=== wb_arbiter ===
==> src/rtl/wb_arbiter.sv <==
// Writeback arbiter: merges the ALU result and FIFO-buffered loads onto the single register-file write port.
// Latency: ALU grant -> REG_WRITE next cycle; load handshake -> REG_WRITE two cycles later at the earliest.
// Backpressure: LD_READY drops when the load FIFO is full; ALU_READY drops for one cycle when a waiting load has been starved.

// Generic FIFO that also exposes every slot and its valid bit, so callers can scan the queued contents.
// Latency: a pushed entry is visible at the head on the next cycle.
// Backpressure: o_full blocks push and o_empty blocks pop; push and pop in the same cycle are allowed when not full.
module wb_fifo #(
    parameter int W     = 8,
    parameter int DEPTH = 2
) (
    input  logic               i_clk,
    input  logic               i_rst,
    input  logic               i_push,
    input  logic [W-1:0]       i_push_dat,
    input  logic               i_pop,
    output logic               o_full,
    output logic               o_empty,
    output logic [W-1:0]       o_head_dat,
    output logic [DEPTH*W-1:0] o_ent_dat,
    output logic [DEPTH-1:0]   o_ent_vld
);
    localparam int AW = (DEPTH > 1) ? $clog2(DEPTH) : 1;

    logic [W-1:0]     r_mem [DEPTH];
    logic [DEPTH-1:0] r_vld;
    logic [AW-1:0]    r_wr_ptr;
    logic [AW-1:0]    r_rd_ptr;
    logic             w_push;
    logic             w_pop;

    assign o_full     = &r_vld;
    assign o_empty    = ~|r_vld;
    assign w_push     = i_push & ~o_full;
    assign w_pop      = i_pop & ~o_empty;
    assign o_head_dat = r_mem[r_rd_ptr];
    assign o_ent_vld  = r_vld;

    always_comb begin
        o_ent_dat = '0;
        for (int i = 0; i < DEPTH; i++) begin
            o_ent_dat[i*W +: W] = r_mem[i];
        end
    end

    // Per-slot valid bits instead of a count: a push and a pop can only coincide on distinct slots.
    always_ff @(posedge i_clk) begin
        if (i_rst) begin
            r_vld    <= '0;
            r_wr_ptr <= '0;
            r_rd_ptr <= '0;
        end else begin
            if (w_push) begin
                r_vld[r_wr_ptr] <= 1'b1;
                r_wr_ptr        <= r_wr_ptr + AW'(1);
            end
            if (w_pop) begin
                r_vld[r_rd_ptr] <= 1'b0;
                r_rd_ptr        <= r_rd_ptr + AW'(1);
            end
        end
    end

    always_ff @(posedge i_clk) begin
        if (w_push) begin
            r_mem[r_wr_ptr] <= i_push_dat;
        end
    end
endmodule

module wb_arbiter #(
    parameter int DATA_W       = 64,
    parameter int FIFO_DEPTH   = 2,
    parameter int STARVE_LIMIT = 4
) (
    input  logic              CLK,
    input  logic              RST,
    input  logic              ALU_VALID,
    output logic              ALU_READY,
    input  logic [4:0]        ALU_RD,
    input  logic [DATA_W-1:0] ALU_DATA,
    input  logic              LD_VALID,
    output logic              LD_READY,
    input  logic [4:0]        LD_RD,
    input  logic [DATA_W-1:0] LD_DATA,
    output logic              REG_WRITE,
    output logic [4:0]        WR_REG,
    output logic [DATA_W-1:0] WR_DATA,
    output logic [31:0]       PENDING
);
    typedef struct packed {
        logic [4:0]        rd;
        logic [DATA_W-1:0] dat;
    } ld_ent_t;

    localparam int ENT_W = $bits(ld_ent_t);
    localparam int SW    = $clog2(STARVE_LIMIT + 1);

    logic                        w_fifo_full;
    logic                        w_fifo_empty;
    ld_ent_t                     w_head;
    logic [FIFO_DEPTH*ENT_W-1:0] w_ent_flat;
    logic [FIFO_DEPTH-1:0]       w_ent_vld;
    logic                        w_ld_push;
    logic                        w_starved;
    logic                        w_alu_gnt;
    logic                        w_ld_gnt;
    logic [4:0]                  w_gnt_rd;
    logic [DATA_W-1:0]           w_gnt_dat;
    logic                        w_wr_en;
    logic [31:0]                 w_pending;

    logic [SW-1:0]               r_starve;
    logic                        r_reg_write;
    logic [4:0]                  r_wr_reg;
    logic [DATA_W-1:0]           r_wr_data;

    assign LD_READY  = ~RST & ~w_fifo_full;
    assign w_ld_push = LD_VALID & LD_READY;

    wb_fifo #(
        .W     (ENT_W),
        .DEPTH (FIFO_DEPTH)
    ) u_ld_fifo (
        .i_clk      (CLK),
        .i_rst      (RST),
        .i_push     (w_ld_push),
        .i_push_dat ({LD_RD, LD_DATA}),
        .i_pop      (w_ld_gnt),
        .o_full     (w_fifo_full),
        .o_empty    (w_fifo_empty),
        .o_head_dat (w_head),
        .o_ent_dat  (w_ent_flat),
        .o_ent_vld  (w_ent_vld)
    );

    // The counter only leaves zero while a load is queued, so reaching the limit implies a non-empty FIFO.
    assign w_starved = (r_starve == SW'(STARVE_LIMIT));
    assign ALU_READY = ~RST & ~w_starved;
    assign w_alu_gnt = ALU_VALID & ALU_READY;
    assign w_ld_gnt  = ~RST & ~w_fifo_empty & (~ALU_VALID | w_starved);

    assign w_gnt_rd  = w_ld_gnt ? w_head.rd  : ALU_RD;
    assign w_gnt_dat = w_ld_gnt ? w_head.dat : ALU_DATA;
    assign w_wr_en   = (w_alu_gnt | w_ld_gnt) & (w_gnt_rd != 5'd31);

    always_ff @(posedge CLK) begin
        if (RST) begin
            r_starve <= '0;
        end else if (w_fifo_empty || w_ld_gnt) begin
            r_starve <= '0;
        end else if (w_alu_gnt && !w_starved) begin
            r_starve <= r_starve + SW'(1);
        end
    end

    always_ff @(posedge CLK) begin
        if (RST) begin
            r_reg_write <= 1'b0;
            r_wr_reg    <= '0;
            r_wr_data   <= '0;
        end else begin
            r_reg_write <= w_wr_en;
            if (w_wr_en) begin
                r_wr_reg  <= w_gnt_rd;
                r_wr_data <= w_gnt_dat;
            end
        end
    end

    // X31 entries are queued normally but never flagged; the zero register has no hazard.
    always_comb begin
        w_pending = '0;
        for (int i = 0; i < FIFO_DEPTH; i++) begin
            if (w_ent_vld[i] && (w_ent_flat[i*ENT_W + DATA_W +: 5] != 5'd31)) begin
                w_pending[w_ent_flat[i*ENT_W + DATA_W +: 5]] = 1'b1;
            end
        end
    end

    // Outputs are forced low during reset so a write queued just before reset never reaches the register file.
    assign REG_WRITE = r_reg_write & ~RST;
    assign WR_REG    = RST ? '0 : r_wr_reg;
    assign WR_DATA   = RST ? '0 : r_wr_data;
    assign PENDING   = RST ? '0 : w_pending;
endmodule

==> config.mk <==
export PLATFORM = sky130hd
export DESIGN_NAME = wb_arbiter
export DESIGN_NICKNAME = d
export VERILOG_FILES = /design/src/rtl/wb_arbiter.sv
export SDC_FILE = /design/constraint.sdc
export NUM_CORES = 1
export LEC_CHECK = 0
export CORE_MARGIN = 1
export CORE_UTILIZATION = 54
export CTS_BUF_LIST = sky130_fd_sc_hd__clkbuf_8
export DETAILED_ROUTE_END_ITERATION = 6
export GPL_ROUTABILITY_DRIVEN = 0
export PLACE_DENSITY = 0.95
export RECOVER_POWER = 25
export SETUP_SLACK_MARGIN = 0.15
export SLEW_MARGIN = 20
export SYNTH_ARGS = -nofsm -noshare
export SYNTH_HDL_FRONTEND = slang
export SYNTH_SLANG_ARGS = --single-unit
==> constraint.sdc <==
create_clock -name CLK -period 9.8 [get_ports CLK]
set_clock_uncertainty 0.2 [all_clocks]
set_input_delay 0.98 -clock CLK [delete_from_list [all_inputs] [get_ports CLK]]
set_output_delay 0.98 -clock CLK [all_outputs]
set_load 0.02 [all_outputs]
=== interrupt_sequencer ===
File: src/rtl/interrupt_sequencer.sv
// Interrupt sequencer: synchronises INT0/INT1 requests, arbitrates them
// against RETI and steers the program counter's interrupt interface.
module interrupt_sequencer #(
    parameter int SYNC_STAGES = 2
) (
    input  logic       CLK,
    input  logic       RESET,
    input  logic       FETCH,
    input  logic       INT_EN,
    input  logic       RETI,
    input  logic       INT0_REQ,
    input  logic       INT1_REQ,
    output logic [2:0] PC_NEXTX,
    output logic       PC_LD_INT0X,
    output logic       PC_LD_INT1X,
    output logic       INT0_ACK,
    output logic       INT1_ACK,
    output logic [1:0] IN_SERVICE,
    output logic       RETI_ERR
);

    localparam logic [2:0] NX_NEXT  = 3'd0;
    localparam logic [2:0] NX_INTV0 = 3'd1;
    localparam logic [2:0] NX_INTV1 = 3'd2;
    localparam logic [2:0] NX_INTR0 = 3'd3;
    localparam logic [2:0] NX_INTR1 = 3'd4;

    // Encoding doubles as the IN_SERVICE value.
    typedef enum logic [1:0] {
        IDLE = 2'b00,
        S0   = 2'b01,
        S1   = 2'b10,
        S01  = 2'b11
    } state_e;

    state_e                 state_q, state_d;
    logic [SYNC_STAGES-1:0] sync0_q, sync1_q;
    logic                   prev0_q, prev1_q;
    logic                   pend0_q, pend0_d;
    logic                   pend1_q, pend1_d;
    logic                   err_q, err_d;
    logic                   edge0, edge1;
    logic                   clr0, clr1;

    assign edge0 = sync0_q[SYNC_STAGES-1] & ~prev0_q;
    assign edge1 = sync1_q[SYNC_STAGES-1] & ~prev1_q;

    // A fresh edge wins over a same-cycle clear so it is not lost.
    assign pend0_d = (pend0_q & ~clr0) | edge0;
    assign pend1_d = (pend1_q & ~clr1) | edge1;

    always_ff @(posedge CLK or posedge RESET) begin
        if (RESET) begin
            sync0_q <= '0;
            sync1_q <= '0;
            prev0_q <= 1'b0;
            prev1_q <= 1'b0;
            pend0_q <= 1'b0;
            pend1_q <= 1'b0;
            err_q   <= 1'b0;
            state_q <= IDLE;
        end else begin
            sync0_q <= {sync0_q[SYNC_STAGES-2:0], INT0_REQ};
            sync1_q <= {sync1_q[SYNC_STAGES-2:0], INT1_REQ};
            prev0_q <= sync0_q[SYNC_STAGES-1];
            prev1_q <= sync1_q[SYNC_STAGES-1];
            pend0_q <= pend0_d;
            pend1_q <= pend1_d;
            err_q   <= err_d;
            state_q <= state_d;
        end
    end

    always_comb begin
        state_d     = state_q;
        err_d       = err_q;
        PC_NEXTX    = NX_NEXT;
        PC_LD_INT0X = 1'b0;
        PC_LD_INT1X = 1'b0;
        INT0_ACK    = 1'b0;
        INT1_ACK    = 1'b0;
        clr0        = 1'b0;
        clr1        = 1'b0;
        if (FETCH) begin
            if (RETI) begin
                unique case (state_q)
                    S0: begin
                        state_d  = IDLE;
                        PC_NEXTX = NX_INTR0;
                    end
                    S01: begin
                        state_d  = S1;
                        PC_NEXTX = NX_INTR0;
                    end
                    S1: begin
                        state_d  = IDLE;
                        PC_NEXTX = NX_INTR1;
                    end
                    default: err_d = 1'b1;
                endcase
            end else if (INT_EN && pend0_q &&
                         (state_q == IDLE || state_q == S1)) begin
                PC_NEXTX    = NX_INTV0;
                PC_LD_INT0X = 1'b1;
                INT0_ACK    = 1'b1;
                clr0        = 1'b1;
                state_d     = (state_q == S1) ? S01 : S0;
            end else if (INT_EN && pend1_q && state_q == IDLE) begin
                PC_NEXTX    = NX_INTV1;
                PC_LD_INT1X = 1'b1;
                INT1_ACK    = 1'b1;
                clr1        = 1'b1;
                state_d     = S1;
            end
        end
    end

    assign IN_SERVICE = state_q;
    assign RETI_ERR   = err_q;

endmodule

File: config.mk
export PLATFORM = sky130hd
export DESIGN_NAME = interrupt_sequencer
export DESIGN_NICKNAME = d
export VERILOG_FILES = /design/src/rtl/interrupt_sequencer.sv
export SDC_FILE = /design/constraint.sdc
export NUM_CORES = 1
export LEC_CHECK = 0
export CAP_MARGIN = 15
export CORE_UTILIZATION = 30
export CTS_CLUSTER_SIZE = 8
export DETAILED_ROUTE_END_ITERATION = 7
export PLACE_DENSITY = 0.66
export REMOVE_ABC_BUFFERS = 1
export SLEW_MARGIN = 20
export SYNTH_ARGS = -nofsm -noshare
export SYNTH_HDL_FRONTEND = slang
export SYNTH_SLANG_ARGS = --single-unit
File: constraint.sdc
create_clock -name CLK -period 2.23 [get_ports CLK]
set_clock_uncertainty 0.2 [all_clocks]
set_input_delay 0.446 -clock CLK [delete_from_list [all_inputs] [get_ports CLK]]
set_output_delay 0.446 -clock CLK [all_outputs]
set_load 0.02 [all_outputs]
=== timeslice_rr_arbiter ===
[src/rtl/timeslice_rr_arbiter.sv]
// Four-way round-robin arbiter with per-grant time slices, early release and a dead handover cycle.
// Latency: one edge from req to grant. Backpressure: none; holders lose the grant on timeout, req drop or rel.
module timeslice_rr_arbiter (
    input  logic       clk,
    input  logic       reset,
    input  logic [3:0] req,
    input  logic [3:0] rel,
    input  logic [2:0] slice_len,
    output logic [3:0] grant,
    output logic [1:0] grant_id,
    output logic       busy,
    output logic [2:0] slice_cnt,
    output logic       expire
);

    typedef enum logic [1:0] {
        IDLE     = 2'd0,
        GRANT    = 2'd1,
        HANDOVER = 2'd2
    } state_t;

    state_t     state, state_nxt;
    logic [1:0] ptr, ptr_nxt;
    logic [2:0] slice_lim, slice_lim_nxt;
    logic [3:0] grant_nxt;
    logic [1:0] grant_id_nxt;
    logic [2:0] slice_cnt_nxt;
    logic       expire_nxt;

    logic [1:0] base;
    logic [7:0] req_dbl;
    logic [7:0] req_sh;
    logic [3:0] req_rot;
    logic [1:0] win_off;
    logic [1:0] win_id;
    logic       win_vld;
    logic       hold_req;
    logic       hold_rel;

    // Rotate req so the requester after ptr sits at bit 0, then take the lowest set bit.
    assign base    = ptr + 2'd1;
    assign req_dbl = {req, req};
    assign req_sh  = req_dbl >> base;
    assign req_rot = req_sh[3:0];
    assign win_vld = |req;
    assign win_id  = base + win_off;

    always_comb begin
        win_off = 2'd3;
        if (req_rot[0])      win_off = 2'd0;
        else if (req_rot[1]) win_off = 2'd1;
        else if (req_rot[2]) win_off = 2'd2;
    end

    assign hold_req = req[grant_id];
    assign hold_rel = rel[grant_id];
    assign busy     = (state == GRANT);

    always_comb begin
        state_nxt     = state;
        ptr_nxt       = ptr;
        slice_lim_nxt = slice_lim;
        grant_nxt     = 4'd0;
        grant_id_nxt  = 2'd0;
        slice_cnt_nxt = 3'd0;
        expire_nxt    = 1'b0;
        case (state)
            GRANT: begin
                // Early exit wins over a coincident timeout, so it suppresses expire.
                if (!hold_req || hold_rel) begin
                    state_nxt = HANDOVER;
                end else if (slice_cnt == slice_lim) begin
                    state_nxt  = HANDOVER;
                    expire_nxt = 1'b1;
                end else begin
                    grant_nxt     = grant;
                    grant_id_nxt  = grant_id;
                    slice_cnt_nxt = slice_cnt + 3'd1;
                end
            end
            default: begin
                if (win_vld) begin
                    state_nxt     = GRANT;
                    grant_nxt     = 4'd1 << win_id;
                    grant_id_nxt  = win_id;
                    ptr_nxt       = win_id;
                    slice_lim_nxt = slice_len;
                end else begin
                    state_nxt = IDLE;
                end
            end
        endcase
    end

    always_ff @(posedge clk or posedge reset) begin
        if (reset) begin
            state     <= IDLE;
            ptr       <= 2'd3;
            slice_lim <= 3'd0;
            grant     <= 4'd0;
            grant_id  <= 2'd0;
            slice_cnt <= 3'd0;
            expire    <= 1'b0;
        end else begin
            state     <= state_nxt;
            ptr       <= ptr_nxt;
            slice_lim <= slice_lim_nxt;
            grant     <= grant_nxt;
            grant_id  <= grant_id_nxt;
            slice_cnt <= slice_cnt_nxt;
            expire    <= expire_nxt;
        end
    end

endmodule

[config.mk]
export PLATFORM = sky130hd
export DESIGN_NAME = timeslice_rr_arbiter
export DESIGN_NICKNAME = d
export VERILOG_FILES = /design/src/rtl/timeslice_rr_arbiter.sv
export SDC_FILE = /design/constraint.sdc
export NUM_CORES = 1
export LEC_CHECK = 0
export ABC_AREA = 1
export CORE_MARGIN = 4
export CORE_UTILIZATION = 45
export DETAILED_ROUTE_END_ITERATION = 6
export PLACE_DENSITY = 0.84
export SYNTH_ARGS = -nofsm -noshare
export SYNTH_HDL_FRONTEND = slang
export SYNTH_SLANG_ARGS = --single-unit
[constraint.sdc]
create_clock -name clk -period 3.9 [get_ports clk]
set_input_delay 0.78 -clock clk [delete_from_list [all_inputs] [get_ports clk]]
set_output_delay 0.78 -clock clk [all_outputs]
set_load 0.01 [all_outputs]
Fig. 1: timeslice_rr_arbiter, the clock network
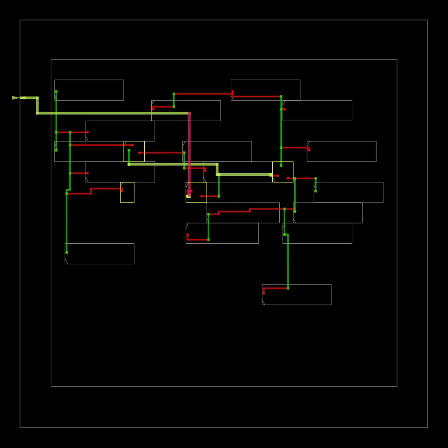
clk_buf instances: 3
Flops: 17

==> impl_metrics.ini, timeslice_rr_arbiter <==
; generated from flow reports
[run_status]
status = completed

[logic_synthesis]
synth_top_area_share = 0.391
edf_count = 0
synth_flops = 17

[power]
power_frac_seq = 0.301
peakVddDrop_uv = 520

[global_route]
grt_use_total = 0.158

[clock_network]
numCtsBuffers = 3
h-tree-depth = 1
cts-root-buf = clkbuf_4
clk_pin_slew_worst_paths_ns = 0.10
cts.sinks = 17

[final_layout]
buffer_area_frac = 0.185
design_area_um2 = 1240

[final_timing]
setup_slack_ns = 1.68
finalClockSkew_ns = 0.0108

[setup_path]
crit_buf_inv = 1

[flow_run]
warnings = 26

[floorplanning]
ios = 24
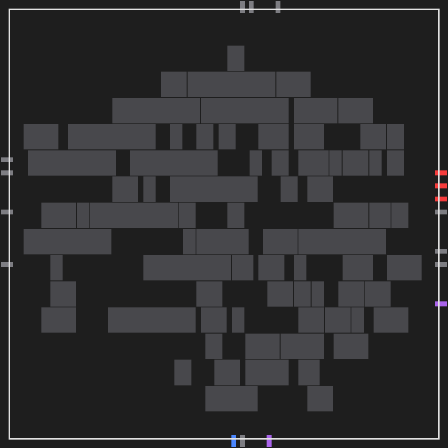
Fig. 2. Ports around the boundary (interrupt_sequencer).
Pins as bars across the die edge, other pins in grey.
Key: IN_SERVICE = purple [pins 2, direction output, edge 1 right, 1 bottom]; INT0_ACK = blue [pins 1, direction output, edge bottom]; PC_NEXTX = red [pins 3, direction output, edge right]
All pins by edge: 7 right, 4 left, 3 bottom, 3 top.
Die Y: 44.4 µm
IO Port Bufs: 16
Die Wd: 44.4 µm

==> impl_metrics.ini, interrupt_sequencer <==
; generated from flow reports
[run_status]
status = completed

[logic_synthesis]
ys_sh_simple = 0.130
synth_warnings = 0

[worst_hold_path]
holdPathEnd = sync0_q[1]

[final_layout]
buffer_area_frac = 0.234
dominant_cells = sequential cells

[final_timing]
relSlewSlack = 0.738
tightest_slew_ns = 0.393

[routing]
drc = 0
drt_iter0_drc = 4

[setup_path]
reg2reg_depth = 6

[global_route]
use_met2 = 0.206
grt_pass1_wl_um = 1790

[clock_network]
h-tree-depth = 1

[power]
internal-power_uw = 527
Fig. 3: wb_arbiter, ports around the boundary
Pins as bars across the die edge, other pins in grey.
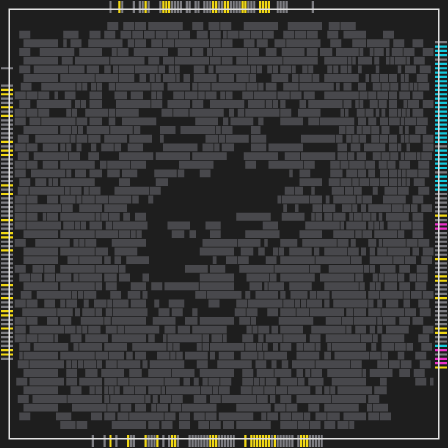
Key: ALU_DATA = yellow [pins 64, direction input, edge 21 bottom, 20 left, 15 top, 8 right]; PENDING = cyan [pins 32, direction output, edge right]; ALU_RD = magenta [pins 5, direction input, edge right]
Die Y: 134 µm
IO Port Bufs: 244
Die Wd: 134 µm

==> impl_metrics.ini, wb_arbiter <==
; generated from flow reports
[setup_path]
endpoint = PENDING[28]
worstPathRequired_ns = 8.62
worstReg2RegStart = r_starve[0]

[global_route]
overflow = 0
busiest_layer = met2

[final_timing]
hold_viol_final = 0

[power]
p_clk_uw = 718
power_frac_seq = 0.511

[final_layout]
areaGrowthSynthToFinish_pct = 33.6
clk_share = 0.0523

[logic_synthesis]
ys_seq_share = 0.605
synth_area_um2 = 9440

[clock_network]
insertion_delay_ns = 0.51
cts-root-buf = clkbuf_8

[routing]
via_count = 6964
drc = 0

[run_status]
status = completed

[floorplanning]
die_area_um2 = 18000

[place]
dpl.hpwl_um = 14900

=== dpb_port_arbiter ===
Fig. 4: dpb_port_arbiter, clock distribution
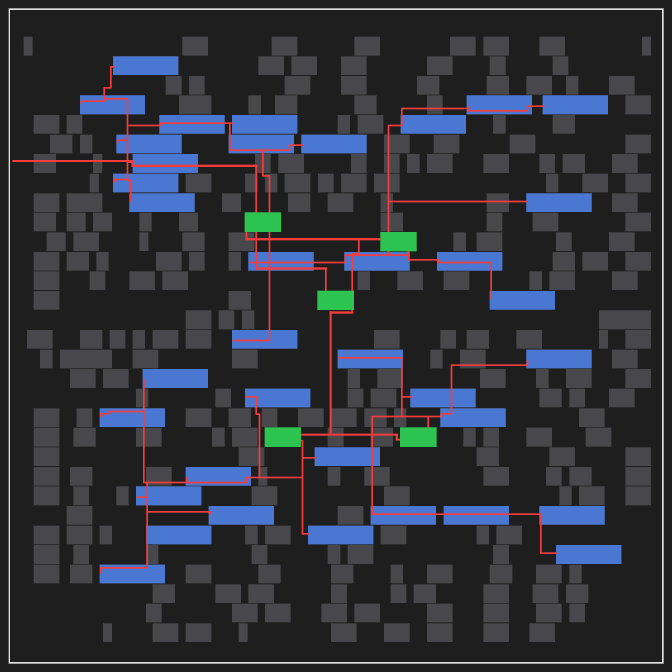

`src/rtl/dpb_port_arbiter.sv`:
```
// Round-robin arbiter sharing one Gowin DPB port between two requesters.
// Registers the winning command onto the port and routes read data back by tag.
module dpb_port_arbiter #(
    parameter logic       READ_MODE = 1'b0,
    parameter logic [2:0] BLK_SEL   = 3'b000,
    parameter int         AW        = 14,
    parameter int         DW        = 16
) (
    input  logic          CLK,
    input  logic          RESET,
    input  logic          REQ0,
    input  logic          REQ1,
    input  logic          WRE0,
    input  logic          WRE1,
    input  logic [AW-1:0] AD0,
    input  logic [AW-1:0] AD1,
    input  logic [DW-1:0] DI0,
    input  logic [DW-1:0] DI1,
    output logic          GNT0,
    output logic          GNT1,
    output logic          RVALID0,
    output logic          RVALID1,
    output logic [DW-1:0] RDATA,
    output logic          CE,
    output logic          OCE,
    output logic          WRE,
    output logic [AW-1:0] AD,
    output logic [DW-1:0] DI,
    output logic [2:0]    BLKSEL,
    input  logic [DW-1:0] DO
);

    // Tag pipeline depth covers the command register plus the DPB output latency.
    localparam int L = (READ_MODE == 1'b1) ? 3 : 2;

    logic         pri;
    logic         rd_push;
    logic [L-1:0] vld_pipe;
    logic [L-1:0] id_pipe;

    assign GNT0    = REQ0 & (~REQ1 | ~pri);
    assign GNT1    = REQ1 & (~REQ0 | pri);
    assign rd_push = (GNT0 & ~WRE0) | (GNT1 & ~WRE1);

    always_ff @(posedge CLK or posedge RESET) begin
        if (RESET) begin
            pri <= 1'b0;
        end else if (GNT0) begin
            pri <= 1'b1;
        end else if (GNT1) begin
            pri <= 1'b0;
        end
    end

    always_ff @(posedge CLK or posedge RESET) begin
        if (RESET) begin
            CE  <= 1'b0;
            WRE <= 1'b0;
            AD  <= '0;
            DI  <= '0;
        end else if (GNT0) begin
            CE  <= 1'b1;
            WRE <= WRE0;
            AD  <= AD0;
            DI  <= DI0;
        end else if (GNT1) begin
            CE  <= 1'b1;
            WRE <= WRE1;
            AD  <= AD1;
            DI  <= DI1;
        end else begin
            CE  <= 1'b0;
            WRE <= 1'b0;
        end
    end

    always_ff @(posedge CLK or posedge RESET) begin
        if (RESET) begin
            vld_pipe <= '0;
            id_pipe  <= '0;
        end else begin
            vld_pipe <= {vld_pipe[L-2:0], rd_push};
            id_pipe  <= {id_pipe[L-2:0], GNT1};
        end
    end

    assign RVALID0 = vld_pipe[L-1] & ~id_pipe[L-1];
    assign RVALID1 = vld_pipe[L-1] & id_pipe[L-1];
    assign RDATA   = DO;
    assign OCE     = 1'b1;
    assign BLKSEL  = BLK_SEL;

endmodule

```
`config.mk`:
```
export PLATFORM = sky130hd
export DESIGN_NAME = dpb_port_arbiter
export DESIGN_NICKNAME = d
export VERILOG_FILES = /design/src/rtl/dpb_port_arbiter.sv
export SDC_FILE = /design/constraint.sdc
export NUM_CORES = 1
export LEC_CHECK = 0
export CAP_MARGIN = 5
export CELL_PAD_IN_SITES_DETAIL_PLACEMENT = 1
export CELL_PAD_IN_SITES_GLOBAL_PLACEMENT = 1
export CORE_UTILIZATION = 28
export CTS_CLUSTER_SIZE = 12
export DETAILED_ROUTE_END_ITERATION = 10
export GPL_TIMING_DRIVEN = 1
export PLACE_DENSITY_LB_ADDON = 0.05
export SYNTH_ARGS = -nofsm -noshare
export SYNTH_HDL_FRONTEND = slang
export SYNTH_SLANG_ARGS = --single-unit
```
`constraint.sdc`:
```
create_clock -name CLK -period 1.7 [get_ports CLK]
set_input_delay 0.34 -clock CLK [delete_from_list [all_inputs] [get_ports CLK]]
set_output_delay 0.34 -clock CLK [all_outputs]
set_load 0.01 [all_outputs]
```
=== multiplier_iter_reg ===
$ cat src/rtl/multiplier_iter_reg.sv
// Iterative shift-add multiplier with valid/ready handshake, retiring STEP multiplier bits per cycle.
// Define MULT_ITER_SIGNED_EN for two's-complement operands (magnitudes multiplied, sign applied at the end).
module multiplier_iter_reg #(
  parameter int WIDTH = 64,
  parameter int STEP  = 1
) (
  input  logic                 iClk,
  input  logic                 iRstN,
  input  logic                 iClr,
  input  logic                 iEn,
  input  logic                 iValid,
  output logic                 oReady,
  input  logic [WIDTH-1:0]     iData0,
  input  logic [WIDTH-1:0]     iData1,
  output logic                 oValid,
  input  logic                 iReady,
  output logic [2*WIDTH-1:0]   oData,
  output logic                 oBusy
);

  localparam int NSTEPS = WIDTH / STEP;
  localparam int CNT_W  = (NSTEPS > 1) ? $clog2(NSTEPS) : 1;
  localparam logic [CNT_W-1:0] LAST_CNT = CNT_W'(NSTEPS - 1);

  typedef enum logic [1:0] {S_IDLE, S_CALC, S_DONE} state_t;

  state_t               r_state;
  state_t               w_stateNext;
  logic                 w_accept;
  logic                 w_last;
  logic [2*WIDTH-1:0]   r_mcand;
  logic [WIDTH-1:0]     r_mplier;
  logic [2*WIDTH-1:0]   r_acc;
  logic [CNT_W-1:0]     r_cnt;
  logic [2*WIDTH-1:0]   r_data;
  logic                 r_valid;
  logic [WIDTH-1:0]     w_magA;
  logic [WIDTH-1:0]     w_magB;
  logic [2*WIDTH-1:0]   w_partial;
  logic [2*WIDTH-1:0]   w_accNext;
  logic [2*WIDTH-1:0]   w_result;

`ifdef MULT_ITER_SIGNED_EN
  logic r_neg;
  // Magnitude of the most negative value still fits WIDTH bits when read as unsigned.
  assign w_magA   = iData0[WIDTH-1] ? (~iData0 + 1'b1) : iData0;
  assign w_magB   = iData1[WIDTH-1] ? (~iData1 + 1'b1) : iData1;
  assign w_result = r_neg ? (~w_accNext + 1'b1) : w_accNext;

  always_ff @(posedge iClk) begin
    if (!iRstN || iClr) begin
      r_neg <= 1'b0;
    end else if (iEn && w_accept) begin
      r_neg <= iData0[WIDTH-1] ^ iData1[WIDTH-1];
    end
  end
`else
  assign w_magA   = iData0;
  assign w_magB   = iData1;
  assign w_result = w_accNext;
`endif

  // The multiplicand is pre-shifted each cycle, so each slice bit just adds a fixed shift of it.
  always_comb begin
    w_partial = '0;
    for (int j = 0; j < STEP; j++) begin
      if (r_mplier[j]) begin
        w_partial = w_partial + (r_mcand << j);
      end
    end
    w_accNext = r_acc + w_partial;
  end

  always_ff @(posedge iClk) begin
    if (!iRstN || iClr) begin
      r_state <= S_IDLE;
    end else if (iEn) begin
      r_state <= w_stateNext;
    end
  end

  always_comb begin
    w_stateNext = r_state;
    w_accept    = 1'b0;
    w_last      = 1'b0;
    oReady      = 1'b0;
    oBusy       = 1'b0;
    case (r_state)
      S_IDLE: begin
        oReady = 1'b1;
        if (iValid) begin
          w_accept    = 1'b1;
          w_stateNext = S_CALC;
        end
      end
      S_CALC: begin
        oBusy = 1'b1;
        if (r_cnt == LAST_CNT) begin
          w_last      = 1'b1;
          w_stateNext = S_DONE;
        end
      end
      S_DONE: begin
        if (iReady) begin
          w_stateNext = S_IDLE;
        end
      end
      default: w_stateNext = S_IDLE;
    endcase
  end

  always_ff @(posedge iClk) begin
    if (!iRstN || iClr) begin
      r_mcand  <= '0;
      r_mplier <= '0;
      r_acc    <= '0;
      r_cnt    <= '0;
      r_data   <= '0;
      r_valid  <= 1'b0;
    end else if (iEn) begin
      if (w_accept) begin
        r_mcand  <= {{WIDTH{1'b0}}, w_magA};
        r_mplier <= w_magB;
        r_acc    <= '0;
        r_cnt    <= '0;
      end else if (r_state == S_CALC) begin
        r_acc    <= w_accNext;
        r_mcand  <= r_mcand << STEP;
        r_mplier <= r_mplier >> STEP;
        r_cnt    <= r_cnt + 1'b1;
        if (w_last) begin
          r_data  <= w_result;
          r_valid <= 1'b1;
        end
      end else if (r_state == S_DONE && iReady) begin
        r_valid <= 1'b0;
      end
    end
  end

  assign oData  = r_data;
  assign oValid = r_valid;

endmodule
$ cat config.mk
export PLATFORM = sky130hd
export DESIGN_NAME = multiplier_iter_reg
export DESIGN_NICKNAME = d
export VERILOG_FILES = /design/src/rtl/multiplier_iter_reg.sv
export SDC_FILE = /design/constraint.sdc
export NUM_CORES = 1
export LEC_CHECK = 0
export ABC_CLOCK_PERIOD_IN_PS = 4120
export CORE_MARGIN = 2
export CORE_UTILIZATION = 60
export CTS_BUF_LIST = sky130_fd_sc_hd__clkbuf_8
export DETAILED_ROUTE_END_ITERATION = 8
export GPL_TIMING_DRIVEN = 1
export PLACE_DENSITY_LB_ADDON = 0.3
export SLEW_MARGIN = 20
export SYNTH_ARGS = -nofsm -noshare
export SYNTH_HDL_FRONTEND = slang
export SYNTH_SLANG_ARGS = --single-unit
$ cat constraint.sdc
create_clock -name iClk -period 4.12 [get_ports iClk]
set_clock_uncertainty 0.1 [all_clocks]
set_input_delay 0.412 -clock iClk [delete_from_list [all_inputs] [get_ports iClk]]
set_output_delay 0.412 -clock iClk [all_outputs]
set_load 0.005 [all_outputs]
=== wdog_key_ctrl ===
$ cat config.mk
export PLATFORM = sky130hd
export DESIGN_NAME = wdog_key_ctrl
export DESIGN_NICKNAME = d
export VERILOG_FILES = /design/src/rtl/wdog_key_ctrl.sv
export SDC_FILE = /design/constraint.sdc
export NUM_CORES = 1
export LEC_CHECK = 0
export CORE_MARGIN = 3
export CORE_UTILIZATION = 30
export CTS_CLUSTER_DIAMETER = 100
export DETAILED_ROUTE_END_ITERATION = 7
export GPL_ROUTABILITY_DRIVEN = 0
export PLACE_DENSITY = 0.54
export SYNTH_ARGS = -nofsm -noshare
export SYNTH_HDL_FRONTEND = slang
export SYNTH_SLANG_ARGS = --single-unit
$ cat constraint.sdc
create_clock -name clk -period 5.09 [get_ports clk]
set_input_delay 1.018 -clock clk [delete_from_list [all_inputs] [get_ports clk]]
set_output_delay 1.018 -clock clk [all_outputs]
set_load 0.01 [all_outputs]
$ cat src/rtl/wdog_key_ctrl.sv
// -----------------------------------------------------------------------------
// wdog_key_ctrl
//   Bus-facing watchdog controller. Enable, disable and kick are each guarded
//   by a multi-access key sequence on a small register bus. While enabled, the
//   timeout counter decrements on every TICK. On expiry it reloads, sets the
//   sticky TIMEOUT flag and drives a RST_CYC-cycle reset-request pulse.
//
//   Optional feature macro: WDOG_PREWARN_EN
//     defined   : WARN register at 0xC, registered pre-timeout WARN_IRQ
//     undefined : 0xC reads 0 and ignores writes, warn_irq_o tied 0
//
// Ports
//   clk         single clock, all logic on posedge
//   rst_n       asynchronous active-low reset
//   sel_i       bus access strobe, one access per cycle
//   write_i     1 = write, 0 = read (qualified by sel_i)
//   addr_i      register address [3:0]
//   wdata_i     write data [31:0]
//   rdata_o     registered read data, valid the cycle after sel_i & ~write_i
//   tick_i      count-enable pulse (prescaled timebase)
//   wdog_rst_o  reset request pulse, RST_CYC cycles long
//   warn_irq_o  pre-timeout warning
//
// Register map
//   0x0 KEY (WO)   0x4 LOAD (RW)   0x8 CNT (RO)   0xA STATUS (RO)
//   0xC WARN (RW, optional)        0xE KICK (WO)  others read 0
//   STATUS = {28'b0, RSTACT, SEQERR, TIMEOUT, EN}
// -----------------------------------------------------------------------------
module wdog_key_ctrl #(
    parameter int          CNT_W       = 32,
    parameter logic [31:0] DEF_TIMEOUT = 32'h0000_FFFF,
    parameter int          RST_CYC     = 4
) (
    input  logic        clk,
    input  logic        rst_n,
    input  logic        sel_i,
    input  logic        write_i,
    input  logic [3:0]  addr_i,
    input  logic [31:0] wdata_i,
    output logic [31:0] rdata_o,
    input  logic        tick_i,
    output logic        wdog_rst_o,
    output logic        warn_irq_o
);

    localparam int RC_W = $clog2(RST_CYC + 1);

    localparam logic [3:0] A_KEY    = 4'h0;
    localparam logic [3:0] A_LOAD   = 4'h4;
    localparam logic [3:0] A_CNT    = 4'h8;
    localparam logic [3:0] A_STATUS = 4'hA;
    localparam logic [3:0] A_WARN   = 4'hC;
    localparam logic [3:0] A_KICK   = 4'hE;

    localparam logic [31:0] KEY_EN  = 32'h0000_0001;
    localparam logic [31:0] KEY_DIS = 32'h0000_000F;
    localparam logic [31:0] KICK_1  = 32'h0000_00AA;
    localparam logic [31:0] KICK_2  = 32'h0000_0055;

    typedef enum logic [2:0] {
        S_IDLE,
        S_EN1,
        S_EN2,
        S_DIS1,
        S_DIS2,
        S_KICK1
    } state_e;

    state_e            state_q, state_d;
    logic              en_q, en_d;
    logic [CNT_W-1:0]  load_q, load_d;
    logic [CNT_W-1:0]  cnt_q, cnt_d;
    logic              timeout_q, timeout_d;
    logic              seqerr_q, seqerr_d;
    logic [RC_W-1:0]   rst_cnt_q, rst_cnt_d;
    logic              wdog_rst_q, wdog_rst_d;
    logic [31:0]       rdata_q, rdata_d;

    logic              bus_wr, bus_rd;
    logic              key_wr, kick_wr, status_rd;
    logic              kick_done, dis_done, fire;

`ifdef WDOG_PREWARN_EN
    logic [CNT_W-1:0]  warn_q, warn_d;
    logic              warn_irq_q, warn_irq_d;
`endif

    assign bus_wr    = sel_i & write_i;
    assign bus_rd    = sel_i & ~write_i;
    assign key_wr    = bus_wr && (addr_i == A_KEY);
    assign kick_wr   = bus_wr && (addr_i == A_KICK);
    assign status_rd = bus_rd && (addr_i == A_STATUS);

    always_comb begin
        // NOTE: every signal driven here gets a default first, so no path
        // leaves it unassigned and no latch is inferred.
        state_d   = state_q;
        en_d      = en_q;
        load_d    = load_q;
        cnt_d     = cnt_q;
        timeout_d = timeout_q;
        seqerr_d  = seqerr_q;
        rst_cnt_d = rst_cnt_q;
        rdata_d   = rdata_q;
        kick_done = 1'b0;
        dis_done  = 1'b0;
        fire      = 1'b0;
`ifdef WDOG_PREWARN_EN
        warn_d    = warn_q;
`endif

        // Key sequencer. Only SEL cycles can advance or break a sequence;
        // a breaking access falls through to the register logic below.
        unique case (state_q)
            S_IDLE: begin
                if (key_wr) begin
                    if (wdata_i == KEY_EN && !en_q)       state_d = S_EN1;
                    else if (wdata_i == KEY_DIS && en_q)  state_d = S_DIS1;
                    else                                  seqerr_d = 1'b1;
                end else if (kick_wr) begin
                    if (wdata_i == KICK_1 && en_q)        state_d = S_KICK1;
                    else                                  seqerr_d = 1'b1;
                end
            end
            S_EN1, S_DIS1: begin
                if (status_rd) begin
                    state_d = (state_q == S_EN1) ? S_EN2 : S_DIS2;
                end else if (sel_i) begin
                    state_d  = S_IDLE;
                    seqerr_d = 1'b1;
                end
            end
            S_EN2: begin
                if (key_wr && wdata_i == KEY_DIS) begin
                    state_d   = S_IDLE;
                    en_d      = 1'b1;
                    cnt_d     = load_q;
                    timeout_d = 1'b0;
                    seqerr_d  = 1'b0;
                end else if (sel_i) begin
                    state_d  = S_IDLE;
                    seqerr_d = 1'b1;
                end
            end
            S_DIS2: begin
                if (key_wr && wdata_i == KEY_EN) begin
                    state_d  = S_IDLE;
                    en_d     = 1'b0;
                    seqerr_d = 1'b0;
                    dis_done = 1'b1;
                end else if (sel_i) begin
                    state_d  = S_IDLE;
                    seqerr_d = 1'b1;
                end
            end
            S_KICK1: begin
                if (kick_wr && wdata_i == KICK_2) begin
                    state_d   = S_IDLE;
                    cnt_d     = load_q;
                    seqerr_d  = 1'b0;
                    kick_done = 1'b1;
                end else if (sel_i) begin
                    state_d  = S_IDLE;
                    seqerr_d = 1'b1;
                end
            end
            default: state_d = S_IDLE;
        endcase

        // LOAD (and WARN) are frozen while the watchdog runs.
        if (bus_wr && addr_i == A_LOAD) begin
            if (!en_q) load_d   = wdata_i[CNT_W-1:0];
            else       seqerr_d = 1'b1;
        end
`ifdef WDOG_PREWARN_EN
        if (bus_wr && addr_i == A_WARN && !en_q) warn_d = wdata_i[CNT_W-1:0];
`endif

        // A completing kick (or disable) in the same cycle as a TICK at zero
        // takes precedence, so no timeout is raised.
        if (en_q && tick_i && !kick_done && !dis_done) begin
            if (cnt_q != '0) begin
                cnt_d = cnt_q - CNT_W'(1);
            end else begin
                cnt_d     = load_q;
                timeout_d = 1'b1;
                fire      = 1'b1;
            end
        end

        // Reset-request pulse length; a new expiry restarts the count.
        if (fire)                  rst_cnt_d = RC_W'(RST_CYC);
        else if (rst_cnt_q != '0)  rst_cnt_d = rst_cnt_q - RC_W'(1);
        wdog_rst_d = (rst_cnt_d != '0);

        if (bus_rd) begin
            unique case (addr_i)
                A_LOAD:   rdata_d = 32'(load_q);
                A_CNT:    rdata_d = 32'(cnt_q);
                A_STATUS: rdata_d = {28'b0, wdog_rst_q, seqerr_q, timeout_q, en_q};
`ifdef WDOG_PREWARN_EN
                A_WARN:   rdata_d = 32'(warn_q);
`endif
                default:  rdata_d = 32'b0;
            endcase
        end

`ifdef WDOG_PREWARN_EN
        // Evaluated on next-state values so the flag lines up with CNT.
        warn_irq_d = en_d && (cnt_d <= warn_d);
`endif
    end

    always_ff @(posedge clk or negedge rst_n) begin
        if (!rst_n) begin
            state_q    <= S_IDLE;
            en_q       <= 1'b0;
            load_q     <= CNT_W'(DEF_TIMEOUT);
            cnt_q      <= CNT_W'(DEF_TIMEOUT);
            timeout_q  <= 1'b0;
            seqerr_q   <= 1'b0;
            rst_cnt_q  <= '0;
            wdog_rst_q <= 1'b0;
            rdata_q    <= 32'b0;
`ifdef WDOG_PREWARN_EN
            warn_q     <= '0;
            warn_irq_q <= 1'b0;
`endif
        end else begin
            // NOTE: state registers use non-blocking assignments so every
            // flop samples the pre-edge value of every other flop.
            state_q    <= state_d;
            en_q       <= en_d;
            load_q     <= load_d;
            cnt_q      <= cnt_d;
            timeout_q  <= timeout_d;
            seqerr_q   <= seqerr_d;
            rst_cnt_q  <= rst_cnt_d;
            wdog_rst_q <= wdog_rst_d;
            rdata_q    <= rdata_d;
`ifdef WDOG_PREWARN_EN
            warn_q     <= warn_d;
            warn_irq_q <= warn_irq_d;
`endif
        end
    end

    assign rdata_o    = rdata_q;
    assign wdog_rst_o = wdog_rst_q;
`ifdef WDOG_PREWARN_EN
    assign warn_irq_o = warn_irq_q;
`else
    assign warn_irq_o = 1'b0;
`endif

endmodule

Fig. 5: dpb_port_arbiter, the clock network
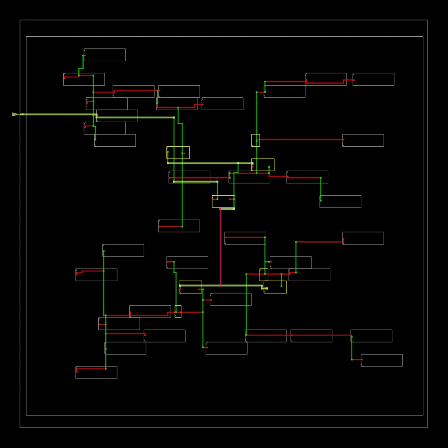
clk pwr: 598 µW
clk_buf instances: 6
Sink Count: 37
clk ins delay skew pair: 0.28 ns
Layout Skew: 0.00315 ns

Notes on Fig. 4 above:
Key: clock-net drivers = green [count 5]; clock wires = red [length 538 µm]; flip-flops = blue [count 37]
There are 6 routed clock nets.
Clock power frac: 0.241

==> impl_metrics.ini, dpb_port_arbiter <==
; generated from flow reports
[run_status]
status = completed

[logic_synthesis]
synth_flops = 37
top_cells_by_count = dfrtp_1, o21ai_1, a31oi_1, and3b_1, mux2i_1
topCellsByArea = dfrtp_1, mux2i_1, and3b_1, a31oi_1, buf_4
yosys.area.top_type = dfrtp_1
synth-async-reset-ratio = 1.00
ys_sh_simple = 0.139

[routing]
via_count = 1885
wirelength_um = 6150
first_pass_iters = 4

[final_layout]
nonClockBufferCount = 107
design.seq.count = 37
layout-drive-gt1-share = 0.0588

[power]
switching_share = 0.291
powerDensity_nw_per_um2 = 775
p_leak_nw = 1.45

[final_timing]
tightest_slew_ns = 0.618
fin_tns_setup_ns = 0
setup_slack_ns = 0.0889
finalSetupViolCount = 0

[floorplanning]
core_area_um2 = 7450

[setup_path]
rrSetupSlack_ns = 0.40

[flow_run]
warnings = 26

[global_route]
use_met2 = 0.235
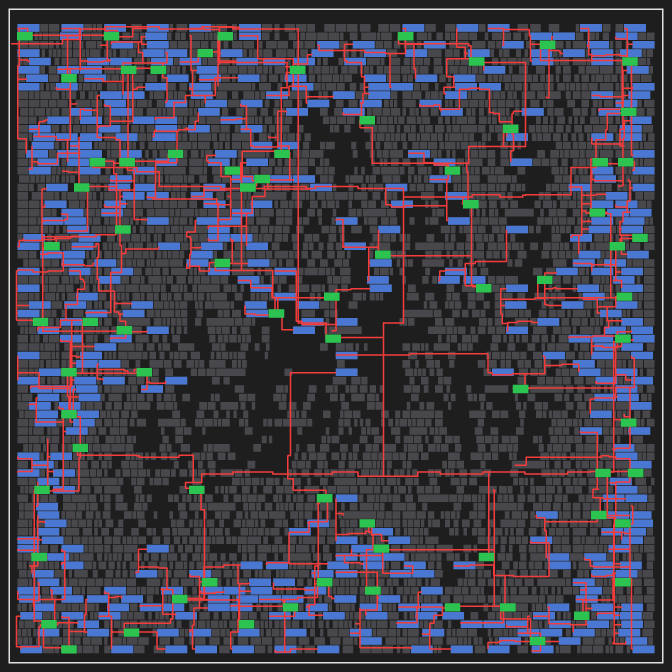
Fig. 6. Clock distribution (multiplier_iter_reg).
Key: clock wires = red [length 6560 µm]; clock-net drivers = green [count 75]; flip-flops = blue [count 457]
There are 76 routed clock nets. Position of the flops: spread over the die.
clk ins delay skew pair: 0.74 ns
Clock power frac: 0.483

Fig. 7: multiplier_iter_reg, the clock network
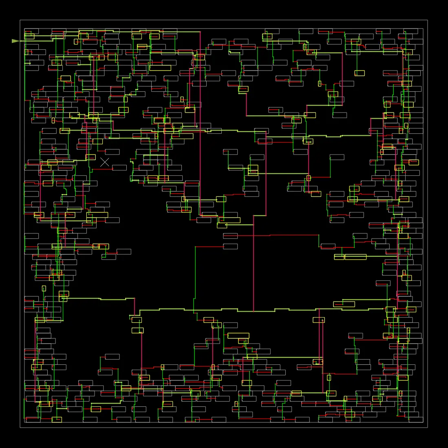
clk pwr: 4.62 mW
clk_buf instances: 92
Sink Count: 457

==> impl_metrics.ini, multiplier_iter_reg <==
; generated from flow reports
[run_status]
status = finished, violations left
violations = DRC, setup timing

[power]
power_frac_seq = 0.468
pwr-share-comb = 0.049
powerDensity_nw_per_um2 = 284

[setup_path]
slowest_delay_ns = 0.44
worstPathRequired_ns = 4.63
endpoint = oData[96]
rr_endpoint = oData[96]

[logic_synthesis]
ys_sh_adder = 0.0630
synthCells = 3341
yosysUniqueCellTypes = 75
ys_cells = 3341
top_cells_by_count = nand2_1, dfxtp_1, a21oi_1
syn_nets = 3604

[worst_hold_path]
hold_depth = 3
hold_start = iData1[34]

[final_layout]
design.seq.count = 457
dominant_cells = multi-input combinational cells
num-fill-cells = 2515
lay_top_cells = nand2_1, dfxtp_1, a21oi_1

[routing]
via_count = 30500
drc = 1

[global_route]
grt.met1_usage = 0.522
grt_use_total = 0.450

[clock_network]
cts-resized-gates = 31

[final_timing]
setup_slack_ns = -0.0533
finalSetupViolCount = 5
Fig. 8: wdog_key_ctrl, the clock network
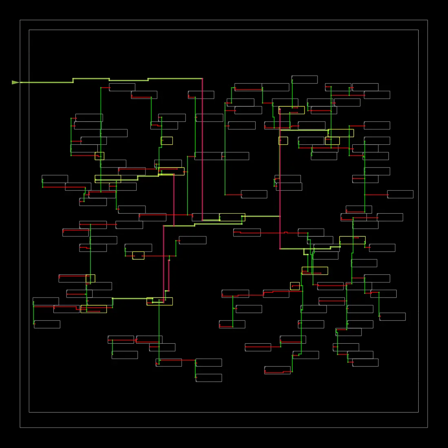
clk ins delay skew pair: 0.36 ns
clk_buf instances: 10
Layout Skew: 0.00801 ns
CTS Buf Count: 9

Fig. 9: wdog_key_ctrl, clock distribution
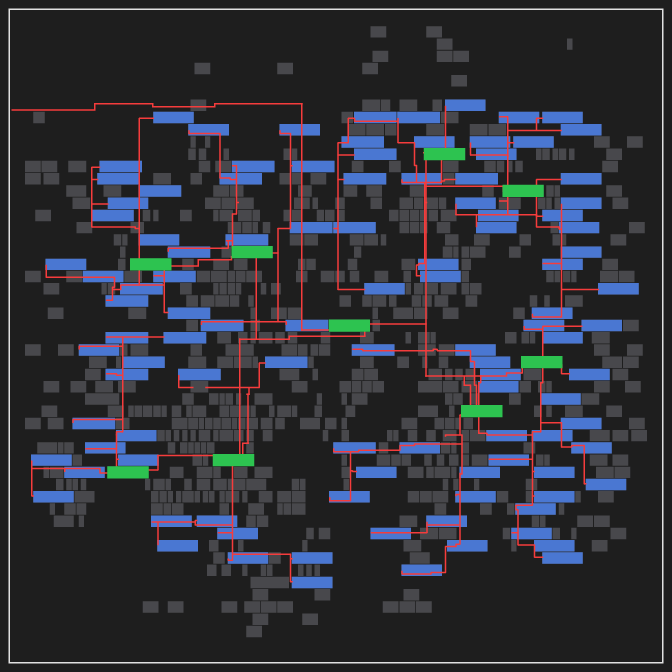
Key: clock-net drivers = green [count 9]; flip-flops = blue [count 106]; clock wires = red [length 1480 µm]
There are 10 routed clock nets.
Clock power frac: 0.361
clk pwr: 709 µW

==> impl_metrics.ini, wdog_key_ctrl <==
; generated from flow reports
[logic_synthesis]
top_cells_by_count = dfrtp_1, nand2_1, nor2_1
aoi_share = 0.198
synth-async-reset-ratio = 1.00

[worst_hold_path]
holdPathEnd = rdata_o[25]

[global_route]
grt_pass1_wl_um = 26800
grt.met1_usage = 0.221
use_met2 = 0.241
first_global_vias = 4898

[setup_path]
worstPathRequired_ns = 5.39
worst_setup_path_start_kind = input pin
slowest_delay_ns = 0.60

[floorplanning]
die_w_um = 145
die_y_um = 145

[final_layout]
design_area_um2 = 7080
design.seq.count = 106
lay_top_cells = dfrtp_1, clkdlybuf4s50_1, nand2_1
clk_share = 0.0419

[power]
p_leak_nw = 2.80
powerDensity_nw_per_um2 = 278
pwr-share-comb = 0.126

[clock_network]
clk_pin_slew_worst_paths_ns = 0.08
post_cts_buffers = 0

[run_status]
status = completed

[place]
dp_slack_ns = 0.832

[routing]
maxUsedRoutingLayer = met4
first_pass_iters = 5

[flow_run]
maxCapViolCount = 0

==> screenshots <==
Ports around the boundary.
Pins as bars across the die edge, other pins in grey.
Plate I
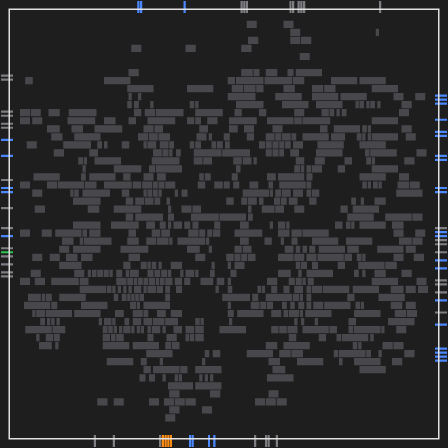
Plate II
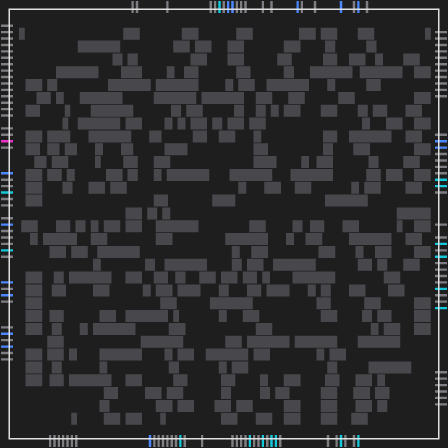
Plate III
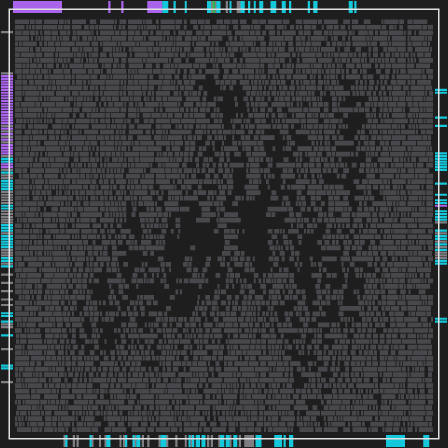
| picture | from |
|---|---|
| Plate III | multiplier_iter_reg |
| Plate II | dpb_port_arbiter |
| Plate I | wdog_key_ctrl |
The one with the most pins is Plate III.


=== t_counter_flat ===
Fig. 10: t_counter_flat, ports around the boundary
Pins as bars across the die edge, other pins in grey.
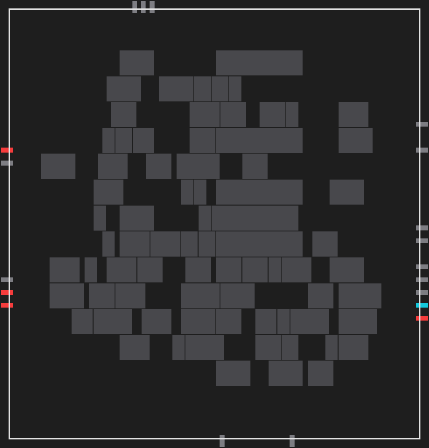

--- src/rtl/t_counter_if.sv ---
// Control and status bundle for t_counter: the driver owns en/up/load/d,
// and the counter owns q/qbar/tc/wrap.
interface t_counter_if #(
    parameter int WIDTH = 4
);
    logic             en;
    logic             up;
    logic             load;
    logic [WIDTH-1:0] d;
    logic [WIDTH-1:0] q;
    logic [WIDTH-1:0] qbar;
    logic             tc;
    logic             wrap;

    modport master (output en, up, load, d, input q, qbar, tc, wrap);
    modport slave  (input en, up, load, d, output q, qbar, tc, wrap);
endinterface

--- src/rtl/t_counter.sv ---
// Modulo-MODULUS up/down counter with T-flip-flop hold/step semantics, clamped load,
// terminal count and wrap pulse. Define T_COUNTER_SAT_EN to saturate instead of wrap.
module t_counter #(
    parameter int WIDTH   = 4,
    parameter int MODULUS = 10
) (
    input  logic        clk,
    input  logic        rst,
    t_counter_if.slave  bus
);

    localparam logic [WIDTH-1:0] MAX_Q = WIDTH'(MODULUS - 1);

    generate
        if (WIDTH < 1 || MODULUS < 2 || longint'(MODULUS) > (longint'(1) << WIDTH)) begin : g_param_check
            $error("t_counter: need WIDTH >= 1 and 2 <= MODULUS <= 2**WIDTH");
        end
    endgenerate

    logic [WIDTH-1:0] q_r;
    logic             wrap_r;
    logic [WIDTH-1:0] q_next;
    logic             wrap_next;
    logic             tc;
    logic [WIDTH-1:0] q_step;

    // Out-of-range load values clamp to the top of the count range.
    function automatic logic [WIDTH-1:0] clamp_load(input logic [WIDTH-1:0] v);
        return (v > MAX_Q) ? MAX_Q : v;
    endfunction

    function automatic logic [WIDTH-1:0] step(input logic [WIDTH-1:0] cur, input logic dir_up);
        if (dir_up)
            return (cur == MAX_Q) ? '0 : cur + 1'b1;
        else
            return (cur == '0) ? MAX_Q : cur - 1'b1;
    endfunction

    always_comb begin
        tc     = bus.en & (bus.up ? (q_r == MAX_Q) : (q_r == '0));
        q_step = step(q_r, bus.up);
    end

    always_comb begin
        q_next    = q_r;
        wrap_next = 1'b0;
        if (bus.load) begin
            q_next = clamp_load(bus.d);
        end else if (bus.en) begin
`ifdef T_COUNTER_SAT_EN
            // At the terminal value tc is high: hold there, and flag only the entering edge.
            if (!tc) begin
                q_next    = q_step;
                wrap_next = (q_step == (bus.up ? MAX_Q : '0));
            end
`else
            q_next    = q_step;
            wrap_next = tc;
`endif
        end
    end

    always_ff @(posedge clk or posedge rst) begin
        if (rst) begin
            q_r    <= '0;
            wrap_r <= 1'b0;
        end else begin
            q_r    <= q_next;
            wrap_r <= wrap_next;
        end
    end

    assign bus.q    = q_r;
    assign bus.qbar = ~q_r;
    assign bus.tc   = tc;
    assign bus.wrap = wrap_r;

endmodule
--- src/flat_wrapper.sv ---
// flat-port wrapper written by rule: the top's interface ports become plain ports
module t_counter_flat 
#(
    parameter int WIDTH   = 4,
    parameter int MODULUS = 10
)
  (clk, rst, bus_en, bus_up, bus_load, bus_d, bus_q, bus_qbar, bus_tc, bus_wrap);
  t_counter_if #(.WIDTH(WIDTH)) bus_i ();
  input  logic clk;
  input  logic rst;
  input wire logic [$bits(bus_i.en)-1:0] bus_en;
  input wire logic [$bits(bus_i.up)-1:0] bus_up;
  input wire logic [$bits(bus_i.load)-1:0] bus_load;
  input wire logic [$bits(bus_i.d)-1:0] bus_d;
  output wire logic [$bits(bus_i.q)-1:0] bus_q;
  output wire logic [$bits(bus_i.qbar)-1:0] bus_qbar;
  output wire logic [$bits(bus_i.tc)-1:0] bus_tc;
  output wire logic [$bits(bus_i.wrap)-1:0] bus_wrap;
  assign bus_i.en = bus_en;
  assign bus_i.up = bus_up;
  assign bus_i.load = bus_load;
  assign bus_i.d = bus_d;
  assign bus_q = bus_i.q;
  assign bus_qbar = bus_i.qbar;
  assign bus_tc = bus_i.tc;
  assign bus_wrap = bus_i.wrap;
  t_counter #(.WIDTH(WIDTH), .MODULUS(MODULUS)) u_core (.clk(clk), .rst(rst), .bus(bus_i));
endmodule
--- config.mk ---
export PLATFORM = sky130hd
export DESIGN_NAME = t_counter_flat
export DESIGN_NICKNAME = d
export VERILOG_FILES = /design/src/rtl/t_counter_if.sv /design/src/rtl/t_counter.sv /design/src/flat_wrapper.sv
export SDC_FILE = /design/constraint.sdc
export NUM_CORES = 1
export LEC_CHECK = 0
export CAP_MARGIN = 20
export CORE_AREA = 3 3 40 42
export CTS_CLUSTER_DIAMETER = 120
export CTS_CLUSTER_SIZE = 20
export DETAILED_ROUTE_END_ITERATION = 8
export DIE_AREA = 0 0 43 45
export PLACE_DENSITY_LB_ADDON = 0.12
export SLEW_MARGIN = 5
export SYNTH_ARGS = -nofsm -noshare
export SYNTH_HDL_FRONTEND = slang
export SYNTH_SLANG_ARGS = --single-unit
--- constraint.sdc ---
create_clock -name clk -period 1.6 [get_ports clk]
set_clock_uncertainty 0.1 [all_clocks]
set_input_delay 0.16 -clock clk [delete_from_list [all_inputs] [get_ports clk]]
set_output_delay 0.16 -clock clk [all_outputs]
set_load 0.02 [all_outputs]
=== led_ctl ===
--- src/rtl/led_ctl.sv ---
// led_ctl: LED pattern generator for the board LED bank.
//
// Registers the 2-bit mode code from the key-press counter and drives the LEDs
// with one of four patterns. Every mode change restarts the selected pattern
// and the tick prescaler, so each pattern begins with its entry state and a
// full step period.
//
//   mode 0  off            all LEDs dark
//   mode 1  blink          all LEDs toggle together once per tick
//   mode 2  running light  single lit LED rotating left once per tick
//   mode 3  breathing      8-bit PWM whose duty ramps 0..255..0
//                          (only with LED_BREATH_EN; otherwise same as mode 0)
//
// Build option:
//   LED_BREATH_EN  define to build the breathing pattern for mode 3. When it is
//                  undefined, no breathing registers are built.
//
// Parameters:
//   LED_WIDTH    number of LEDs driven (>= 2)
//   TICK_CNT     clock cycles per pattern step (>= 2)
//   BREATH_STEP  clock cycles per duty step in breathing mode (>= 1)
//
// Ports:
//   clk    in   system clock (27 MHz)
//   rst_n  in   asynchronous active-low reset
//   ctrl   in   mode code, synchronous to clk (no synchroniser here)
//   led    out  registered LED drive, active-high (1 = LED on)

module led_ctl #(
  parameter int unsigned LED_WIDTH   = 4,
  parameter int unsigned TICK_CNT    = 13_500_000,
  parameter int unsigned BREATH_STEP = 52_734
) (
  input  logic                 clk,
  input  logic                 rst_n,
  input  logic [1:0]           ctrl,
  output logic [LED_WIDTH-1:0] led
);

  // Elaboration-time parameter sanity check.
  if (LED_WIDTH < 2 || TICK_CNT < 2 || BREATH_STEP < 1) begin : g_param_err
    $error("led_ctl: LED_WIDTH and TICK_CNT must be >= 2, BREATH_STEP >= 1");
  end

  localparam int unsigned TickW = $clog2(TICK_CNT);
  localparam logic [TickW-1:0] TickMax = TickW'(TICK_CNT - 1);

  typedef enum logic [1:0] {
    ModeOff    = 2'd0,
    ModeBlink  = 2'd1,
    ModeFlow   = 2'd2,
    ModeBreath = 2'd3
  } mode_e;

  mode_e                mode_q, mode_d;
  logic [TickW-1:0]     tick_cnt_q, tick_cnt_d;
  logic                 blink_q, blink_d;
  logic [LED_WIDTH-1:0] flow_q, flow_d;
  logic [LED_WIDTH-1:0] led_q, led_d;

  logic mode_chg;
  logic tick;

  assign mode_chg = (ctrl != mode_q);
  assign tick     = (tick_cnt_q == TickMax);

  // ---------------------------------------------------------------------------
  // Mode register and prescaler
  // ---------------------------------------------------------------------------
  always_comb begin
    mode_d     = mode_q;
    tick_cnt_d = tick_cnt_q + TickW'(1);
    if (mode_chg) begin
      // Restart the step period so the new pattern gets a full first step.
      mode_d     = mode_e'(ctrl);
      tick_cnt_d = '0;
    end else if (tick) begin
      tick_cnt_d = '0;
    end
  end

  // ---------------------------------------------------------------------------
  // Blink and running-light state
  // ---------------------------------------------------------------------------
  // Both patterns are reloaded on any mode change; the state of an inactive
  // pattern is never shown, so this keeps the entry logic to a single branch.
  always_comb begin
    blink_d = blink_q;
    flow_d  = flow_q;
    if (mode_chg) begin
      blink_d = 1'b1;
      flow_d  = LED_WIDTH'(1);
    end else if (tick) begin
      if (mode_q == ModeBlink) begin
        blink_d = ~blink_q;
      end
      if (mode_q == ModeFlow) begin
        flow_d = {flow_q[LED_WIDTH-2:0], flow_q[LED_WIDTH-1]};
      end
    end
  end

`ifdef LED_BREATH_EN
  // ---------------------------------------------------------------------------
  // Breathing state
  // ---------------------------------------------------------------------------
  localparam int unsigned StepW = (BREATH_STEP > 1) ? $clog2(BREATH_STEP) : 1;
  localparam logic [StepW-1:0] StepMax = StepW'(BREATH_STEP - 1);

  logic [7:0]       pwm_cnt_q, pwm_cnt_d;
  logic [7:0]       duty_q, duty_d;
  logic             dir_down_q, dir_down_d;
  logic [StepW-1:0] step_cnt_q, step_cnt_d;
  logic             step_wrap;
  logic             breath_on;

  assign step_wrap = (step_cnt_q == StepMax);
  assign breath_on = (pwm_cnt_q < duty_q);

  always_comb begin
    pwm_cnt_d  = pwm_cnt_q;
    duty_d     = duty_q;
    dir_down_d = dir_down_q;
    step_cnt_d = step_cnt_q;
    if (mode_chg) begin
      pwm_cnt_d  = '0;
      duty_d     = '0;
      dir_down_d = 1'b0;
      step_cnt_d = '0;
    end else if (mode_q == ModeBreath) begin
      pwm_cnt_d  = pwm_cnt_q + 8'd1;
      step_cnt_d = step_wrap ? '0 : step_cnt_q + StepW'(1);
      if (step_wrap) begin
        // Direction flips on the same step that lands on an endpoint.
        if (!dir_down_q) begin
          duty_d = duty_q + 8'd1;
          if (duty_q == 8'd254) begin
            dir_down_d = 1'b1;
          end
        end else begin
          duty_d = duty_q - 8'd1;
          if (duty_q == 8'd1) begin
            dir_down_d = 1'b0;
          end
        end
      end
    end
  end

  always_ff @(posedge clk or negedge rst_n) begin
    if (!rst_n) begin
      pwm_cnt_q  <= '0;
      duty_q     <= '0;
      dir_down_q <= 1'b0;
      step_cnt_q <= '0;
    end else begin
      pwm_cnt_q  <= pwm_cnt_d;
      duty_q     <= duty_d;
      dir_down_q <= dir_down_d;
      step_cnt_q <= step_cnt_d;
    end
  end
`endif

  // ---------------------------------------------------------------------------
  // LED output
  // ---------------------------------------------------------------------------
  // Decoded from the registered mode and pattern state, then registered again,
  // so a new pattern is visible one edge after the mode register updates.
  always_comb begin
    led_d = '0;
    unique case (mode_q)
      ModeOff:   led_d = '0;
      ModeBlink: led_d = {LED_WIDTH{blink_q}};
      ModeFlow:  led_d = flow_q;
      ModeBreath: begin
`ifdef LED_BREATH_EN
        led_d = {LED_WIDTH{breath_on}};
`else
        led_d = '0;
`endif
      end
    endcase
  end

  always_ff @(posedge clk or negedge rst_n) begin
    if (!rst_n) begin
      mode_q     <= ModeOff;
      tick_cnt_q <= '0;
      blink_q    <= 1'b0;
      flow_q     <= LED_WIDTH'(1);
      led_q      <= '0;
    end else begin
      mode_q     <= mode_d;
      tick_cnt_q <= tick_cnt_d;
      blink_q    <= blink_d;
      flow_q     <= flow_d;
      led_q      <= led_d;
    end
  end

  assign led = led_q;

endmodule

--- config.mk ---
export PLATFORM = sky130hd
export DESIGN_NAME = led_ctl
export DESIGN_NICKNAME = d
export VERILOG_FILES = /design/src/rtl/led_ctl.sv
export SDC_FILE = /design/constraint.sdc
export NUM_CORES = 1
export LEC_CHECK = 0
export CAP_MARGIN = 0
export CORE_MARGIN = 2
export CORE_UTILIZATION = 59
export CTS_CLUSTER_DIAMETER = 60
export DETAILED_ROUTE_END_ITERATION = 10
export GPL_ROUTABILITY_DRIVEN = 0
export PLACE_DENSITY_LB_ADDON = 0.3
export SLEW_MARGIN = 10
export SYNTH_ARGS = -nofsm -noshare
export SYNTH_HDL_FRONTEND = slang
export SYNTH_SLANG_ARGS = --single-unit
export TNS_END_PERCENT = 100
--- constraint.sdc ---
create_clock -name clk -period 2.3 [get_ports clk]
set_clock_uncertainty 0.15 [all_clocks]
set_input_delay 0.575 -clock clk [delete_from_list [all_inputs] [get_ports clk]]
set_output_delay 0.575 -clock clk [all_outputs]
set_load 0.1 [all_outputs]
=== camera_pixel_capture ===
File: src/rtl/camera_pixel_capture.sv
// Camera byte-stream capture: pairs RGB565 high/low bytes into pixels,
// tracks raster position and flags lines of the wrong length.
module camera_pixel_capture #(
    parameter int IMG_WIDTH  = 640,
    parameter int IMG_HEIGHT = 480
) (
    input  logic        clk,
    input  logic        rst,
    input  logic        cam_vsync,
    input  logic        cam_href,
    input  logic        cam_byte_en,
    input  logic [7:0]  cam_data,
    output logic [15:0] pixel_out,
    output logic        data_valid_out,
    output logic [9:0]  x_pos,
    output logic [9:0]  y_pos,
    output logic        frame_start,
    output logic        frame_done,
    output logic        line_err
);

    typedef enum logic [1:0] {
        SYNC      = 2'd0,
        IDLE_LINE = 2'd1,
        HI_BYTE   = 2'd2,
        LO_BYTE   = 2'd3
    } state_t;

    localparam logic [9:0] W_LIM = 10'(IMG_WIDTH);
    localparam logic [9:0] H_LIM = 10'(IMG_HEIGHT);

    state_t      state_r;
    state_t      next_state_s;
    logic        vsync_d_r;
    logic        href_d_r;
    logic [7:0]  hi_byte_r;
    logic [9:0]  x_cnt_r;
    logic [9:0]  y_cnt_r;
    logic        over_r;

    logic        vsync_fall_s;
    logic        href_fall_s;
    logic        byte_s;
    logic        last_line_s;
    logic        start_s;
    logic        abort_s;
    logic        close_s;
    logic        hi_cap_s;
    logic        lo_cap_s;
    logic        col_ok_s;
    logic        row_ok_s;
    logic        pix_fire_s;
    logic        done_s;
    logic        len_bad_s;

    assign vsync_fall_s = vsync_d_r & ~cam_vsync;
    assign href_fall_s  = href_d_r & ~cam_href;
    assign byte_s       = cam_href & cam_byte_en;
    assign last_line_s  = (y_cnt_r >= (H_LIM - 10'd1));

    // Edge-detect history for vsync and href
    always_ff @(posedge clk or posedge rst) begin
        if (rst) begin
            vsync_d_r <= 1'b0;
            href_d_r  <= 1'b0;
        end else begin
            vsync_d_r <= cam_vsync;
            href_d_r  <= cam_href;
        end
    end

    // State register
    always_ff @(posedge clk or posedge rst) begin
        if (rst) begin
            state_r <= SYNC;
        end else begin
            state_r <= next_state_s;
        end
    end

    // Next-state logic; vsync high aborts any in-frame state
    always_comb begin
        next_state_s = state_r;
        case (state_r)
            SYNC: begin
                if (vsync_fall_s) next_state_s = IDLE_LINE;
                else              next_state_s = SYNC;
            end
            IDLE_LINE: begin
                if (cam_vsync)   next_state_s = SYNC;
                else if (byte_s) next_state_s = LO_BYTE;
                else             next_state_s = IDLE_LINE;
            end
            HI_BYTE: begin
                if (cam_vsync)        next_state_s = SYNC;
                else if (href_fall_s) next_state_s = last_line_s ? SYNC : IDLE_LINE;
                else if (byte_s)      next_state_s = LO_BYTE;
                else                  next_state_s = HI_BYTE;
            end
            LO_BYTE: begin
                if (cam_vsync)        next_state_s = SYNC;
                else if (href_fall_s) next_state_s = last_line_s ? SYNC : IDLE_LINE;
                else if (byte_s)      next_state_s = HI_BYTE;
                else                  next_state_s = LO_BYTE;
            end
            default: next_state_s = SYNC;
        endcase
    end

    // Per-cycle control strobes decoded from state and inputs
    always_comb begin
        start_s  = 1'b0;
        abort_s  = 1'b0;
        close_s  = 1'b0;
        hi_cap_s = 1'b0;
        lo_cap_s = 1'b0;
        case (state_r)
            SYNC: begin
                start_s = vsync_fall_s;
            end
            IDLE_LINE: begin
                abort_s  = cam_vsync;
                hi_cap_s = ~cam_vsync & byte_s;
            end
            HI_BYTE: begin
                abort_s  = cam_vsync;
                close_s  = ~cam_vsync & href_fall_s;
                hi_cap_s = ~cam_vsync & byte_s;
            end
            LO_BYTE: begin
                abort_s  = cam_vsync;
                close_s  = ~cam_vsync & href_fall_s;
                lo_cap_s = ~cam_vsync & byte_s;
            end
            default: begin
                start_s = 1'b0;
            end
        endcase
        col_ok_s   = (x_cnt_r < W_LIM);
        row_ok_s   = (y_cnt_r < H_LIM);
        pix_fire_s = lo_cap_s & col_ok_s & row_ok_s;
        done_s     = close_s & last_line_s;
        // over_r catches lines that ran past the saturated column count
        len_bad_s  = close_s & ((x_cnt_r != W_LIM) | over_r);
    end

    // Column/line counters and high-byte holding register
    always_ff @(posedge clk or posedge rst) begin
        if (rst) begin
            hi_byte_r <= 8'd0;
            x_cnt_r   <= 10'd0;
            y_cnt_r   <= 10'd0;
            over_r    <= 1'b0;
        end else begin
            if (hi_cap_s) hi_byte_r <= cam_data;
            else          hi_byte_r <= hi_byte_r;

            if (start_s | close_s | abort_s) begin
                x_cnt_r <= 10'd0;
                over_r  <= 1'b0;
            end else if (lo_cap_s & col_ok_s) begin
                x_cnt_r <= x_cnt_r + 10'd1;
                over_r  <= over_r;
            end else if (lo_cap_s) begin
                x_cnt_r <= x_cnt_r;
                over_r  <= 1'b1;
            end else begin
                x_cnt_r <= x_cnt_r;
                over_r  <= over_r;
            end

            if (start_s)                 y_cnt_r <= 10'd0;
            else if (close_s & row_ok_s) y_cnt_r <= y_cnt_r + 10'd1;
            else                         y_cnt_r <= y_cnt_r;
        end
    end

    // Registered outputs
    always_ff @(posedge clk or posedge rst) begin
        if (rst) begin
            pixel_out      <= 16'd0;
            data_valid_out <= 1'b0;
            x_pos          <= 10'd0;
            y_pos          <= 10'd0;
            frame_start    <= 1'b0;
            frame_done     <= 1'b0;
            line_err       <= 1'b0;
        end else begin
            data_valid_out <= pix_fire_s;
            frame_start    <= start_s;
            frame_done     <= done_s;
            if (pix_fire_s) begin
                pixel_out <= {hi_byte_r, cam_data};
                x_pos     <= x_cnt_r;
                y_pos     <= y_cnt_r;
            end else begin
                pixel_out <= pixel_out;
                x_pos     <= x_pos;
                y_pos     <= y_pos;
            end
            if (start_s)        line_err <= 1'b0;
            else if (len_bad_s) line_err <= 1'b1;
            else                line_err <= line_err;
        end
    end

endmodule

File: config.mk
export PLATFORM = sky130hd
export DESIGN_NAME = camera_pixel_capture
export DESIGN_NICKNAME = d
export VERILOG_FILES = /design/src/rtl/camera_pixel_capture.sv
export SDC_FILE = /design/constraint.sdc
export NUM_CORES = 1
export LEC_CHECK = 0
export CAP_MARGIN = 10
export CORE_MARGIN = 2
export CORE_UTILIZATION = 48
export CTS_CLUSTER_DIAMETER = 100
export CTS_CLUSTER_SIZE = 30
export DETAILED_ROUTE_END_ITERATION = 16
export PLACE_DENSITY = 0.75
export SKIP_CTS_REPAIR_TIMING = 1
export SKIP_LAST_GASP = 1
export SLEW_MARGIN = 25
export SYNTH_ARGS = -nofsm -noshare
export SYNTH_HDL_FRONTEND = slang
export SYNTH_SLANG_ARGS = --single-unit
File: constraint.sdc
create_clock -name clk -period 2.35 [get_ports clk]
set_input_delay 0.47 -clock clk [delete_from_list [all_inputs] [get_ports clk]]
set_output_delay 0.47 -clock clk [all_outputs]
set_load 0.05 [all_outputs]
=== i3c_table_arbiter ===
File: src/rtl/i3c_table_arbiter.sv
`default_nettype none
// ============================================================================
// Module   : i3c_table_arbiter
// Purpose  : Serialises hw/sw accesses to one single-port DAT/DCT table with
//            fixed read latency; define I3C_TABLE_ARB_RR_EN for round-robin.
// Revision : 1.0
// ============================================================================
module i3c_table_arbiter #(
    parameter int DEPTH        = 32,
    parameter int DATA_WIDTH   = 64,
    parameter int MEM_LATENCY  = 1,
    parameter int STARVE_LIMIT = 4,
    parameter int IDX_W        = $clog2(DEPTH)
) (
    input  logic                  clk,
    input  logic                  rst_n,
    input  logic                  hw_req_i,
    input  logic                  hw_we_i,
    input  logic [IDX_W-1:0]      hw_index_i,
    input  logic [DATA_WIDTH-1:0] hw_wdata_i,
    output logic                  hw_gnt_o,
    output logic                  hw_rvalid_o,
    output logic [DATA_WIDTH-1:0] hw_rdata_o,
    input  logic                  sw_req_i,
    input  logic                  sw_we_i,
    input  logic [IDX_W-1:0]      sw_index_i,
    input  logic [DATA_WIDTH-1:0] sw_wdata_i,
    output logic                  sw_gnt_o,
    output logic                  sw_rvalid_o,
    output logic [DATA_WIDTH-1:0] sw_rdata_o,
    output logic                  mem_req_o,
    output logic                  mem_we_o,
    output logic [IDX_W-1:0]      mem_addr_o,
    output logic [DATA_WIDTH-1:0] mem_wdata_o,
    input  logic [DATA_WIDTH-1:0] mem_rdata_i,
    output logic                  busy_o,
    output logic                  err_idx_o
);
    typedef enum logic [1:0] {
        S_IDLE  = 2'd0,
        S_ISSUE = 2'd1,
        S_WAIT  = 2'd2,
        S_DONE  = 2'd3
    } state_t;

    localparam logic [1:0] c_LAT_INIT = 2'(MEM_LATENCY - 1);

    state_t                r_state, w_state_nxt;
    logic                  r_owner;          // 1 = sw owns the current access
    logic                  r_we;
    logic [IDX_W-1:0]      r_index;
    logic [DATA_WIDTH-1:0] r_wdata;
    logic [1:0]            r_lat;
    logic [DATA_WIDTH-1:0] r_hw_rdata, r_sw_rdata;
    logic                  w_arb, w_pick_sw, w_oob, w_issue, w_capture;

    assign w_arb     = ((r_state == S_IDLE) || (r_state == S_DONE)) && (hw_req_i || sw_req_i);
    assign w_issue   = (r_state == S_ISSUE);
    assign w_capture = (r_state == S_WAIT) && (r_lat == 2'd0);

    // Only a non-power-of-2 table can be addressed past its end.
    generate
        if ((2 ** IDX_W) != DEPTH) begin : g_oob
            assign w_oob = ({1'b0, r_index} >= (IDX_W + 1)'(DEPTH));
        end else begin : g_no_oob
            assign w_oob = 1'b0;
        end
    endgenerate

`ifdef I3C_TABLE_ARB_RR_EN
    logic r_last_sw;

    assign w_pick_sw = sw_req_i && (!hw_req_i || !r_last_sw);

    always_ff @(posedge clk or negedge rst_n) begin
        if (!rst_n) begin
            r_last_sw <= 1'b0;
        end else if (w_issue) begin
            r_last_sw <= r_owner;
        end
    end
`else
    localparam int                 c_STV_W   = $clog2(STARVE_LIMIT + 1);
    localparam logic [c_STV_W-1:0] c_STV_MAX = c_STV_W'(STARVE_LIMIT);
    logic [c_STV_W-1:0] r_starve;

    assign w_pick_sw = sw_req_i && (!hw_req_i || (r_starve == c_STV_MAX));

    // Counts hw grants taken while sw is kept waiting.
    always_ff @(posedge clk or negedge rst_n) begin
        if (!rst_n) begin
            r_starve <= '0;
        end else if (!sw_req_i || (w_issue && r_owner)) begin
            r_starve <= '0;
        end else if (w_issue && (r_starve != c_STV_MAX)) begin
            r_starve <= r_starve + 1'b1;
        end
    end
`endif

    always_ff @(posedge clk or negedge rst_n) begin
        if (!rst_n) begin
            r_state <= S_IDLE;
        end else begin
            r_state <= w_state_nxt;
        end
    end

    always_comb begin
        w_state_nxt = r_state;
        hw_gnt_o    = 1'b0;
        sw_gnt_o    = 1'b0;
        hw_rvalid_o = 1'b0;
        sw_rvalid_o = 1'b0;
        mem_req_o   = 1'b0;
        mem_we_o    = 1'b0;
        mem_addr_o  = '0;
        mem_wdata_o = '0;
        err_idx_o   = 1'b0;
        case (r_state)
            S_IDLE: begin
                if (w_arb) w_state_nxt = S_ISSUE;
            end
            S_ISSUE: begin
                hw_gnt_o  = !r_owner;
                sw_gnt_o  = r_owner;
                err_idx_o = w_oob;
                if (!w_oob) begin
                    mem_req_o   = 1'b1;
                    mem_we_o    = r_we;
                    mem_addr_o  = r_index;
                    mem_wdata_o = r_wdata;
                end
                w_state_nxt = (r_we || w_oob) ? S_DONE : S_WAIT;
            end
            S_WAIT: begin
                if (r_lat == 2'd0) w_state_nxt = S_DONE;
            end
            S_DONE: begin
                hw_rvalid_o = !r_owner;
                sw_rvalid_o = r_owner;
                w_state_nxt = w_arb ? S_ISSUE : S_IDLE;
            end
            default: w_state_nxt = S_IDLE;
        endcase
    end

    always_ff @(posedge clk or negedge rst_n) begin
        if (!rst_n) begin
            r_owner <= 1'b0;
            r_we    <= 1'b0;
            r_index <= '0;
            r_wdata <= '0;
            r_lat   <= 2'd0;
        end else begin
            if (w_arb) begin
                r_owner <= w_pick_sw;
                r_we    <= w_pick_sw ? sw_we_i    : hw_we_i;
                r_index <= w_pick_sw ? sw_index_i : hw_index_i;
                r_wdata <= w_pick_sw ? sw_wdata_i : hw_wdata_i;
            end
            if (w_issue) begin
                r_lat <= c_LAT_INIT;
            end else if ((r_state == S_WAIT) && (r_lat != 2'd0)) begin
                r_lat <= r_lat - 2'd1;
            end
        end
    end

    // Each requester's read data holds until its own next read completes.
    always_ff @(posedge clk or negedge rst_n) begin
        if (!rst_n) begin
            r_hw_rdata <= '0;
            r_sw_rdata <= '0;
        end else begin
            if (w_issue && w_oob && !r_we) begin
                if (r_owner) r_sw_rdata <= '0;
                else         r_hw_rdata <= '0;
            end
            if (w_capture) begin
                if (r_owner) r_sw_rdata <= mem_rdata_i;
                else         r_hw_rdata <= mem_rdata_i;
            end
        end
    end

    assign hw_rdata_o = r_hw_rdata;
    assign sw_rdata_o = r_sw_rdata;
    assign busy_o     = (r_state != S_IDLE);

endmodule
`default_nettype wire

File: config.mk
export PLATFORM = sky130hd
export DESIGN_NAME = i3c_table_arbiter
export DESIGN_NICKNAME = d
export VERILOG_FILES = /design/src/rtl/i3c_table_arbiter.sv
export SDC_FILE = /design/constraint.sdc
export NUM_CORES = 1
export LEC_CHECK = 0
export CORE_AREA = 2 2 162 164
export DETAILED_ROUTE_END_ITERATION = 8
export DIE_AREA = 0 0 164 166
export PLACE_DENSITY = 0.77
export SYNTH_ARGS = -nofsm -noshare
export SYNTH_HDL_FRONTEND = slang
export SYNTH_SLANG_ARGS = --single-unit
export TNS_END_PERCENT = 100
File: constraint.sdc
create_clock -name clk -period 2 [get_ports clk]
set_input_delay 0.2 -clock clk [delete_from_list [all_inputs] [get_ports clk]]
set_output_delay 0.2 -clock clk [all_outputs]
set_load 0.01 [all_outputs]
Fig. 11: t_counter_flat, cells by drive strength
Scale bar: 10 µm.
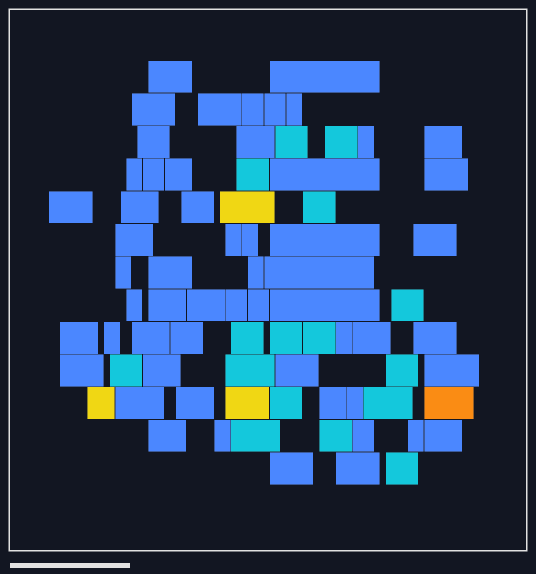
Key: x1 and smaller = blue [cells 56, most used clkdlybuf4s50_1]; x6 and larger = orange [cells 1, most used buf_6]; x2 = yellow [cells 3]; x3 and x4 = cyan [cells 16, most used buf_4]
area grow syn2layout: 66.9%
bufs w/o clock: 28
Finished Cell Area: 687 µm²
post-route setup slack: 0.0241 ns

Notes on Fig. 10 above:
Key: bus_tc = cyan [pins 1, direction output, edge right]; bus_qbar = red [pins 4, direction output, edge 3 left, 1 right]
Die Y: 45 µm
IO Port Bufs: 18
Die Wd: 43 µm

==> impl_metrics.ini, t_counter_flat <==
; generated from flow reports
[run_status]
status = completed

[final_timing]
min_period_ns = 1.58
relSlewSlack = 0.755

[global_route]
grt.met1_usage = 0.157
busiest_layer = met2
use_met2 = 0.177

[final_layout]
dominant_cells = non-clock buffers
clk_share = 0.0383
logic_area_um2 = 239
layout-drive-gt1-share = 0.263
largest_reg_flops = 4
comb_area_frac = 0.348
design.seq.count = 5

[logic_synthesis]
topCellsByArea = dfrtp_1, inv_1, xnor2_1, nand3_1, buf_4
ys.flop_type = dfrtp_1
most_common_cell = inv_1
edf_count = 0
synthMuxAreaShare = 0.0243

[routing]
drt-wirelength-per-cell_um = 11.8
first_pass_iters = 2

[clock_network]
insertion_delay_ns = 0.23
cts-root-buf = clkbuf_4

[power]
p_leak_nw = 0.324
maxPowerGroup = combinational cells
p_clk_uw = 137
seq_cell_power_uw = 156

[setup_path]
crit_family = simple AND/OR/NAND/NOR gates
path_depth = 4
crit_arrival_ns = 1.32

[flow_run]
warnings = 27
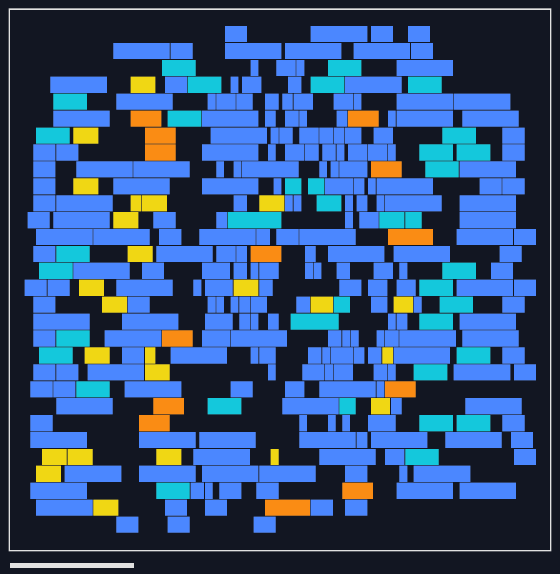
Fig. 12. Cells by drive strength (camera_pixel_capture).
Scale bar: 20 µm.
Key: x1 and smaller = blue [cells 242, most used dfrtp_1]; x2 = yellow [cells 24, most used mux2_2]; x6 and larger = orange [cells 13, most used clkbuf_8]; x3 and x4 = cyan [cells 37, most used mux2_4]
area grow syn2layout: 24.8%
Finished Cell Area: 4110 µm²
post-route setup slack: 0.340 ns
bufs w/o clock: 59

==> impl_metrics.ini, camera_pixel_capture <==
; generated from flow reports
[logic_synthesis]
synth_area_um2 = 3290
topCellsByArea = dfrtp_1, mux2_4, mux2_2, nor2_1, ha_1
top_cells_by_count = dfrtp_1, mux2_4, nor2_1
synth-async-reset-ratio = 1.00
yosysUniqueCellTypes = 39
xor_share = 0.0266
synth_warnings = 0

[final_layout]
nNonClkInverters = 11
lay_top_cells = dfrtp_1, clkdlybuf4s50_1, mux2_4
antenna_cells = 0

[place]
gpl.final_weighted_congestion = 0.884
placed_area_um2 = 3940

[floorplanning]
tap_cells = 80
ios = 53
core_area_um2 = 6720

[power]
pwr-share-comb = 0.063
peakVddDrop_uv = 292
internal-power_mw = 1.81
seq_cell_power_mw = 1.32
p_clk_frac = 0.370

[run_status]
status = completed

[final_timing]
finalSetupViolCount = 0

[setup_path]
worst-path-max-fanout = 2
worst_setup_path_start_kind = register
rrSetupSlack_ns = 0.51
cp-end-kind = output port

[global_route]
use_met2 = 0.249
grt.met1_usage = 0.233

[routing]
via_count = 2119
avgViaCountPerCell = 5.35
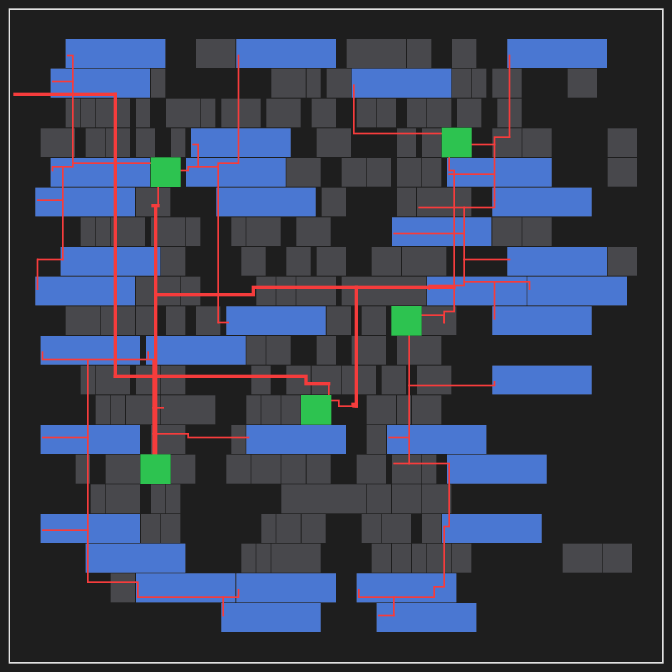
Fig. 13. Clock distribution (led_ctl).
Key: clock-net drivers = green [count 5]; clock wires = red [length 435 µm]; flip-flops = blue [count 35]
There are 6 routed clock nets.
clk pwr: 389 µW
clk ins delay skew pair: 0.35 ns
Clock power frac: 0.349

==> impl_metrics.ini, led_ctl <==
; generated from flow reports
[logic_synthesis]
xor_share = 0.0668
top_cells_by_count = dfrtp_1, nand4_1, nor2_1

[power]
power_mw = 1.11
powerDensity_nw_per_um2 = 578
switching_power_uw = 288
peakVddDrop_uv = 473

[final_layout]
ff_latch_area_um2 = 877
layout-drive-gt1-share = 0.130
seq_share = 0.455
buffer_area_frac = 0.0389
dominant_cells = sequential cells

[run_status]
status = completed

[global_route]
overflow = 0

[flow_run]
warnings = 26

[setup_path]
crit_family = simple AND/OR/NAND/NOR gates

[routing]
drc = 0
avgViaCountPerCell = 6.28

[final_timing]
setup_slack_ns = 0.331

[floorplanning]
rows = 20

[clock_network]
cts-root-buf = clkbuf_4
Fig. 14: i3c_table_arbiter, ports around the boundary
Pins as bars across the die edge, other pins in grey.
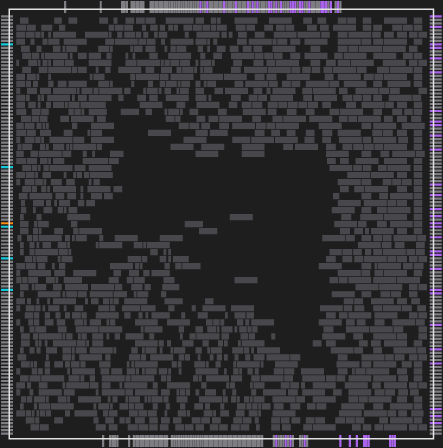
Key: sw_rvalid_o = orange [pins 1, direction output, edge left]; sw_rdata_o = purple [pins 64, direction output, edge 29 right, 22 top, 13 bottom]; hw_index_i = cyan [pins 5, direction input, edge left]
Die Y: 166 µm
IO Port Bufs: 411
Die Wd: 164 µm

Fig. 15: i3c_table_arbiter, the clock network
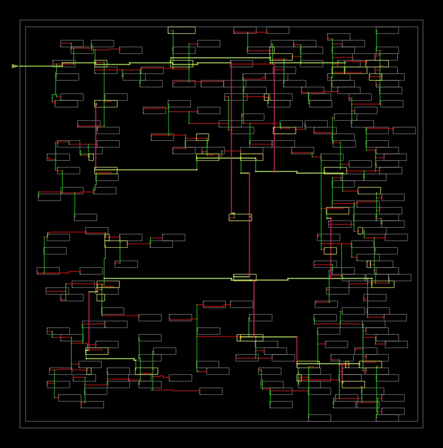
clk ins delay skew pair: 0.49 ns
Flops: 206
CTS Buf Count: 23

==> impl_metrics.ini, i3c_table_arbiter <==
; generated from flow reports
[run_status]
status = completed

[worst_hold_path]
hold_start = sw_req_i

[setup_path]
crit_arrival_ns = 1.77
crit_buf_inv = 4
critical_path_class = reg -> out

[routing]
wl_met1_um = 11700
maxUsedRoutingLayer = met4
avgViaCountPerCell = 5.08

[logic_synthesis]
ys_sh_adder = 0.00909
yosys.area.top_type = dfrtp_1
ys_sh_simple = 0.157

[final_layout]
lay_top_cells = clkdlybuf4s50_1, dfrtp_1, nand2_1

[power]
powerDensity_nw_per_um2 = 1620

[floorplanning]
tap_cells = 335

[final_timing]
grt_setup_unrepaired = yes

[clock_network]
cts-resized-gates = 271

=== detect_event_monitor ===
### config.mk
export PLATFORM = sky130hd
export DESIGN_NAME = detect_event_monitor
export DESIGN_NICKNAME = d
export VERILOG_FILES = /design/src/rtl/detect_mon_pkg.sv /design/src/rtl/ts_fifo.sv /design/src/rtl/detect_event_monitor.sv
export SDC_FILE = /design/constraint.sdc
export NUM_CORES = 1
export LEC_CHECK = 0
export CAP_MARGIN = 30
export CORE_MARGIN = 1
export CORE_UTILIZATION = 50
export CTS_BUF_LIST = sky130_fd_sc_hd__clkbuf_16
export CTS_CLUSTER_DIAMETER = 50
export DETAILED_ROUTE_END_ITERATION = 12
export GPL_TIMING_DRIVEN = 1
export PLACE_DENSITY = 0.72
export SYNTH_ARGS = -nofsm -noshare
export SYNTH_HDL_FRONTEND = slang
export SYNTH_SLANG_ARGS = --single-unit
### constraint.sdc
create_clock -name clk -period 2.4 [get_ports clk]
set_input_delay 0.48 -clock clk [delete_from_list [all_inputs] [get_ports clk]]
set_output_delay 0.48 -clock clk [all_outputs]
set_load 0.05 [all_outputs]
### src/rtl/detect_mon_pkg.sv
// Shared types and helpers for the detector event monitor.
package detect_mon_pkg;

  typedef enum logic [1:0] {M_IDLE, M_WINDOW, M_ALARM} mon_state_t;

  // Increment that holds at the all-ones value of a width-bit counter.
  function automatic logic [31:0] sat_inc(input logic [31:0] val, input int unsigned width);
    logic [31:0] max_val;
    max_val = (width >= 32) ? '1 : ((32'd1 << width) - 32'd1);
    return (val == max_val) ? val : val + 32'd1;
  endfunction

endpackage

### src/rtl/ts_fifo.sv
// Timestamp FIFO; accepts push and pop in the same cycle even when full.
module ts_fifo #(
  parameter int unsigned W     = 16,
  parameter int unsigned DEPTH = 4
) (
  input  logic                     clk,
  input  logic                     rst,
  input  logic                     push,
  input  logic                     pop,
  input  logic [W-1:0]             din,
  output logic [W-1:0]             dout,
  output logic                     full,
  output logic                     empty,
  output logic [$clog2(DEPTH):0]   level
);

  localparam int unsigned AW = $clog2(DEPTH);

  logic [W-1:0]    mem_q [DEPTH];
  logic [AW-1:0]   wr_ptr_q, rd_ptr_q;
  logic [AW:0]     level_q, level_d;
  logic            do_push, do_pop;

  assign empty   = (level_q == '0);
  assign full    = (level_q == (AW+1)'(DEPTH));
  assign do_pop  = pop && !empty;
  assign do_push = push && (!full || do_pop);
  assign level   = level_q;
  // Storage is not reset, so mask the head while empty.
  assign dout    = empty ? '0 : mem_q[rd_ptr_q];

  always_comb begin
    level_d = level_q;
    case ({do_push, do_pop})
      2'b10:   level_d = level_q + (AW+1)'(1);
      2'b01:   level_d = level_q - (AW+1)'(1);
      default: level_d = level_q;
    endcase
  end

  always_ff @(posedge clk or negedge rst) begin
    if (!rst) begin
      wr_ptr_q <= '0;
      rd_ptr_q <= '0;
      level_q  <= '0;
    end else begin
      if (do_push) wr_ptr_q <= wr_ptr_q + AW'(1);
      if (do_pop)  rd_ptr_q <= rd_ptr_q + AW'(1);
      level_q <= level_d;
    end
  end

  always_ff @(posedge clk) begin
    if (do_push) mem_q[wr_ptr_q] <= din;
  end

endmodule

### src/rtl/detect_event_monitor.sv
// Timestamps detector pulses into a FIFO, counts/drops them and raises a windowed
// threshold alarm.
module detect_event_monitor
  import detect_mon_pkg::*;
#(
  parameter int unsigned TS_W   = 16,
  parameter int unsigned DEPTH  = 4,
  parameter int unsigned WIN    = 64,
  parameter int unsigned THRESH = 3,
  parameter int unsigned CNT_W  = 16
) (
  input  logic                   clk,
  input  logic                   rst,
  input  logic                   detect,
  input  logic                   evt_ready,
  input  logic                   alarm_clr,
  input  logic                   stat_clr,
  output logic                   evt_valid,
  output logic [TS_W-1:0]        evt_ts,
  output logic [$clog2(DEPTH):0] fifo_level,
  output logic                   alarm,
  output logic                   overflow,
  output logic [CNT_W-1:0]       event_count,
  output logic [CNT_W-1:0]       drop_count
);

  localparam int unsigned WIN_W    = $clog2(WIN);
  localparam logic [WIN_W-1:0] WIN_LAST = WIN_W'(WIN - 1);
  localparam logic [7:0]       THRESH_B = 8'(THRESH);

  logic [TS_W-1:0]  ts_q;
  logic             full, empty, pop, push, drop;
  mon_state_t       state_q, state_d;
  logic [WIN_W-1:0] win_cnt_q, win_cnt_d;
  logic [7:0]       hits_q, hits_d;

  assign evt_valid = !empty;
  assign pop       = evt_valid && evt_ready;
  assign push      = detect && (!full || pop);
  assign drop      = detect && full && !pop;
  assign alarm     = (state_q == M_ALARM);

  ts_fifo #(
    .W     (TS_W),
    .DEPTH (DEPTH)
  ) u_fifo (
    .clk   (clk),
    .rst   (rst),
    .push  (push),
    .pop   (pop),
    .din   (ts_q),
    .dout  (evt_ts),
    .full  (full),
    .empty (empty),
    .level (fifo_level)
  );

  always_ff @(posedge clk or negedge rst) begin
    if (!rst) begin
      ts_q        <= '0;
      overflow    <= 1'b0;
      event_count <= '0;
      drop_count  <= '0;
    end else begin
      ts_q <= ts_q + TS_W'(1);
      // A clear outranks any increment landing in the same cycle.
      if (stat_clr) begin
        overflow    <= 1'b0;
        event_count <= '0;
        drop_count  <= '0;
      end else begin
        if (detect) event_count <= CNT_W'(sat_inc(32'(event_count), CNT_W));
        if (drop) begin
          overflow   <= 1'b1;
          drop_count <= CNT_W'(sat_inc(32'(drop_count), CNT_W));
        end
      end
    end
  end

  always_comb begin
    state_d   = state_q;
    win_cnt_d = win_cnt_q;
    hits_d    = hits_q;
    case (state_q)
      M_IDLE: begin
        if (detect) begin
          win_cnt_d = '0;
          hits_d    = 8'd1;
          state_d   = (THRESH == 1) ? M_ALARM : M_WINDOW;
        end
      end
      M_WINDOW: begin
        if (detect && (hits_q + 8'd1 == THRESH_B)) begin
          state_d = M_ALARM;
        end else if (win_cnt_q == WIN_LAST) begin
          if (detect) begin
            win_cnt_d = '0;
            hits_d    = 8'd1;
          end else begin
            state_d = M_IDLE;
          end
        end else begin
          win_cnt_d = win_cnt_q + WIN_W'(1);
          if (detect) hits_d = hits_q + 8'd1;
        end
      end
      M_ALARM: begin
        if (alarm_clr) begin
          if (detect) begin
            state_d   = M_WINDOW;
            win_cnt_d = '0;
            hits_d    = 8'd1;
          end else begin
            state_d = M_IDLE;
          end
        end
      end
      default: state_d = M_IDLE;
    endcase
  end

  always_ff @(posedge clk or negedge rst) begin
    if (!rst) begin
      state_q   <= M_IDLE;
      win_cnt_q <= '0;
      hits_q    <= '0;
    end else begin
      state_q   <= state_d;
      win_cnt_q <= win_cnt_d;
      hits_q    <= hits_d;
    end
  end

`ifdef ASSERTIONS
  always @(posedge clk) begin
    if (rst) begin
      assert (!$isunknown({evt_valid, evt_ts, fifo_level, alarm, overflow,
                           event_count, drop_count}));
      assert (fifo_level <= ($clog2(DEPTH)+1)'(DEPTH));
      assert (alarm == (state_q == M_ALARM));
      assert (!(push && full && !pop));
    end
  end
`endif

endmodule
=== program_state_stack ===
`config.mk`:
```
export PLATFORM = sky130hd
export DESIGN_NAME = program_state_stack
export DESIGN_NICKNAME = d
export VERILOG_FILES = /design/src/rtl/program_state_stack.sv
export SDC_FILE = /design/constraint.sdc
export NUM_CORES = 1
export LEC_CHECK = 0
export CORE_MARGIN = 3
export CORE_UTILIZATION = 35
export DETAILED_ROUTE_END_ITERATION = 6
export PLACE_DENSITY_LB_ADDON = 0.05
export SETUP_SLACK_MARGIN = 0.2
export SYNTH_ARGS = -nofsm -noshare
export SYNTH_HDL_FRONTEND = slang
export SYNTH_SLANG_ARGS = --single-unit
```
`constraint.sdc`:
```
create_clock -name i_clk -period 4.6 [get_ports i_clk]
set_input_delay 0.92 -clock i_clk [delete_from_list [all_inputs] [get_ports i_clk]]
set_output_delay 0.92 -clock i_clk [all_outputs]
set_load 0.1 [all_outputs]
```
`src/rtl/program_state_stack.sv`:
```
// program_state_stack: per-context current program state with a DEPTH-entry
// LIFO save stack for nested trap entry (push) and trap return (pop).
// Ports:
//   i_clk, i_rst_n           clock, synchronous active-low reset
//   i_ctx                    context addressed by the command and by the outputs
//   i_alter/i_push/i_pop     commands; i_ps is the new state for alter/push
//   i_clr_err                clear the sticky error of i_ctx
//   o_ps/o_depth/o_full/o_empty/o_err  combinational view of context i_ctx
module program_state_stack #(
  parameter int              PS_W     = 32,
  parameter int              NUM_CTX  = 2,
  parameter int              DEPTH    = 4,
  parameter logic [PS_W-1:0] RESET_PS = '0,
  localparam int             CTX_W    = (NUM_CTX > 1) ? $clog2(NUM_CTX) : 1,
  localparam int             DEP_W    = $clog2(DEPTH + 1)
) (
  input  logic             i_clk,
  input  logic             i_rst_n,
  input  logic [CTX_W-1:0] i_ctx,
  input  logic             i_alter,
  input  logic             i_push,
  input  logic             i_pop,
  input  logic [PS_W-1:0]  i_ps,
  input  logic             i_clr_err,
  output logic [PS_W-1:0]  o_ps,
  output logic [DEP_W-1:0] o_depth,
  output logic             o_full,
  output logic             o_empty,
  output logic             o_err
);

  localparam int               IDX_W   = (DEPTH > 1) ? $clog2(DEPTH) : 1;
  localparam logic [DEP_W-1:0] DEPTH_L = DEP_W'(DEPTH);
  localparam logic [CTX_W:0]   NCTX_L  = (CTX_W + 1)'(NUM_CTX);

  logic [PS_W-1:0]  cur_q   [NUM_CTX];
  logic [PS_W-1:0]  cur_d   [NUM_CTX];
  logic [DEP_W-1:0] depth_q [NUM_CTX];
  logic [DEP_W-1:0] depth_d [NUM_CTX];
  logic             err_q   [NUM_CTX];
  logic             err_d   [NUM_CTX];
  logic [PS_W-1:0]  stack_q [NUM_CTX][DEPTH];

  logic             ctx_vld;
  logic [CTX_W-1:0] sel;
  logic [DEP_W-1:0] dep_sel;
  logic [DEP_W-1:0] dep_m1;
  logic [IDX_W-1:0] wr_idx;
  logic [IDX_W-1:0] rd_idx;
  logic             stk_we;
  logic             set_err;

  // Out-of-range contexts (only possible for non-power-of-two NUM_CTX) are
  // steered to index 0 for the array reads, but all writes and outputs are
  // masked by ctx_vld so they never observe or disturb context 0.
  assign ctx_vld = ({1'b0, i_ctx} < NCTX_L);
  assign sel     = ctx_vld ? i_ctx : '0;
  assign dep_sel = depth_q[sel];
  assign dep_m1  = dep_sel - DEP_W'(1);
  assign wr_idx  = dep_sel[IDX_W-1:0];
  assign rd_idx  = dep_m1[IDX_W-1:0];

  always_comb begin
    cur_d   = cur_q;
    depth_d = depth_q;
    err_d   = err_q;
    stk_we  = 1'b0;
    set_err = 1'b0;
    if (ctx_vld) begin
      if (i_push && i_pop) begin
        set_err = 1'b1;
      end else if (i_push) begin
        if (dep_sel != DEPTH_L) begin
          stk_we       = 1'b1;
          depth_d[sel] = dep_sel + DEP_W'(1);
          cur_d[sel]   = i_ps;
        end else begin
          set_err = 1'b1;
        end
      end else if (i_pop) begin
        if (dep_sel != '0) begin
          cur_d[sel]   = stack_q[sel][rd_idx];
          depth_d[sel] = dep_m1;
        end else begin
          set_err = 1'b1;
        end
      end else if (i_alter) begin
        cur_d[sel] = i_ps;
      end
      // A new error wins over a clear requested in the same cycle.
      if (set_err) begin
        err_d[sel] = 1'b1;
      end else if (i_clr_err) begin
        err_d[sel] = 1'b0;
      end
    end
  end

  always_ff @(posedge i_clk) begin
    if (!i_rst_n) begin
      for (int c = 0; c < NUM_CTX; c++) begin
        cur_q[c]   <= RESET_PS;
        depth_q[c] <= '0;
        err_q[c]   <= 1'b0;
      end
    end else begin
      cur_q   <= cur_d;
      depth_q <= depth_d;
      err_q   <= err_d;
    end
  end

  // Stack storage carries no reset: entries at or above depth are never read.
  always_ff @(posedge i_clk) begin
    if (i_rst_n && stk_we) begin
      stack_q[sel][wr_idx] <= cur_q[sel];
    end
  end

  assign o_ps    = ctx_vld ? cur_q[sel] : RESET_PS;
  assign o_depth = ctx_vld ? dep_sel : '0;
  assign o_full  = ctx_vld && (dep_sel == DEPTH_L);
  assign o_empty = !ctx_vld || (dep_sel == '0);
  assign o_err   = !ctx_vld || err_q[sel];

endmodule

```

==> layout pictures side by side <==
The clock network.
picture 1
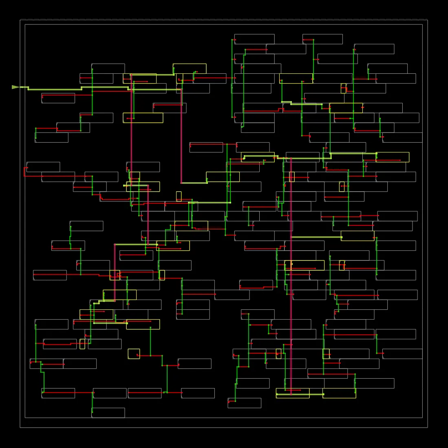
picture 2
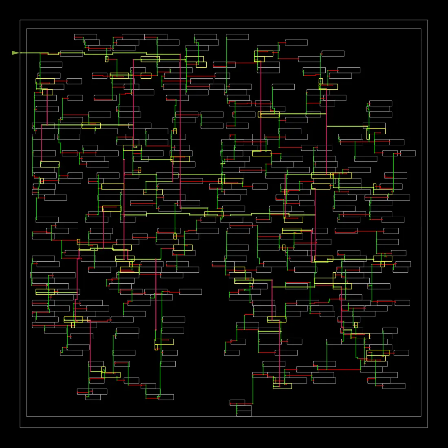
- most sequential cells: picture 2
- most clock buffers: picture 2
- picture 1 = detect_event_monitor
- picture 2 = program_state_stack

Fig. 16: program_state_stack, ports around the boundary
Pins as bars across the die edge, other pins in grey.
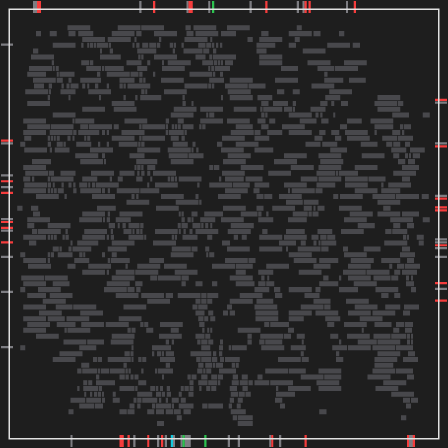
Key: i_push = cyan [pins 1, direction input, edge bottom]; o_depth = green [pins 3, direction output, edge 2 bottom, 1 top]; i_ps = red [pins 32, direction input, edge 9 top, 9 bottom, 8 right, 6 left]
All pins by edge: 27 bottom, 19 top, 16 right, 15 left.
Die Y: 200 µm
IO Port Bufs: 76
Die Wd: 200 µm

Fig. 17: program_state_stack, M4 wires
Scale bar: 50 µm.
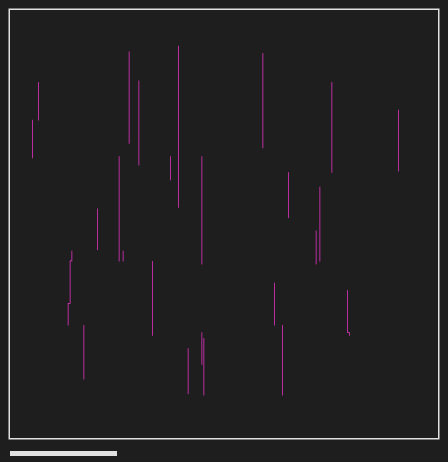
The layer holds 2.2% of the routed length. The wires run mostly vertical. 12 nets have wire on it.
via count: 7611
total wire length: 33800 µm

==> impl_metrics.ini, program_state_stack <==
; generated from flow reports
[final_timing]
grt_setup_unrepaired = no
tightest_slew_ns = 0.990

[setup_path]
rrSetupSlack_ns = 1.54
cp-end-kind = register
slowest_delay_ns = 0.58

[power]
internal-power_mw = 5.42
p_clk_mw = 2.96

[clock_network]
cts_tree = done

[final_layout]
comb_area_frac = 0.240
clk_share = 0.0786
seq_share = 0.578
dominant_cells = sequential cells

[logic_synthesis]
synth.avg_cell_area_um2 = 15.3
synth_flops = 328
synth_warnings = 0
ys.flop_type = edfxtp_1

[flow_run]
warnings = 30

[global_route]
antenna_found_initial = 0

[place]
dp_slack_ns = 0.595

[run_status]
status = completed
Fig. 18: detect_event_monitor, clock distribution
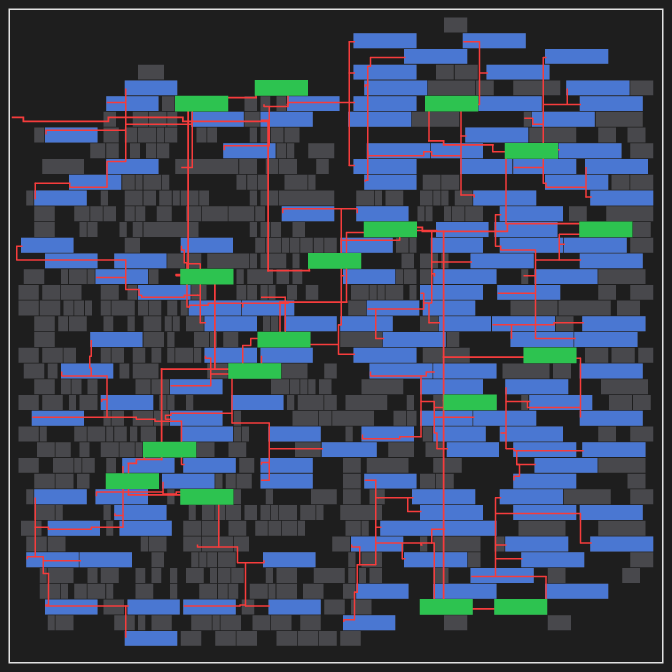
Key: clock wires = red [length 1560 µm]; clock-net drivers = green [count 17]; flip-flops = blue [count 136]
Position of the flops: spread over the die. There are 18 routed clock nets.
Layout Skew: 0.00820 ns
clk ins delay skew pair: 0.42 ns
Clock power frac: 0.256
clk pwr: 2.29 mW

==> impl_metrics.ini, detect_event_monitor <==
; generated from flow reports
[logic_synthesis]
xor_share = 0.0671
ys_sh_adder = 0.0257
ys_cells = 475
edf_count = 64
ys_seq_share = 0.607
synth_flops = 136
topCellsByArea = edfxtp_1, dfrtp_1, mux4_2, xnor2_1, xor2_1

[setup_path]
reg2reg_depth = 7
worstPathCellList = clkbuf_16, mux4_2, and2_4, buf_6

[power]
p_leak_nw = 3.06
switching_share = 0.350

[routing]
avgViaCountPerCell = 5.47
via_count = 3946
ant_nets = 0

[final_layout]
design_area_um2 = 7700
nonClockBufferCount = 83
regMostFlops = u_fifo.mem_q
ff_latch_area_um2 = 3720

[run_status]
status = completed

[floorplanning]
core_area_um2 = 12000
die_area_um2 = 12700

[final_timing]
slew_violations = 0
hold_viol_final = 0
fmax_mhz = 423

[place]
gpl.final_weighted_congestion = 0.798

=== mp3_bus_arbiter ===
Fig. 19: mp3_bus_arbiter, clock distribution
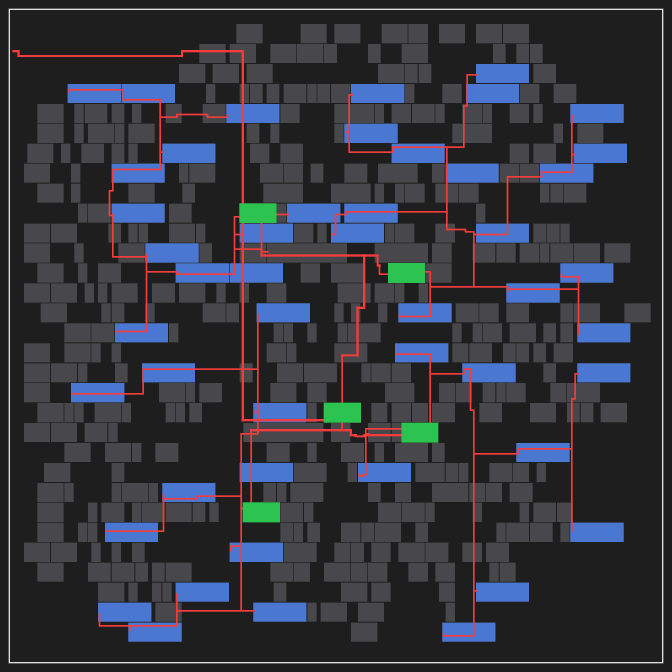

==> src/rtl/mp3_bus_arbiter.sv <==
// mp3_bus_arbiter: arbitrates SCI command and SDI data requesters onto the decoder serial bus.
// Define ARB_FAIR_EN for round-robin arbitration; otherwise commands have strict priority.
module mp3_bus_arbiter #(
    parameter int SCK_DIV = 5,
    parameter int GAP_CYC = 2
) (
    input  logic        clk,
    input  logic        rst_n,
    input  logic        i_DREQ,
    input  logic        i_cmd_req,
    input  logic [31:0] i_cmd_word,
    output logic        o_cmd_ack,
    input  logic        i_dat_req,
    input  logic [15:0] i_dat_word,
    output logic        o_dat_ack,
    output logic        o_XCS,
    output logic        o_XDCS,
    output logic        o_SCK,
    output logic        o_SI,
    output logic        o_busy
);
    typedef enum logic [1:0] {IDLE, CMD_SHIFT, DAT_SHIFT, GAP} state_t;

    state_t      state_q, state_d;
    logic [7:0]  div_q, div_d;
    logic [4:0]  bit_q, bit_d;
    logic        phase_q, phase_d;
    logic [31:0] sh_q, sh_d;
    logic        idle_go, grant_cmd, grant_dat, shifting;
    logic [4:0]  last_bit;

    assign idle_go = (state_q == IDLE) && i_DREQ && rst_n;

`ifdef ARB_FAIR_EN
    logic last_cmd_q;

    always_ff @(posedge clk)
        if (!rst_n) last_cmd_q <= 1'b0;
        else if (grant_cmd || grant_dat) last_cmd_q <= grant_cmd;

    assign grant_cmd = idle_go && i_cmd_req && !(i_dat_req && last_cmd_q);
`else
    assign grant_cmd = idle_go && i_cmd_req;
`endif
    assign grant_dat = idle_go && i_dat_req && !grant_cmd;

    assign last_bit = (state_q == CMD_SHIFT) ? 5'd31 : 5'd15;

    always_comb begin
        state_d = state_q;
        div_d   = div_q;
        bit_d   = bit_q;
        phase_d = phase_q;
        sh_d    = sh_q;
        case (state_q)
            IDLE:
                if (grant_cmd || grant_dat) begin
                    state_d = grant_cmd ? CMD_SHIFT : DAT_SHIFT;
                    sh_d    = grant_cmd ? i_cmd_word : {i_dat_word, 16'h0000};
                    div_d   = '0;
                    bit_d   = '0;
                    phase_d = 1'b0;
                end
            CMD_SHIFT, DAT_SHIFT:
                if (div_q == 8'(SCK_DIV - 1)) begin
                    div_d   = '0;
                    phase_d = !phase_q;
                    // the next bit is presented as the high phase ends, i.e. at the start of its low phase
                    if (phase_q) begin
                        if (bit_q == last_bit) begin
                            state_d = GAP;
                            bit_d   = '0;
                        end else begin
                            bit_d = bit_q + 5'd1;
                            sh_d  = {sh_q[30:0], 1'b0};
                        end
                    end
                end else begin
                    div_d = div_q + 8'd1;
                end
            GAP:
                if (div_q == 8'(GAP_CYC - 1)) begin
                    state_d = IDLE;
                    div_d   = '0;
                end else begin
                    div_d = div_q + 8'd1;
                end
        endcase
    end

    always_ff @(posedge clk)
        if (!rst_n) begin
            state_q <= IDLE;
            div_q   <= '0;
            bit_q   <= '0;
            phase_q <= 1'b0;
            sh_q    <= '0;
        end else begin
            state_q <= state_d;
            div_q   <= div_d;
            bit_q   <= bit_d;
            phase_q <= phase_d;
            sh_q    <= sh_d;
        end

    assign o_XCS     = state_q != CMD_SHIFT;
    assign o_XDCS    = state_q != DAT_SHIFT;
    assign shifting  = !o_XCS || !o_XDCS;
    assign o_SCK     = shifting && phase_q;
    assign o_SI      = shifting && sh_q[31];
    assign o_busy    = state_q != IDLE;
    assign o_cmd_ack = grant_cmd;
    assign o_dat_ack = grant_dat;
endmodule

==> config.mk <==
export PLATFORM = sky130hd
export DESIGN_NAME = mp3_bus_arbiter
export DESIGN_NICKNAME = d
export VERILOG_FILES = /design/src/rtl/mp3_bus_arbiter.sv
export SDC_FILE = /design/constraint.sdc
export NUM_CORES = 1
export LEC_CHECK = 0
export ABC_AREA = 0
export CAP_MARGIN = 20
export CORE_MARGIN = 1.5
export CORE_UTILIZATION = 40
export DETAILED_ROUTE_END_ITERATION = 8
export SYNTH_ARGS = -nofsm -noshare
export SYNTH_HDL_FRONTEND = slang
export SYNTH_SLANG_ARGS = --single-unit
==> constraint.sdc <==
create_clock -name clk -period 5.18 [get_ports clk]
set_input_delay 1.295 -clock clk [delete_from_list [all_inputs] [get_ports clk]]
set_output_delay 1.295 -clock clk [all_outputs]
set_load 0.03 [all_outputs]
=== gobou_ctrl_act_pipe ===
==> src/rtl/gobou_ctrl_act_pipe.sv <==
// gobou_ctrl_act_pipe: control-delay stage for the gobou activation unit.
// Delays start/valid/stop by DEPTH enabled cycles, taps an output-register
// enable at stage OE_TAP, tracks frames in flight and counts output beats.
// Optional protocol checker: define GOBOU_ACT_PROTO_CHK_EN to build the
// sticky err flag; otherwise err is tied low.
// Control bus bit order on in_ctrl/out_ctrl: [2]=start, [1]=valid, [0]=stop.
// Legal ranges: DEPTH 2..16, OE_TAP 0..DEPTH-1.
module gobou_ctrl_act_pipe #(
    parameter int unsigned DEPTH  = 2,
    parameter int unsigned OE_TAP = DEPTH - 2,
    parameter int unsigned CNT_W  = 16
) (
    input  logic             clk,
    input  logic             xrst,
    input  logic             en,
    input  logic [2:0]       in_ctrl,
    output logic [2:0]       out_ctrl,
    output logic             act_oe,
    output logic             busy,
    output logic             frame_done,
    output logic [CNT_W-1:0] beat_cnt,
    output logic             err
);

    localparam int unsigned CTRL_W    = 3;
    localparam int unsigned BIT_START = 2;
    localparam int unsigned BIT_VALID = 1;
    localparam int unsigned BIT_STOP  = 0;
    localparam int unsigned NFR_W     = $clog2(DEPTH + 2);

    typedef enum logic [1:0] {
        ST_IDLE  = 2'd0,
        ST_RUN   = 2'd1,
        ST_DRAIN = 2'd2
    } state_t;

    logic [CTRL_W-1:0] stage_q [DEPTH];
    logic [NFR_W-1:0]  nfr_q;
    logic [NFR_W-1:0]  nfr_d;
    state_t            state_q;
    state_t            state_d;

    logic in_s;
    logic in_p;
    logic out_s;
    logic out_p;
    logic out_v;

    // Control shift register; frozen entirely while stalled.
    always_ff @(posedge clk or negedge xrst) begin
        if (!xrst) begin
            for (int i = 0; i < DEPTH; i++) begin
                stage_q[i] <= '0;
            end
        end else if (en) begin
            stage_q[0] <= in_ctrl;
            for (int i = 1; i < DEPTH; i++) begin
                stage_q[i] <= stage_q[i-1];
            end
        end
    end

    // Outputs are gated by en so nothing leaks downstream during a stall.
    assign out_ctrl   = stage_q[DEPTH-1] & {CTRL_W{en}};
    assign act_oe     = stage_q[OE_TAP][BIT_VALID] & en;
    assign frame_done = out_p;
    assign busy       = (state_q != ST_IDLE);

    // Frame boundary events at the pipe input and output.
    assign in_s  = in_ctrl[BIT_START] & en;
    assign in_p  = in_ctrl[BIT_STOP] & en;
    assign out_s = out_ctrl[BIT_START];
    assign out_p = out_ctrl[BIT_STOP];
    assign out_v = out_ctrl[BIT_VALID];

    // Frames-in-flight next value, saturating in both directions.
    always_comb begin
        nfr_d = nfr_q;
        if (in_s && !out_p) begin
            if (nfr_q != {NFR_W{1'b1}}) begin
                nfr_d = nfr_q + NFR_W'(1);
            end
        end else if (!in_s && out_p) begin
            if (nfr_q != '0) begin
                nfr_d = nfr_q - NFR_W'(1);
            end
        end
    end

    // Frames-in-flight register.
    always_ff @(posedge clk or negedge xrst) begin
        if (!xrst) begin
            nfr_q <= '0;
        end else begin
            nfr_q <= nfr_d;
        end
    end

    // Frame-tracking FSM state register.
    always_ff @(posedge clk or negedge xrst) begin
        if (!xrst) begin
            state_q <= ST_IDLE;
        end else begin
            state_q <= state_d;
        end
    end

    // Frame-tracking FSM next state; holds while stalled.
    always_comb begin
        state_d = state_q;
        if (en) begin
            case (state_q)
                ST_IDLE: begin
                    if (in_s && in_p) begin
                        state_d = ST_DRAIN;
                    end else if (in_s) begin
                        state_d = ST_RUN;
                    end
                end
                ST_RUN: begin
                    if (in_p) begin
                        state_d = ST_DRAIN;
                    end
                end
                ST_DRAIN: begin
                    if (in_s) begin
                        state_d = in_p ? ST_DRAIN : ST_RUN;
                    end else if (nfr_d == '0) begin
                        state_d = ST_IDLE;
                    end
                end
                default: state_d = ST_IDLE;
            endcase
        end
    end

    // Output beat counter: restarts on each output start, saturates, holds.
    always_ff @(posedge clk or negedge xrst) begin
        if (!xrst) begin
            beat_cnt <= '0;
        end else if (out_s) begin
            beat_cnt <= out_v ? CNT_W'(1) : CNT_W'(0);
        end else if (out_v && (beat_cnt != {CNT_W{1'b1}})) begin
            beat_cnt <= beat_cnt + CNT_W'(1);
        end
    end

`ifdef GOBOU_ACT_PROTO_CHK_EN
    logic proto_viol;
    logic err_q;

    // Upstream protocol violations; offending bits are still forwarded.
    always_comb begin
        proto_viol = (in_s && (state_q == ST_RUN))
                   || (in_ctrl[BIT_VALID] && en && (state_q == ST_IDLE) && !in_s)
                   || (in_p && (state_q != ST_RUN) && !in_s)
                   || (!en && (|in_ctrl));
    end

    // Sticky error flag, cleared only by reset.
    always_ff @(posedge clk or negedge xrst) begin
        if (!xrst) begin
            err_q <= 1'b0;
        end else if (proto_viol) begin
            err_q <= 1'b1;
        end
    end

    assign err = err_q;
`else
    assign err = 1'b0;
`endif

endmodule

==> config.mk <==
export PLATFORM = sky130hd
export DESIGN_NAME = gobou_ctrl_act_pipe
export DESIGN_NICKNAME = d
export VERILOG_FILES = /design/src/rtl/gobou_ctrl_act_pipe.sv
export SDC_FILE = /design/constraint.sdc
export NUM_CORES = 1
export LEC_CHECK = 0
export CAP_MARGIN = 5
export CORE_MARGIN = 5
export CORE_UTILIZATION = 51
export DETAILED_ROUTE_END_ITERATION = 16
export HOLD_SLACK_MARGIN = 0.03
export PLACE_DENSITY = 0.82
export SKIP_LAST_GASP = 1
export SYNTH_ARGS = -nofsm -noshare
export SYNTH_HDL_FRONTEND = slang
export SYNTH_SLANG_ARGS = --single-unit
export TNS_END_PERCENT = 1
==> constraint.sdc <==
create_clock -name clk -period 2.2 [get_ports clk]
set_input_delay 0.66 -clock clk [delete_from_list [all_inputs] [get_ports clk]]
set_output_delay 0.66 -clock clk [all_outputs]
set_load 0.02 [all_outputs]

==> notes/layouts.md <==
Pictures saved along the way, in no particular order.

The clock network.
image #1
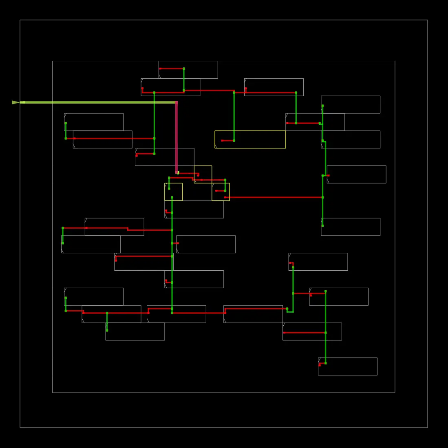
image #2
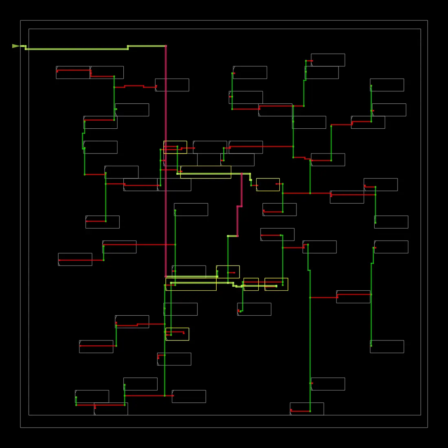
Image #2 is mp3_bus_arbiter.
Image #1 is gobou_ctrl_act_pipe.
The one with the most sequential cells is image #2.

Fig. 20: gobou_ctrl_act_pipe, cell classes on the final placement
Scale bar: 20 µm.
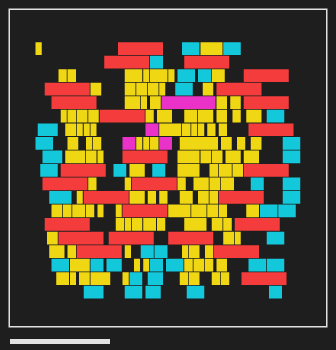
Key: remaining buffers and delay cells = cyan [cells 38, share of their area 19%]; remaining logic cells = yellow [cells 121, share of their area 42%]; clock drivers and dummy loads = magenta [cells 4, share of their area 2.9%]; registers = red [cells 26, share of their area 36%]
row cnt: 19
post-layout util: 0.676
sequential cell area share: 0.349
Finished Cell Area: 1860 µm²
core outline area: 2760 µm²

Fig. 21: gobou_ctrl_act_pipe, cells by drive strength
Scale bar: 20 µm.
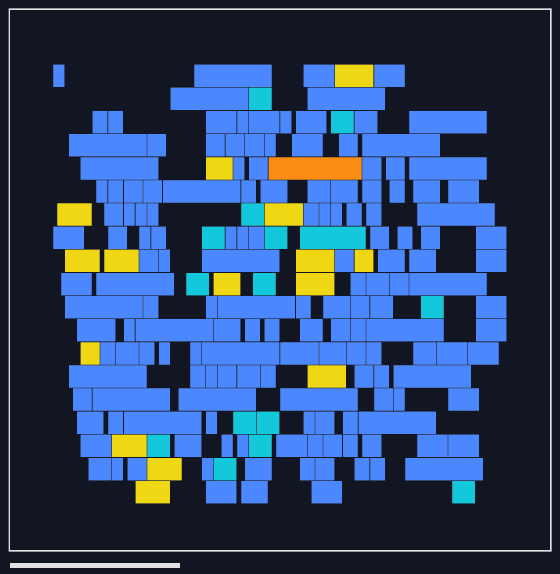
Key: x6 and larger = orange [cells 1, most used bufinv_16]; x1 and smaller = blue [cells 158, most used dfrtp_1]; x3 and x4 = cyan [cells 15, most used buf_4]; x2 = yellow [cells 15]
area grow syn2layout: 27.6%
post-route setup slack: 0.0288 ns
bufs w/o clock: 38

==> impl_metrics.ini, gobou_ctrl_act_pipe <==
; generated from flow reports
[global_route]
grt_pass1_wl_um = 6180

[setup_path]
rrSetupSlack_ns = 0.31
crit_arrival_ns = 1.51
worst-path-max-fanout = 9
path_depth = 1
critical_path_class = reg -> out
rr_endpoint = beat_cnt[14]

[routing]
via_count = 1357

[logic_synthesis]
top_cells_by_count = dfrtp_1, nand2_1, a21oi_1
ys_seq_share = 0.446
ys.flop_type = dfrtp_1
synth.avg_cell_area_um2 = 9.42
ys_sh_adder = 0.00857
syn_nets = 162

[place]
placed_cells = 216

[final_timing]
fmax_mhz = 461

[power]
seq_cell_power_uw = 607
p_clk_frac = 0.264
p_leak_nw = 0.812
switching_power_uw = 384

[floorplanning]
tap_cells = 31
die_w_um = 63.5
die_y_um = 63.5

[worst_hold_path]
holdPathEnd = stage_q[2]
holdCritPathClass = reg -> reg

[final_layout]
comb_cells = 115

[run_status]
status = completed

[flow_run]
warnings = 28
Fig. 22: mp3_bus_arbiter, ports around the boundary
Pins as bars across the die edge, other pins in grey.
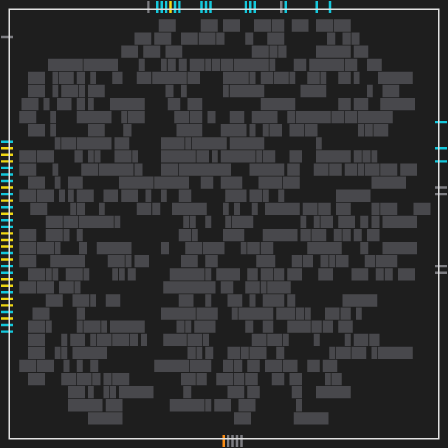
Key: i_dat_word = yellow [pins 16, direction input, edge 15 left, 1 top]; i_cmd_word = cyan [pins 32, direction input, edge 15 left, 14 top, 3 right]; o_dat_ack = orange [pins 1, direction output, edge bottom]
All pins by edge: 31 left, 17 top, 7 right, 5 bottom.
Die Wd: 88.9 µm
IO Port Bufs: 59
Die Y: 88.9 µm

Fig. 23: mp3_bus_arbiter, cells by drive strength
Scale bar: 20 µm.
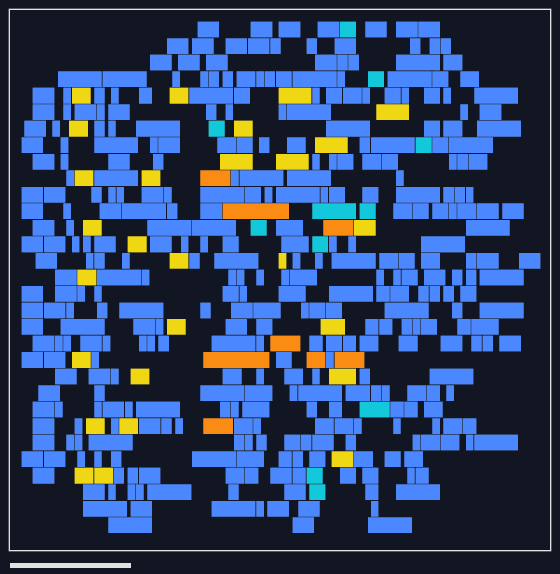
Key: x6 and larger = orange [cells 8, most used clkbuf_8]; x2 = yellow [cells 27, most used a31o_2]; x1 and smaller = blue [cells 362, most used nand2_1]; x3 and x4 = cyan [cells 11, most used buf_4]
bufs w/o clock: 67
area grow syn2layout: 26.0%
Finished Cell Area: 3720 µm²
post-route setup slack: 1.02 ns

About Fig. 19:
Key: clock wires = red [length 697 µm]; flip-flops = blue [count 48]; clock-net drivers = green [count 5]
There are 6 routed clock nets.
clk pwr: 332 µW
Clock power frac: 0.246
clk ins delay skew pair: 0.31 ns

==> impl_metrics.ini, mp3_bus_arbiter <==
; generated from flow reports
[place]
gpl.final_weighted_congestion = 0.827

[worst_hold_path]
hold_start = sh_q[31]

[power]
maxPowerGroup = combinational cells
switching_power_uw = 532
powerDensity_nw_per_um2 = 362
peakVddDrop_uv = 194

[setup_path]
worstReg2RegStart = state_q[1]
crit_buf_inv = 2
critical_path_class = in -> out
endpoint = o_dat_ack

[run_status]
status = completed

[clock_network]
cts_tree = done
numCtsBuffers = 5

[final_timing]
grt_setup_unrepaired = no

[final_layout]
utilization = 0.516

[logic_synthesis]
aoi_share = 0.302

[floorplanning]
rows = 31
core_area_um2 = 7210

[routing]
avgViaCountPerCell = 5.79

[global_route]
use_met2 = 0.340


==> notes/layouts.md <==
Pictures saved along the way, in no particular order.

Cells by drive strength.
shot_01.png
Scale bar: 20 µm.
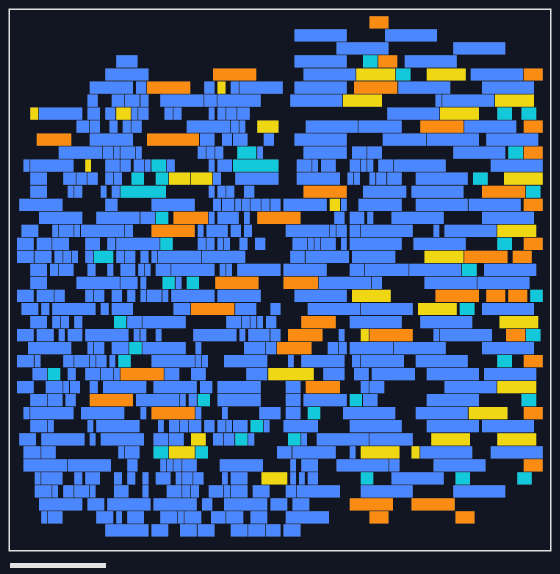
shot_02.png
Scale bar: 20 µm.
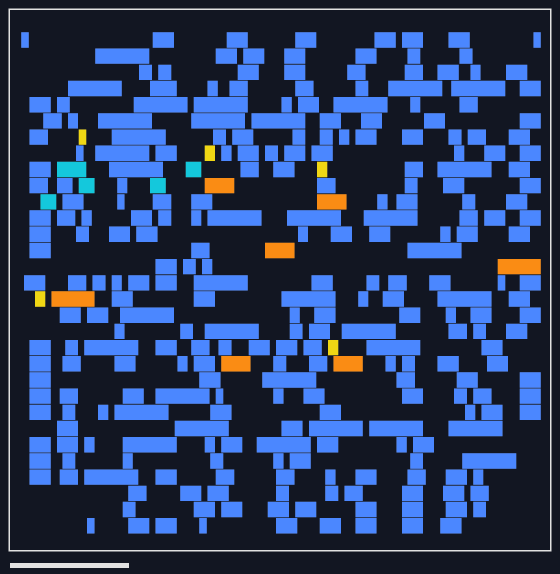
shot_03.png
Scale bar: 50 µm.
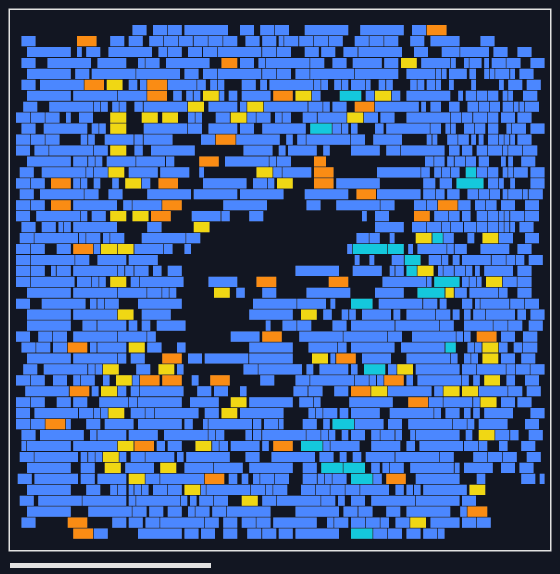
shot_04.png
Scale bar: 50 µm.
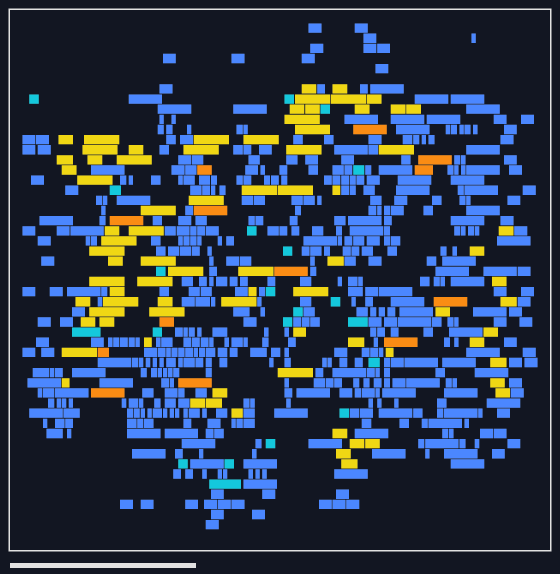
shot_05.png
Scale bar: 20 µm.
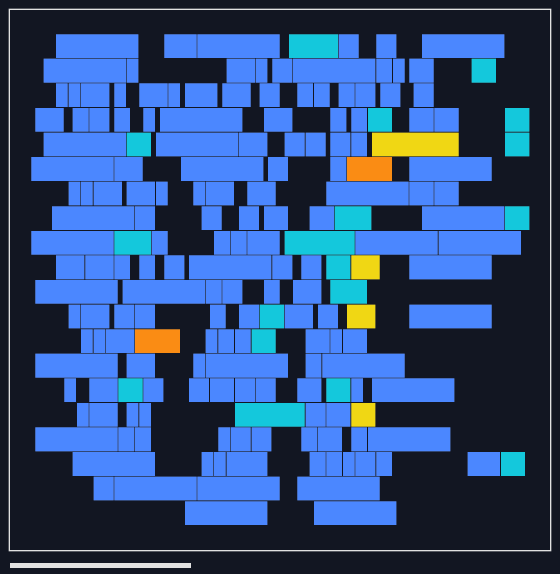
shot_06.png
Scale bar: 20 µm.
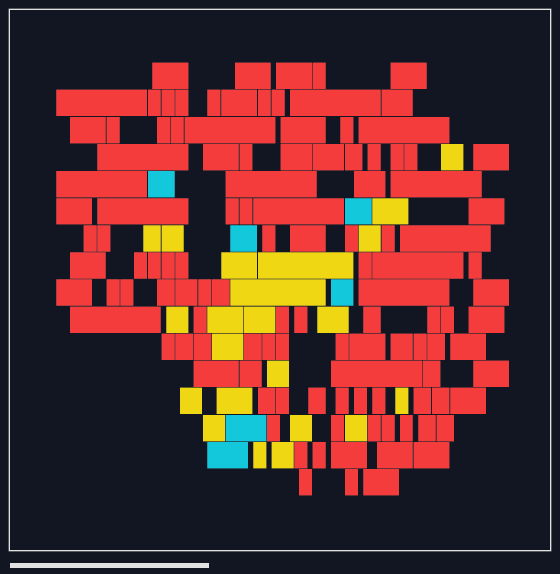
- largest die: shot_04.png
shot_04.png: wdog_key_ctrl
shot_06.png: timeslice_rr_arbiter
shot_05.png: led_ctl
shot_03.png: wb_arbiter
shot_02.png: dpb_port_arbiter
shot_01.png: detect_event_monitor


==> notes/layouts.md <==
Pictures saved along the way, in no particular order.

Cell classes on the final placement.
panel A
Scale bar: 10 µm.
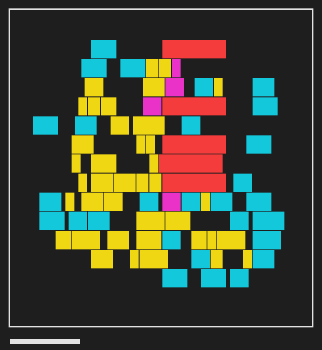
panel B
Scale bar: 20 µm.
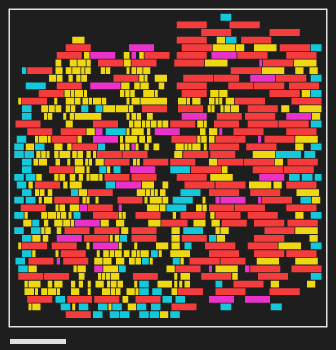
panel C
Scale bar: 20 µm.
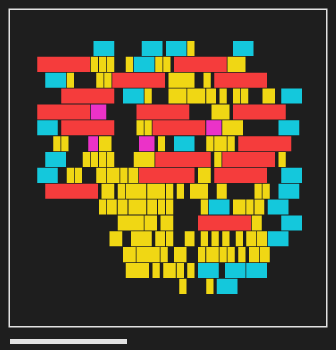
panel D
Scale bar: 10 µm.
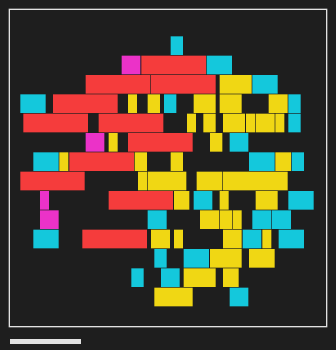
panel E
Scale bar: 20 µm.
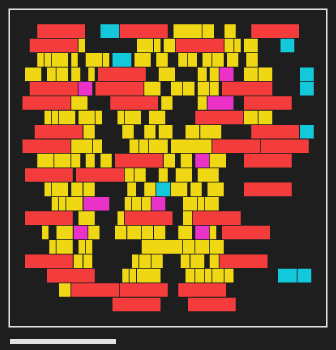
panel F
Scale bar: 20 µm.
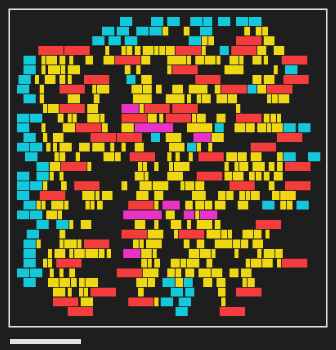
mp3_bus_arbiter -> panel F
led_ctl -> panel E
interrupt_sequencer -> panel D
timeslice_rr_arbiter -> panel C
detect_event_monitor -> panel B
t_counter_flat -> panel A

Key to panel E:
Key: remaining buffers and delay cells = cyan [cells 9, share of their area 4.0%]; remaining logic cells = yellow [cells 132, share of their area 46%]; registers = red [cells 35, share of their area 46%]; clock drivers and dummy loads = magenta [cells 8, share of their area 3.8%]

Power is estimated from default activity; no workload was simulated.
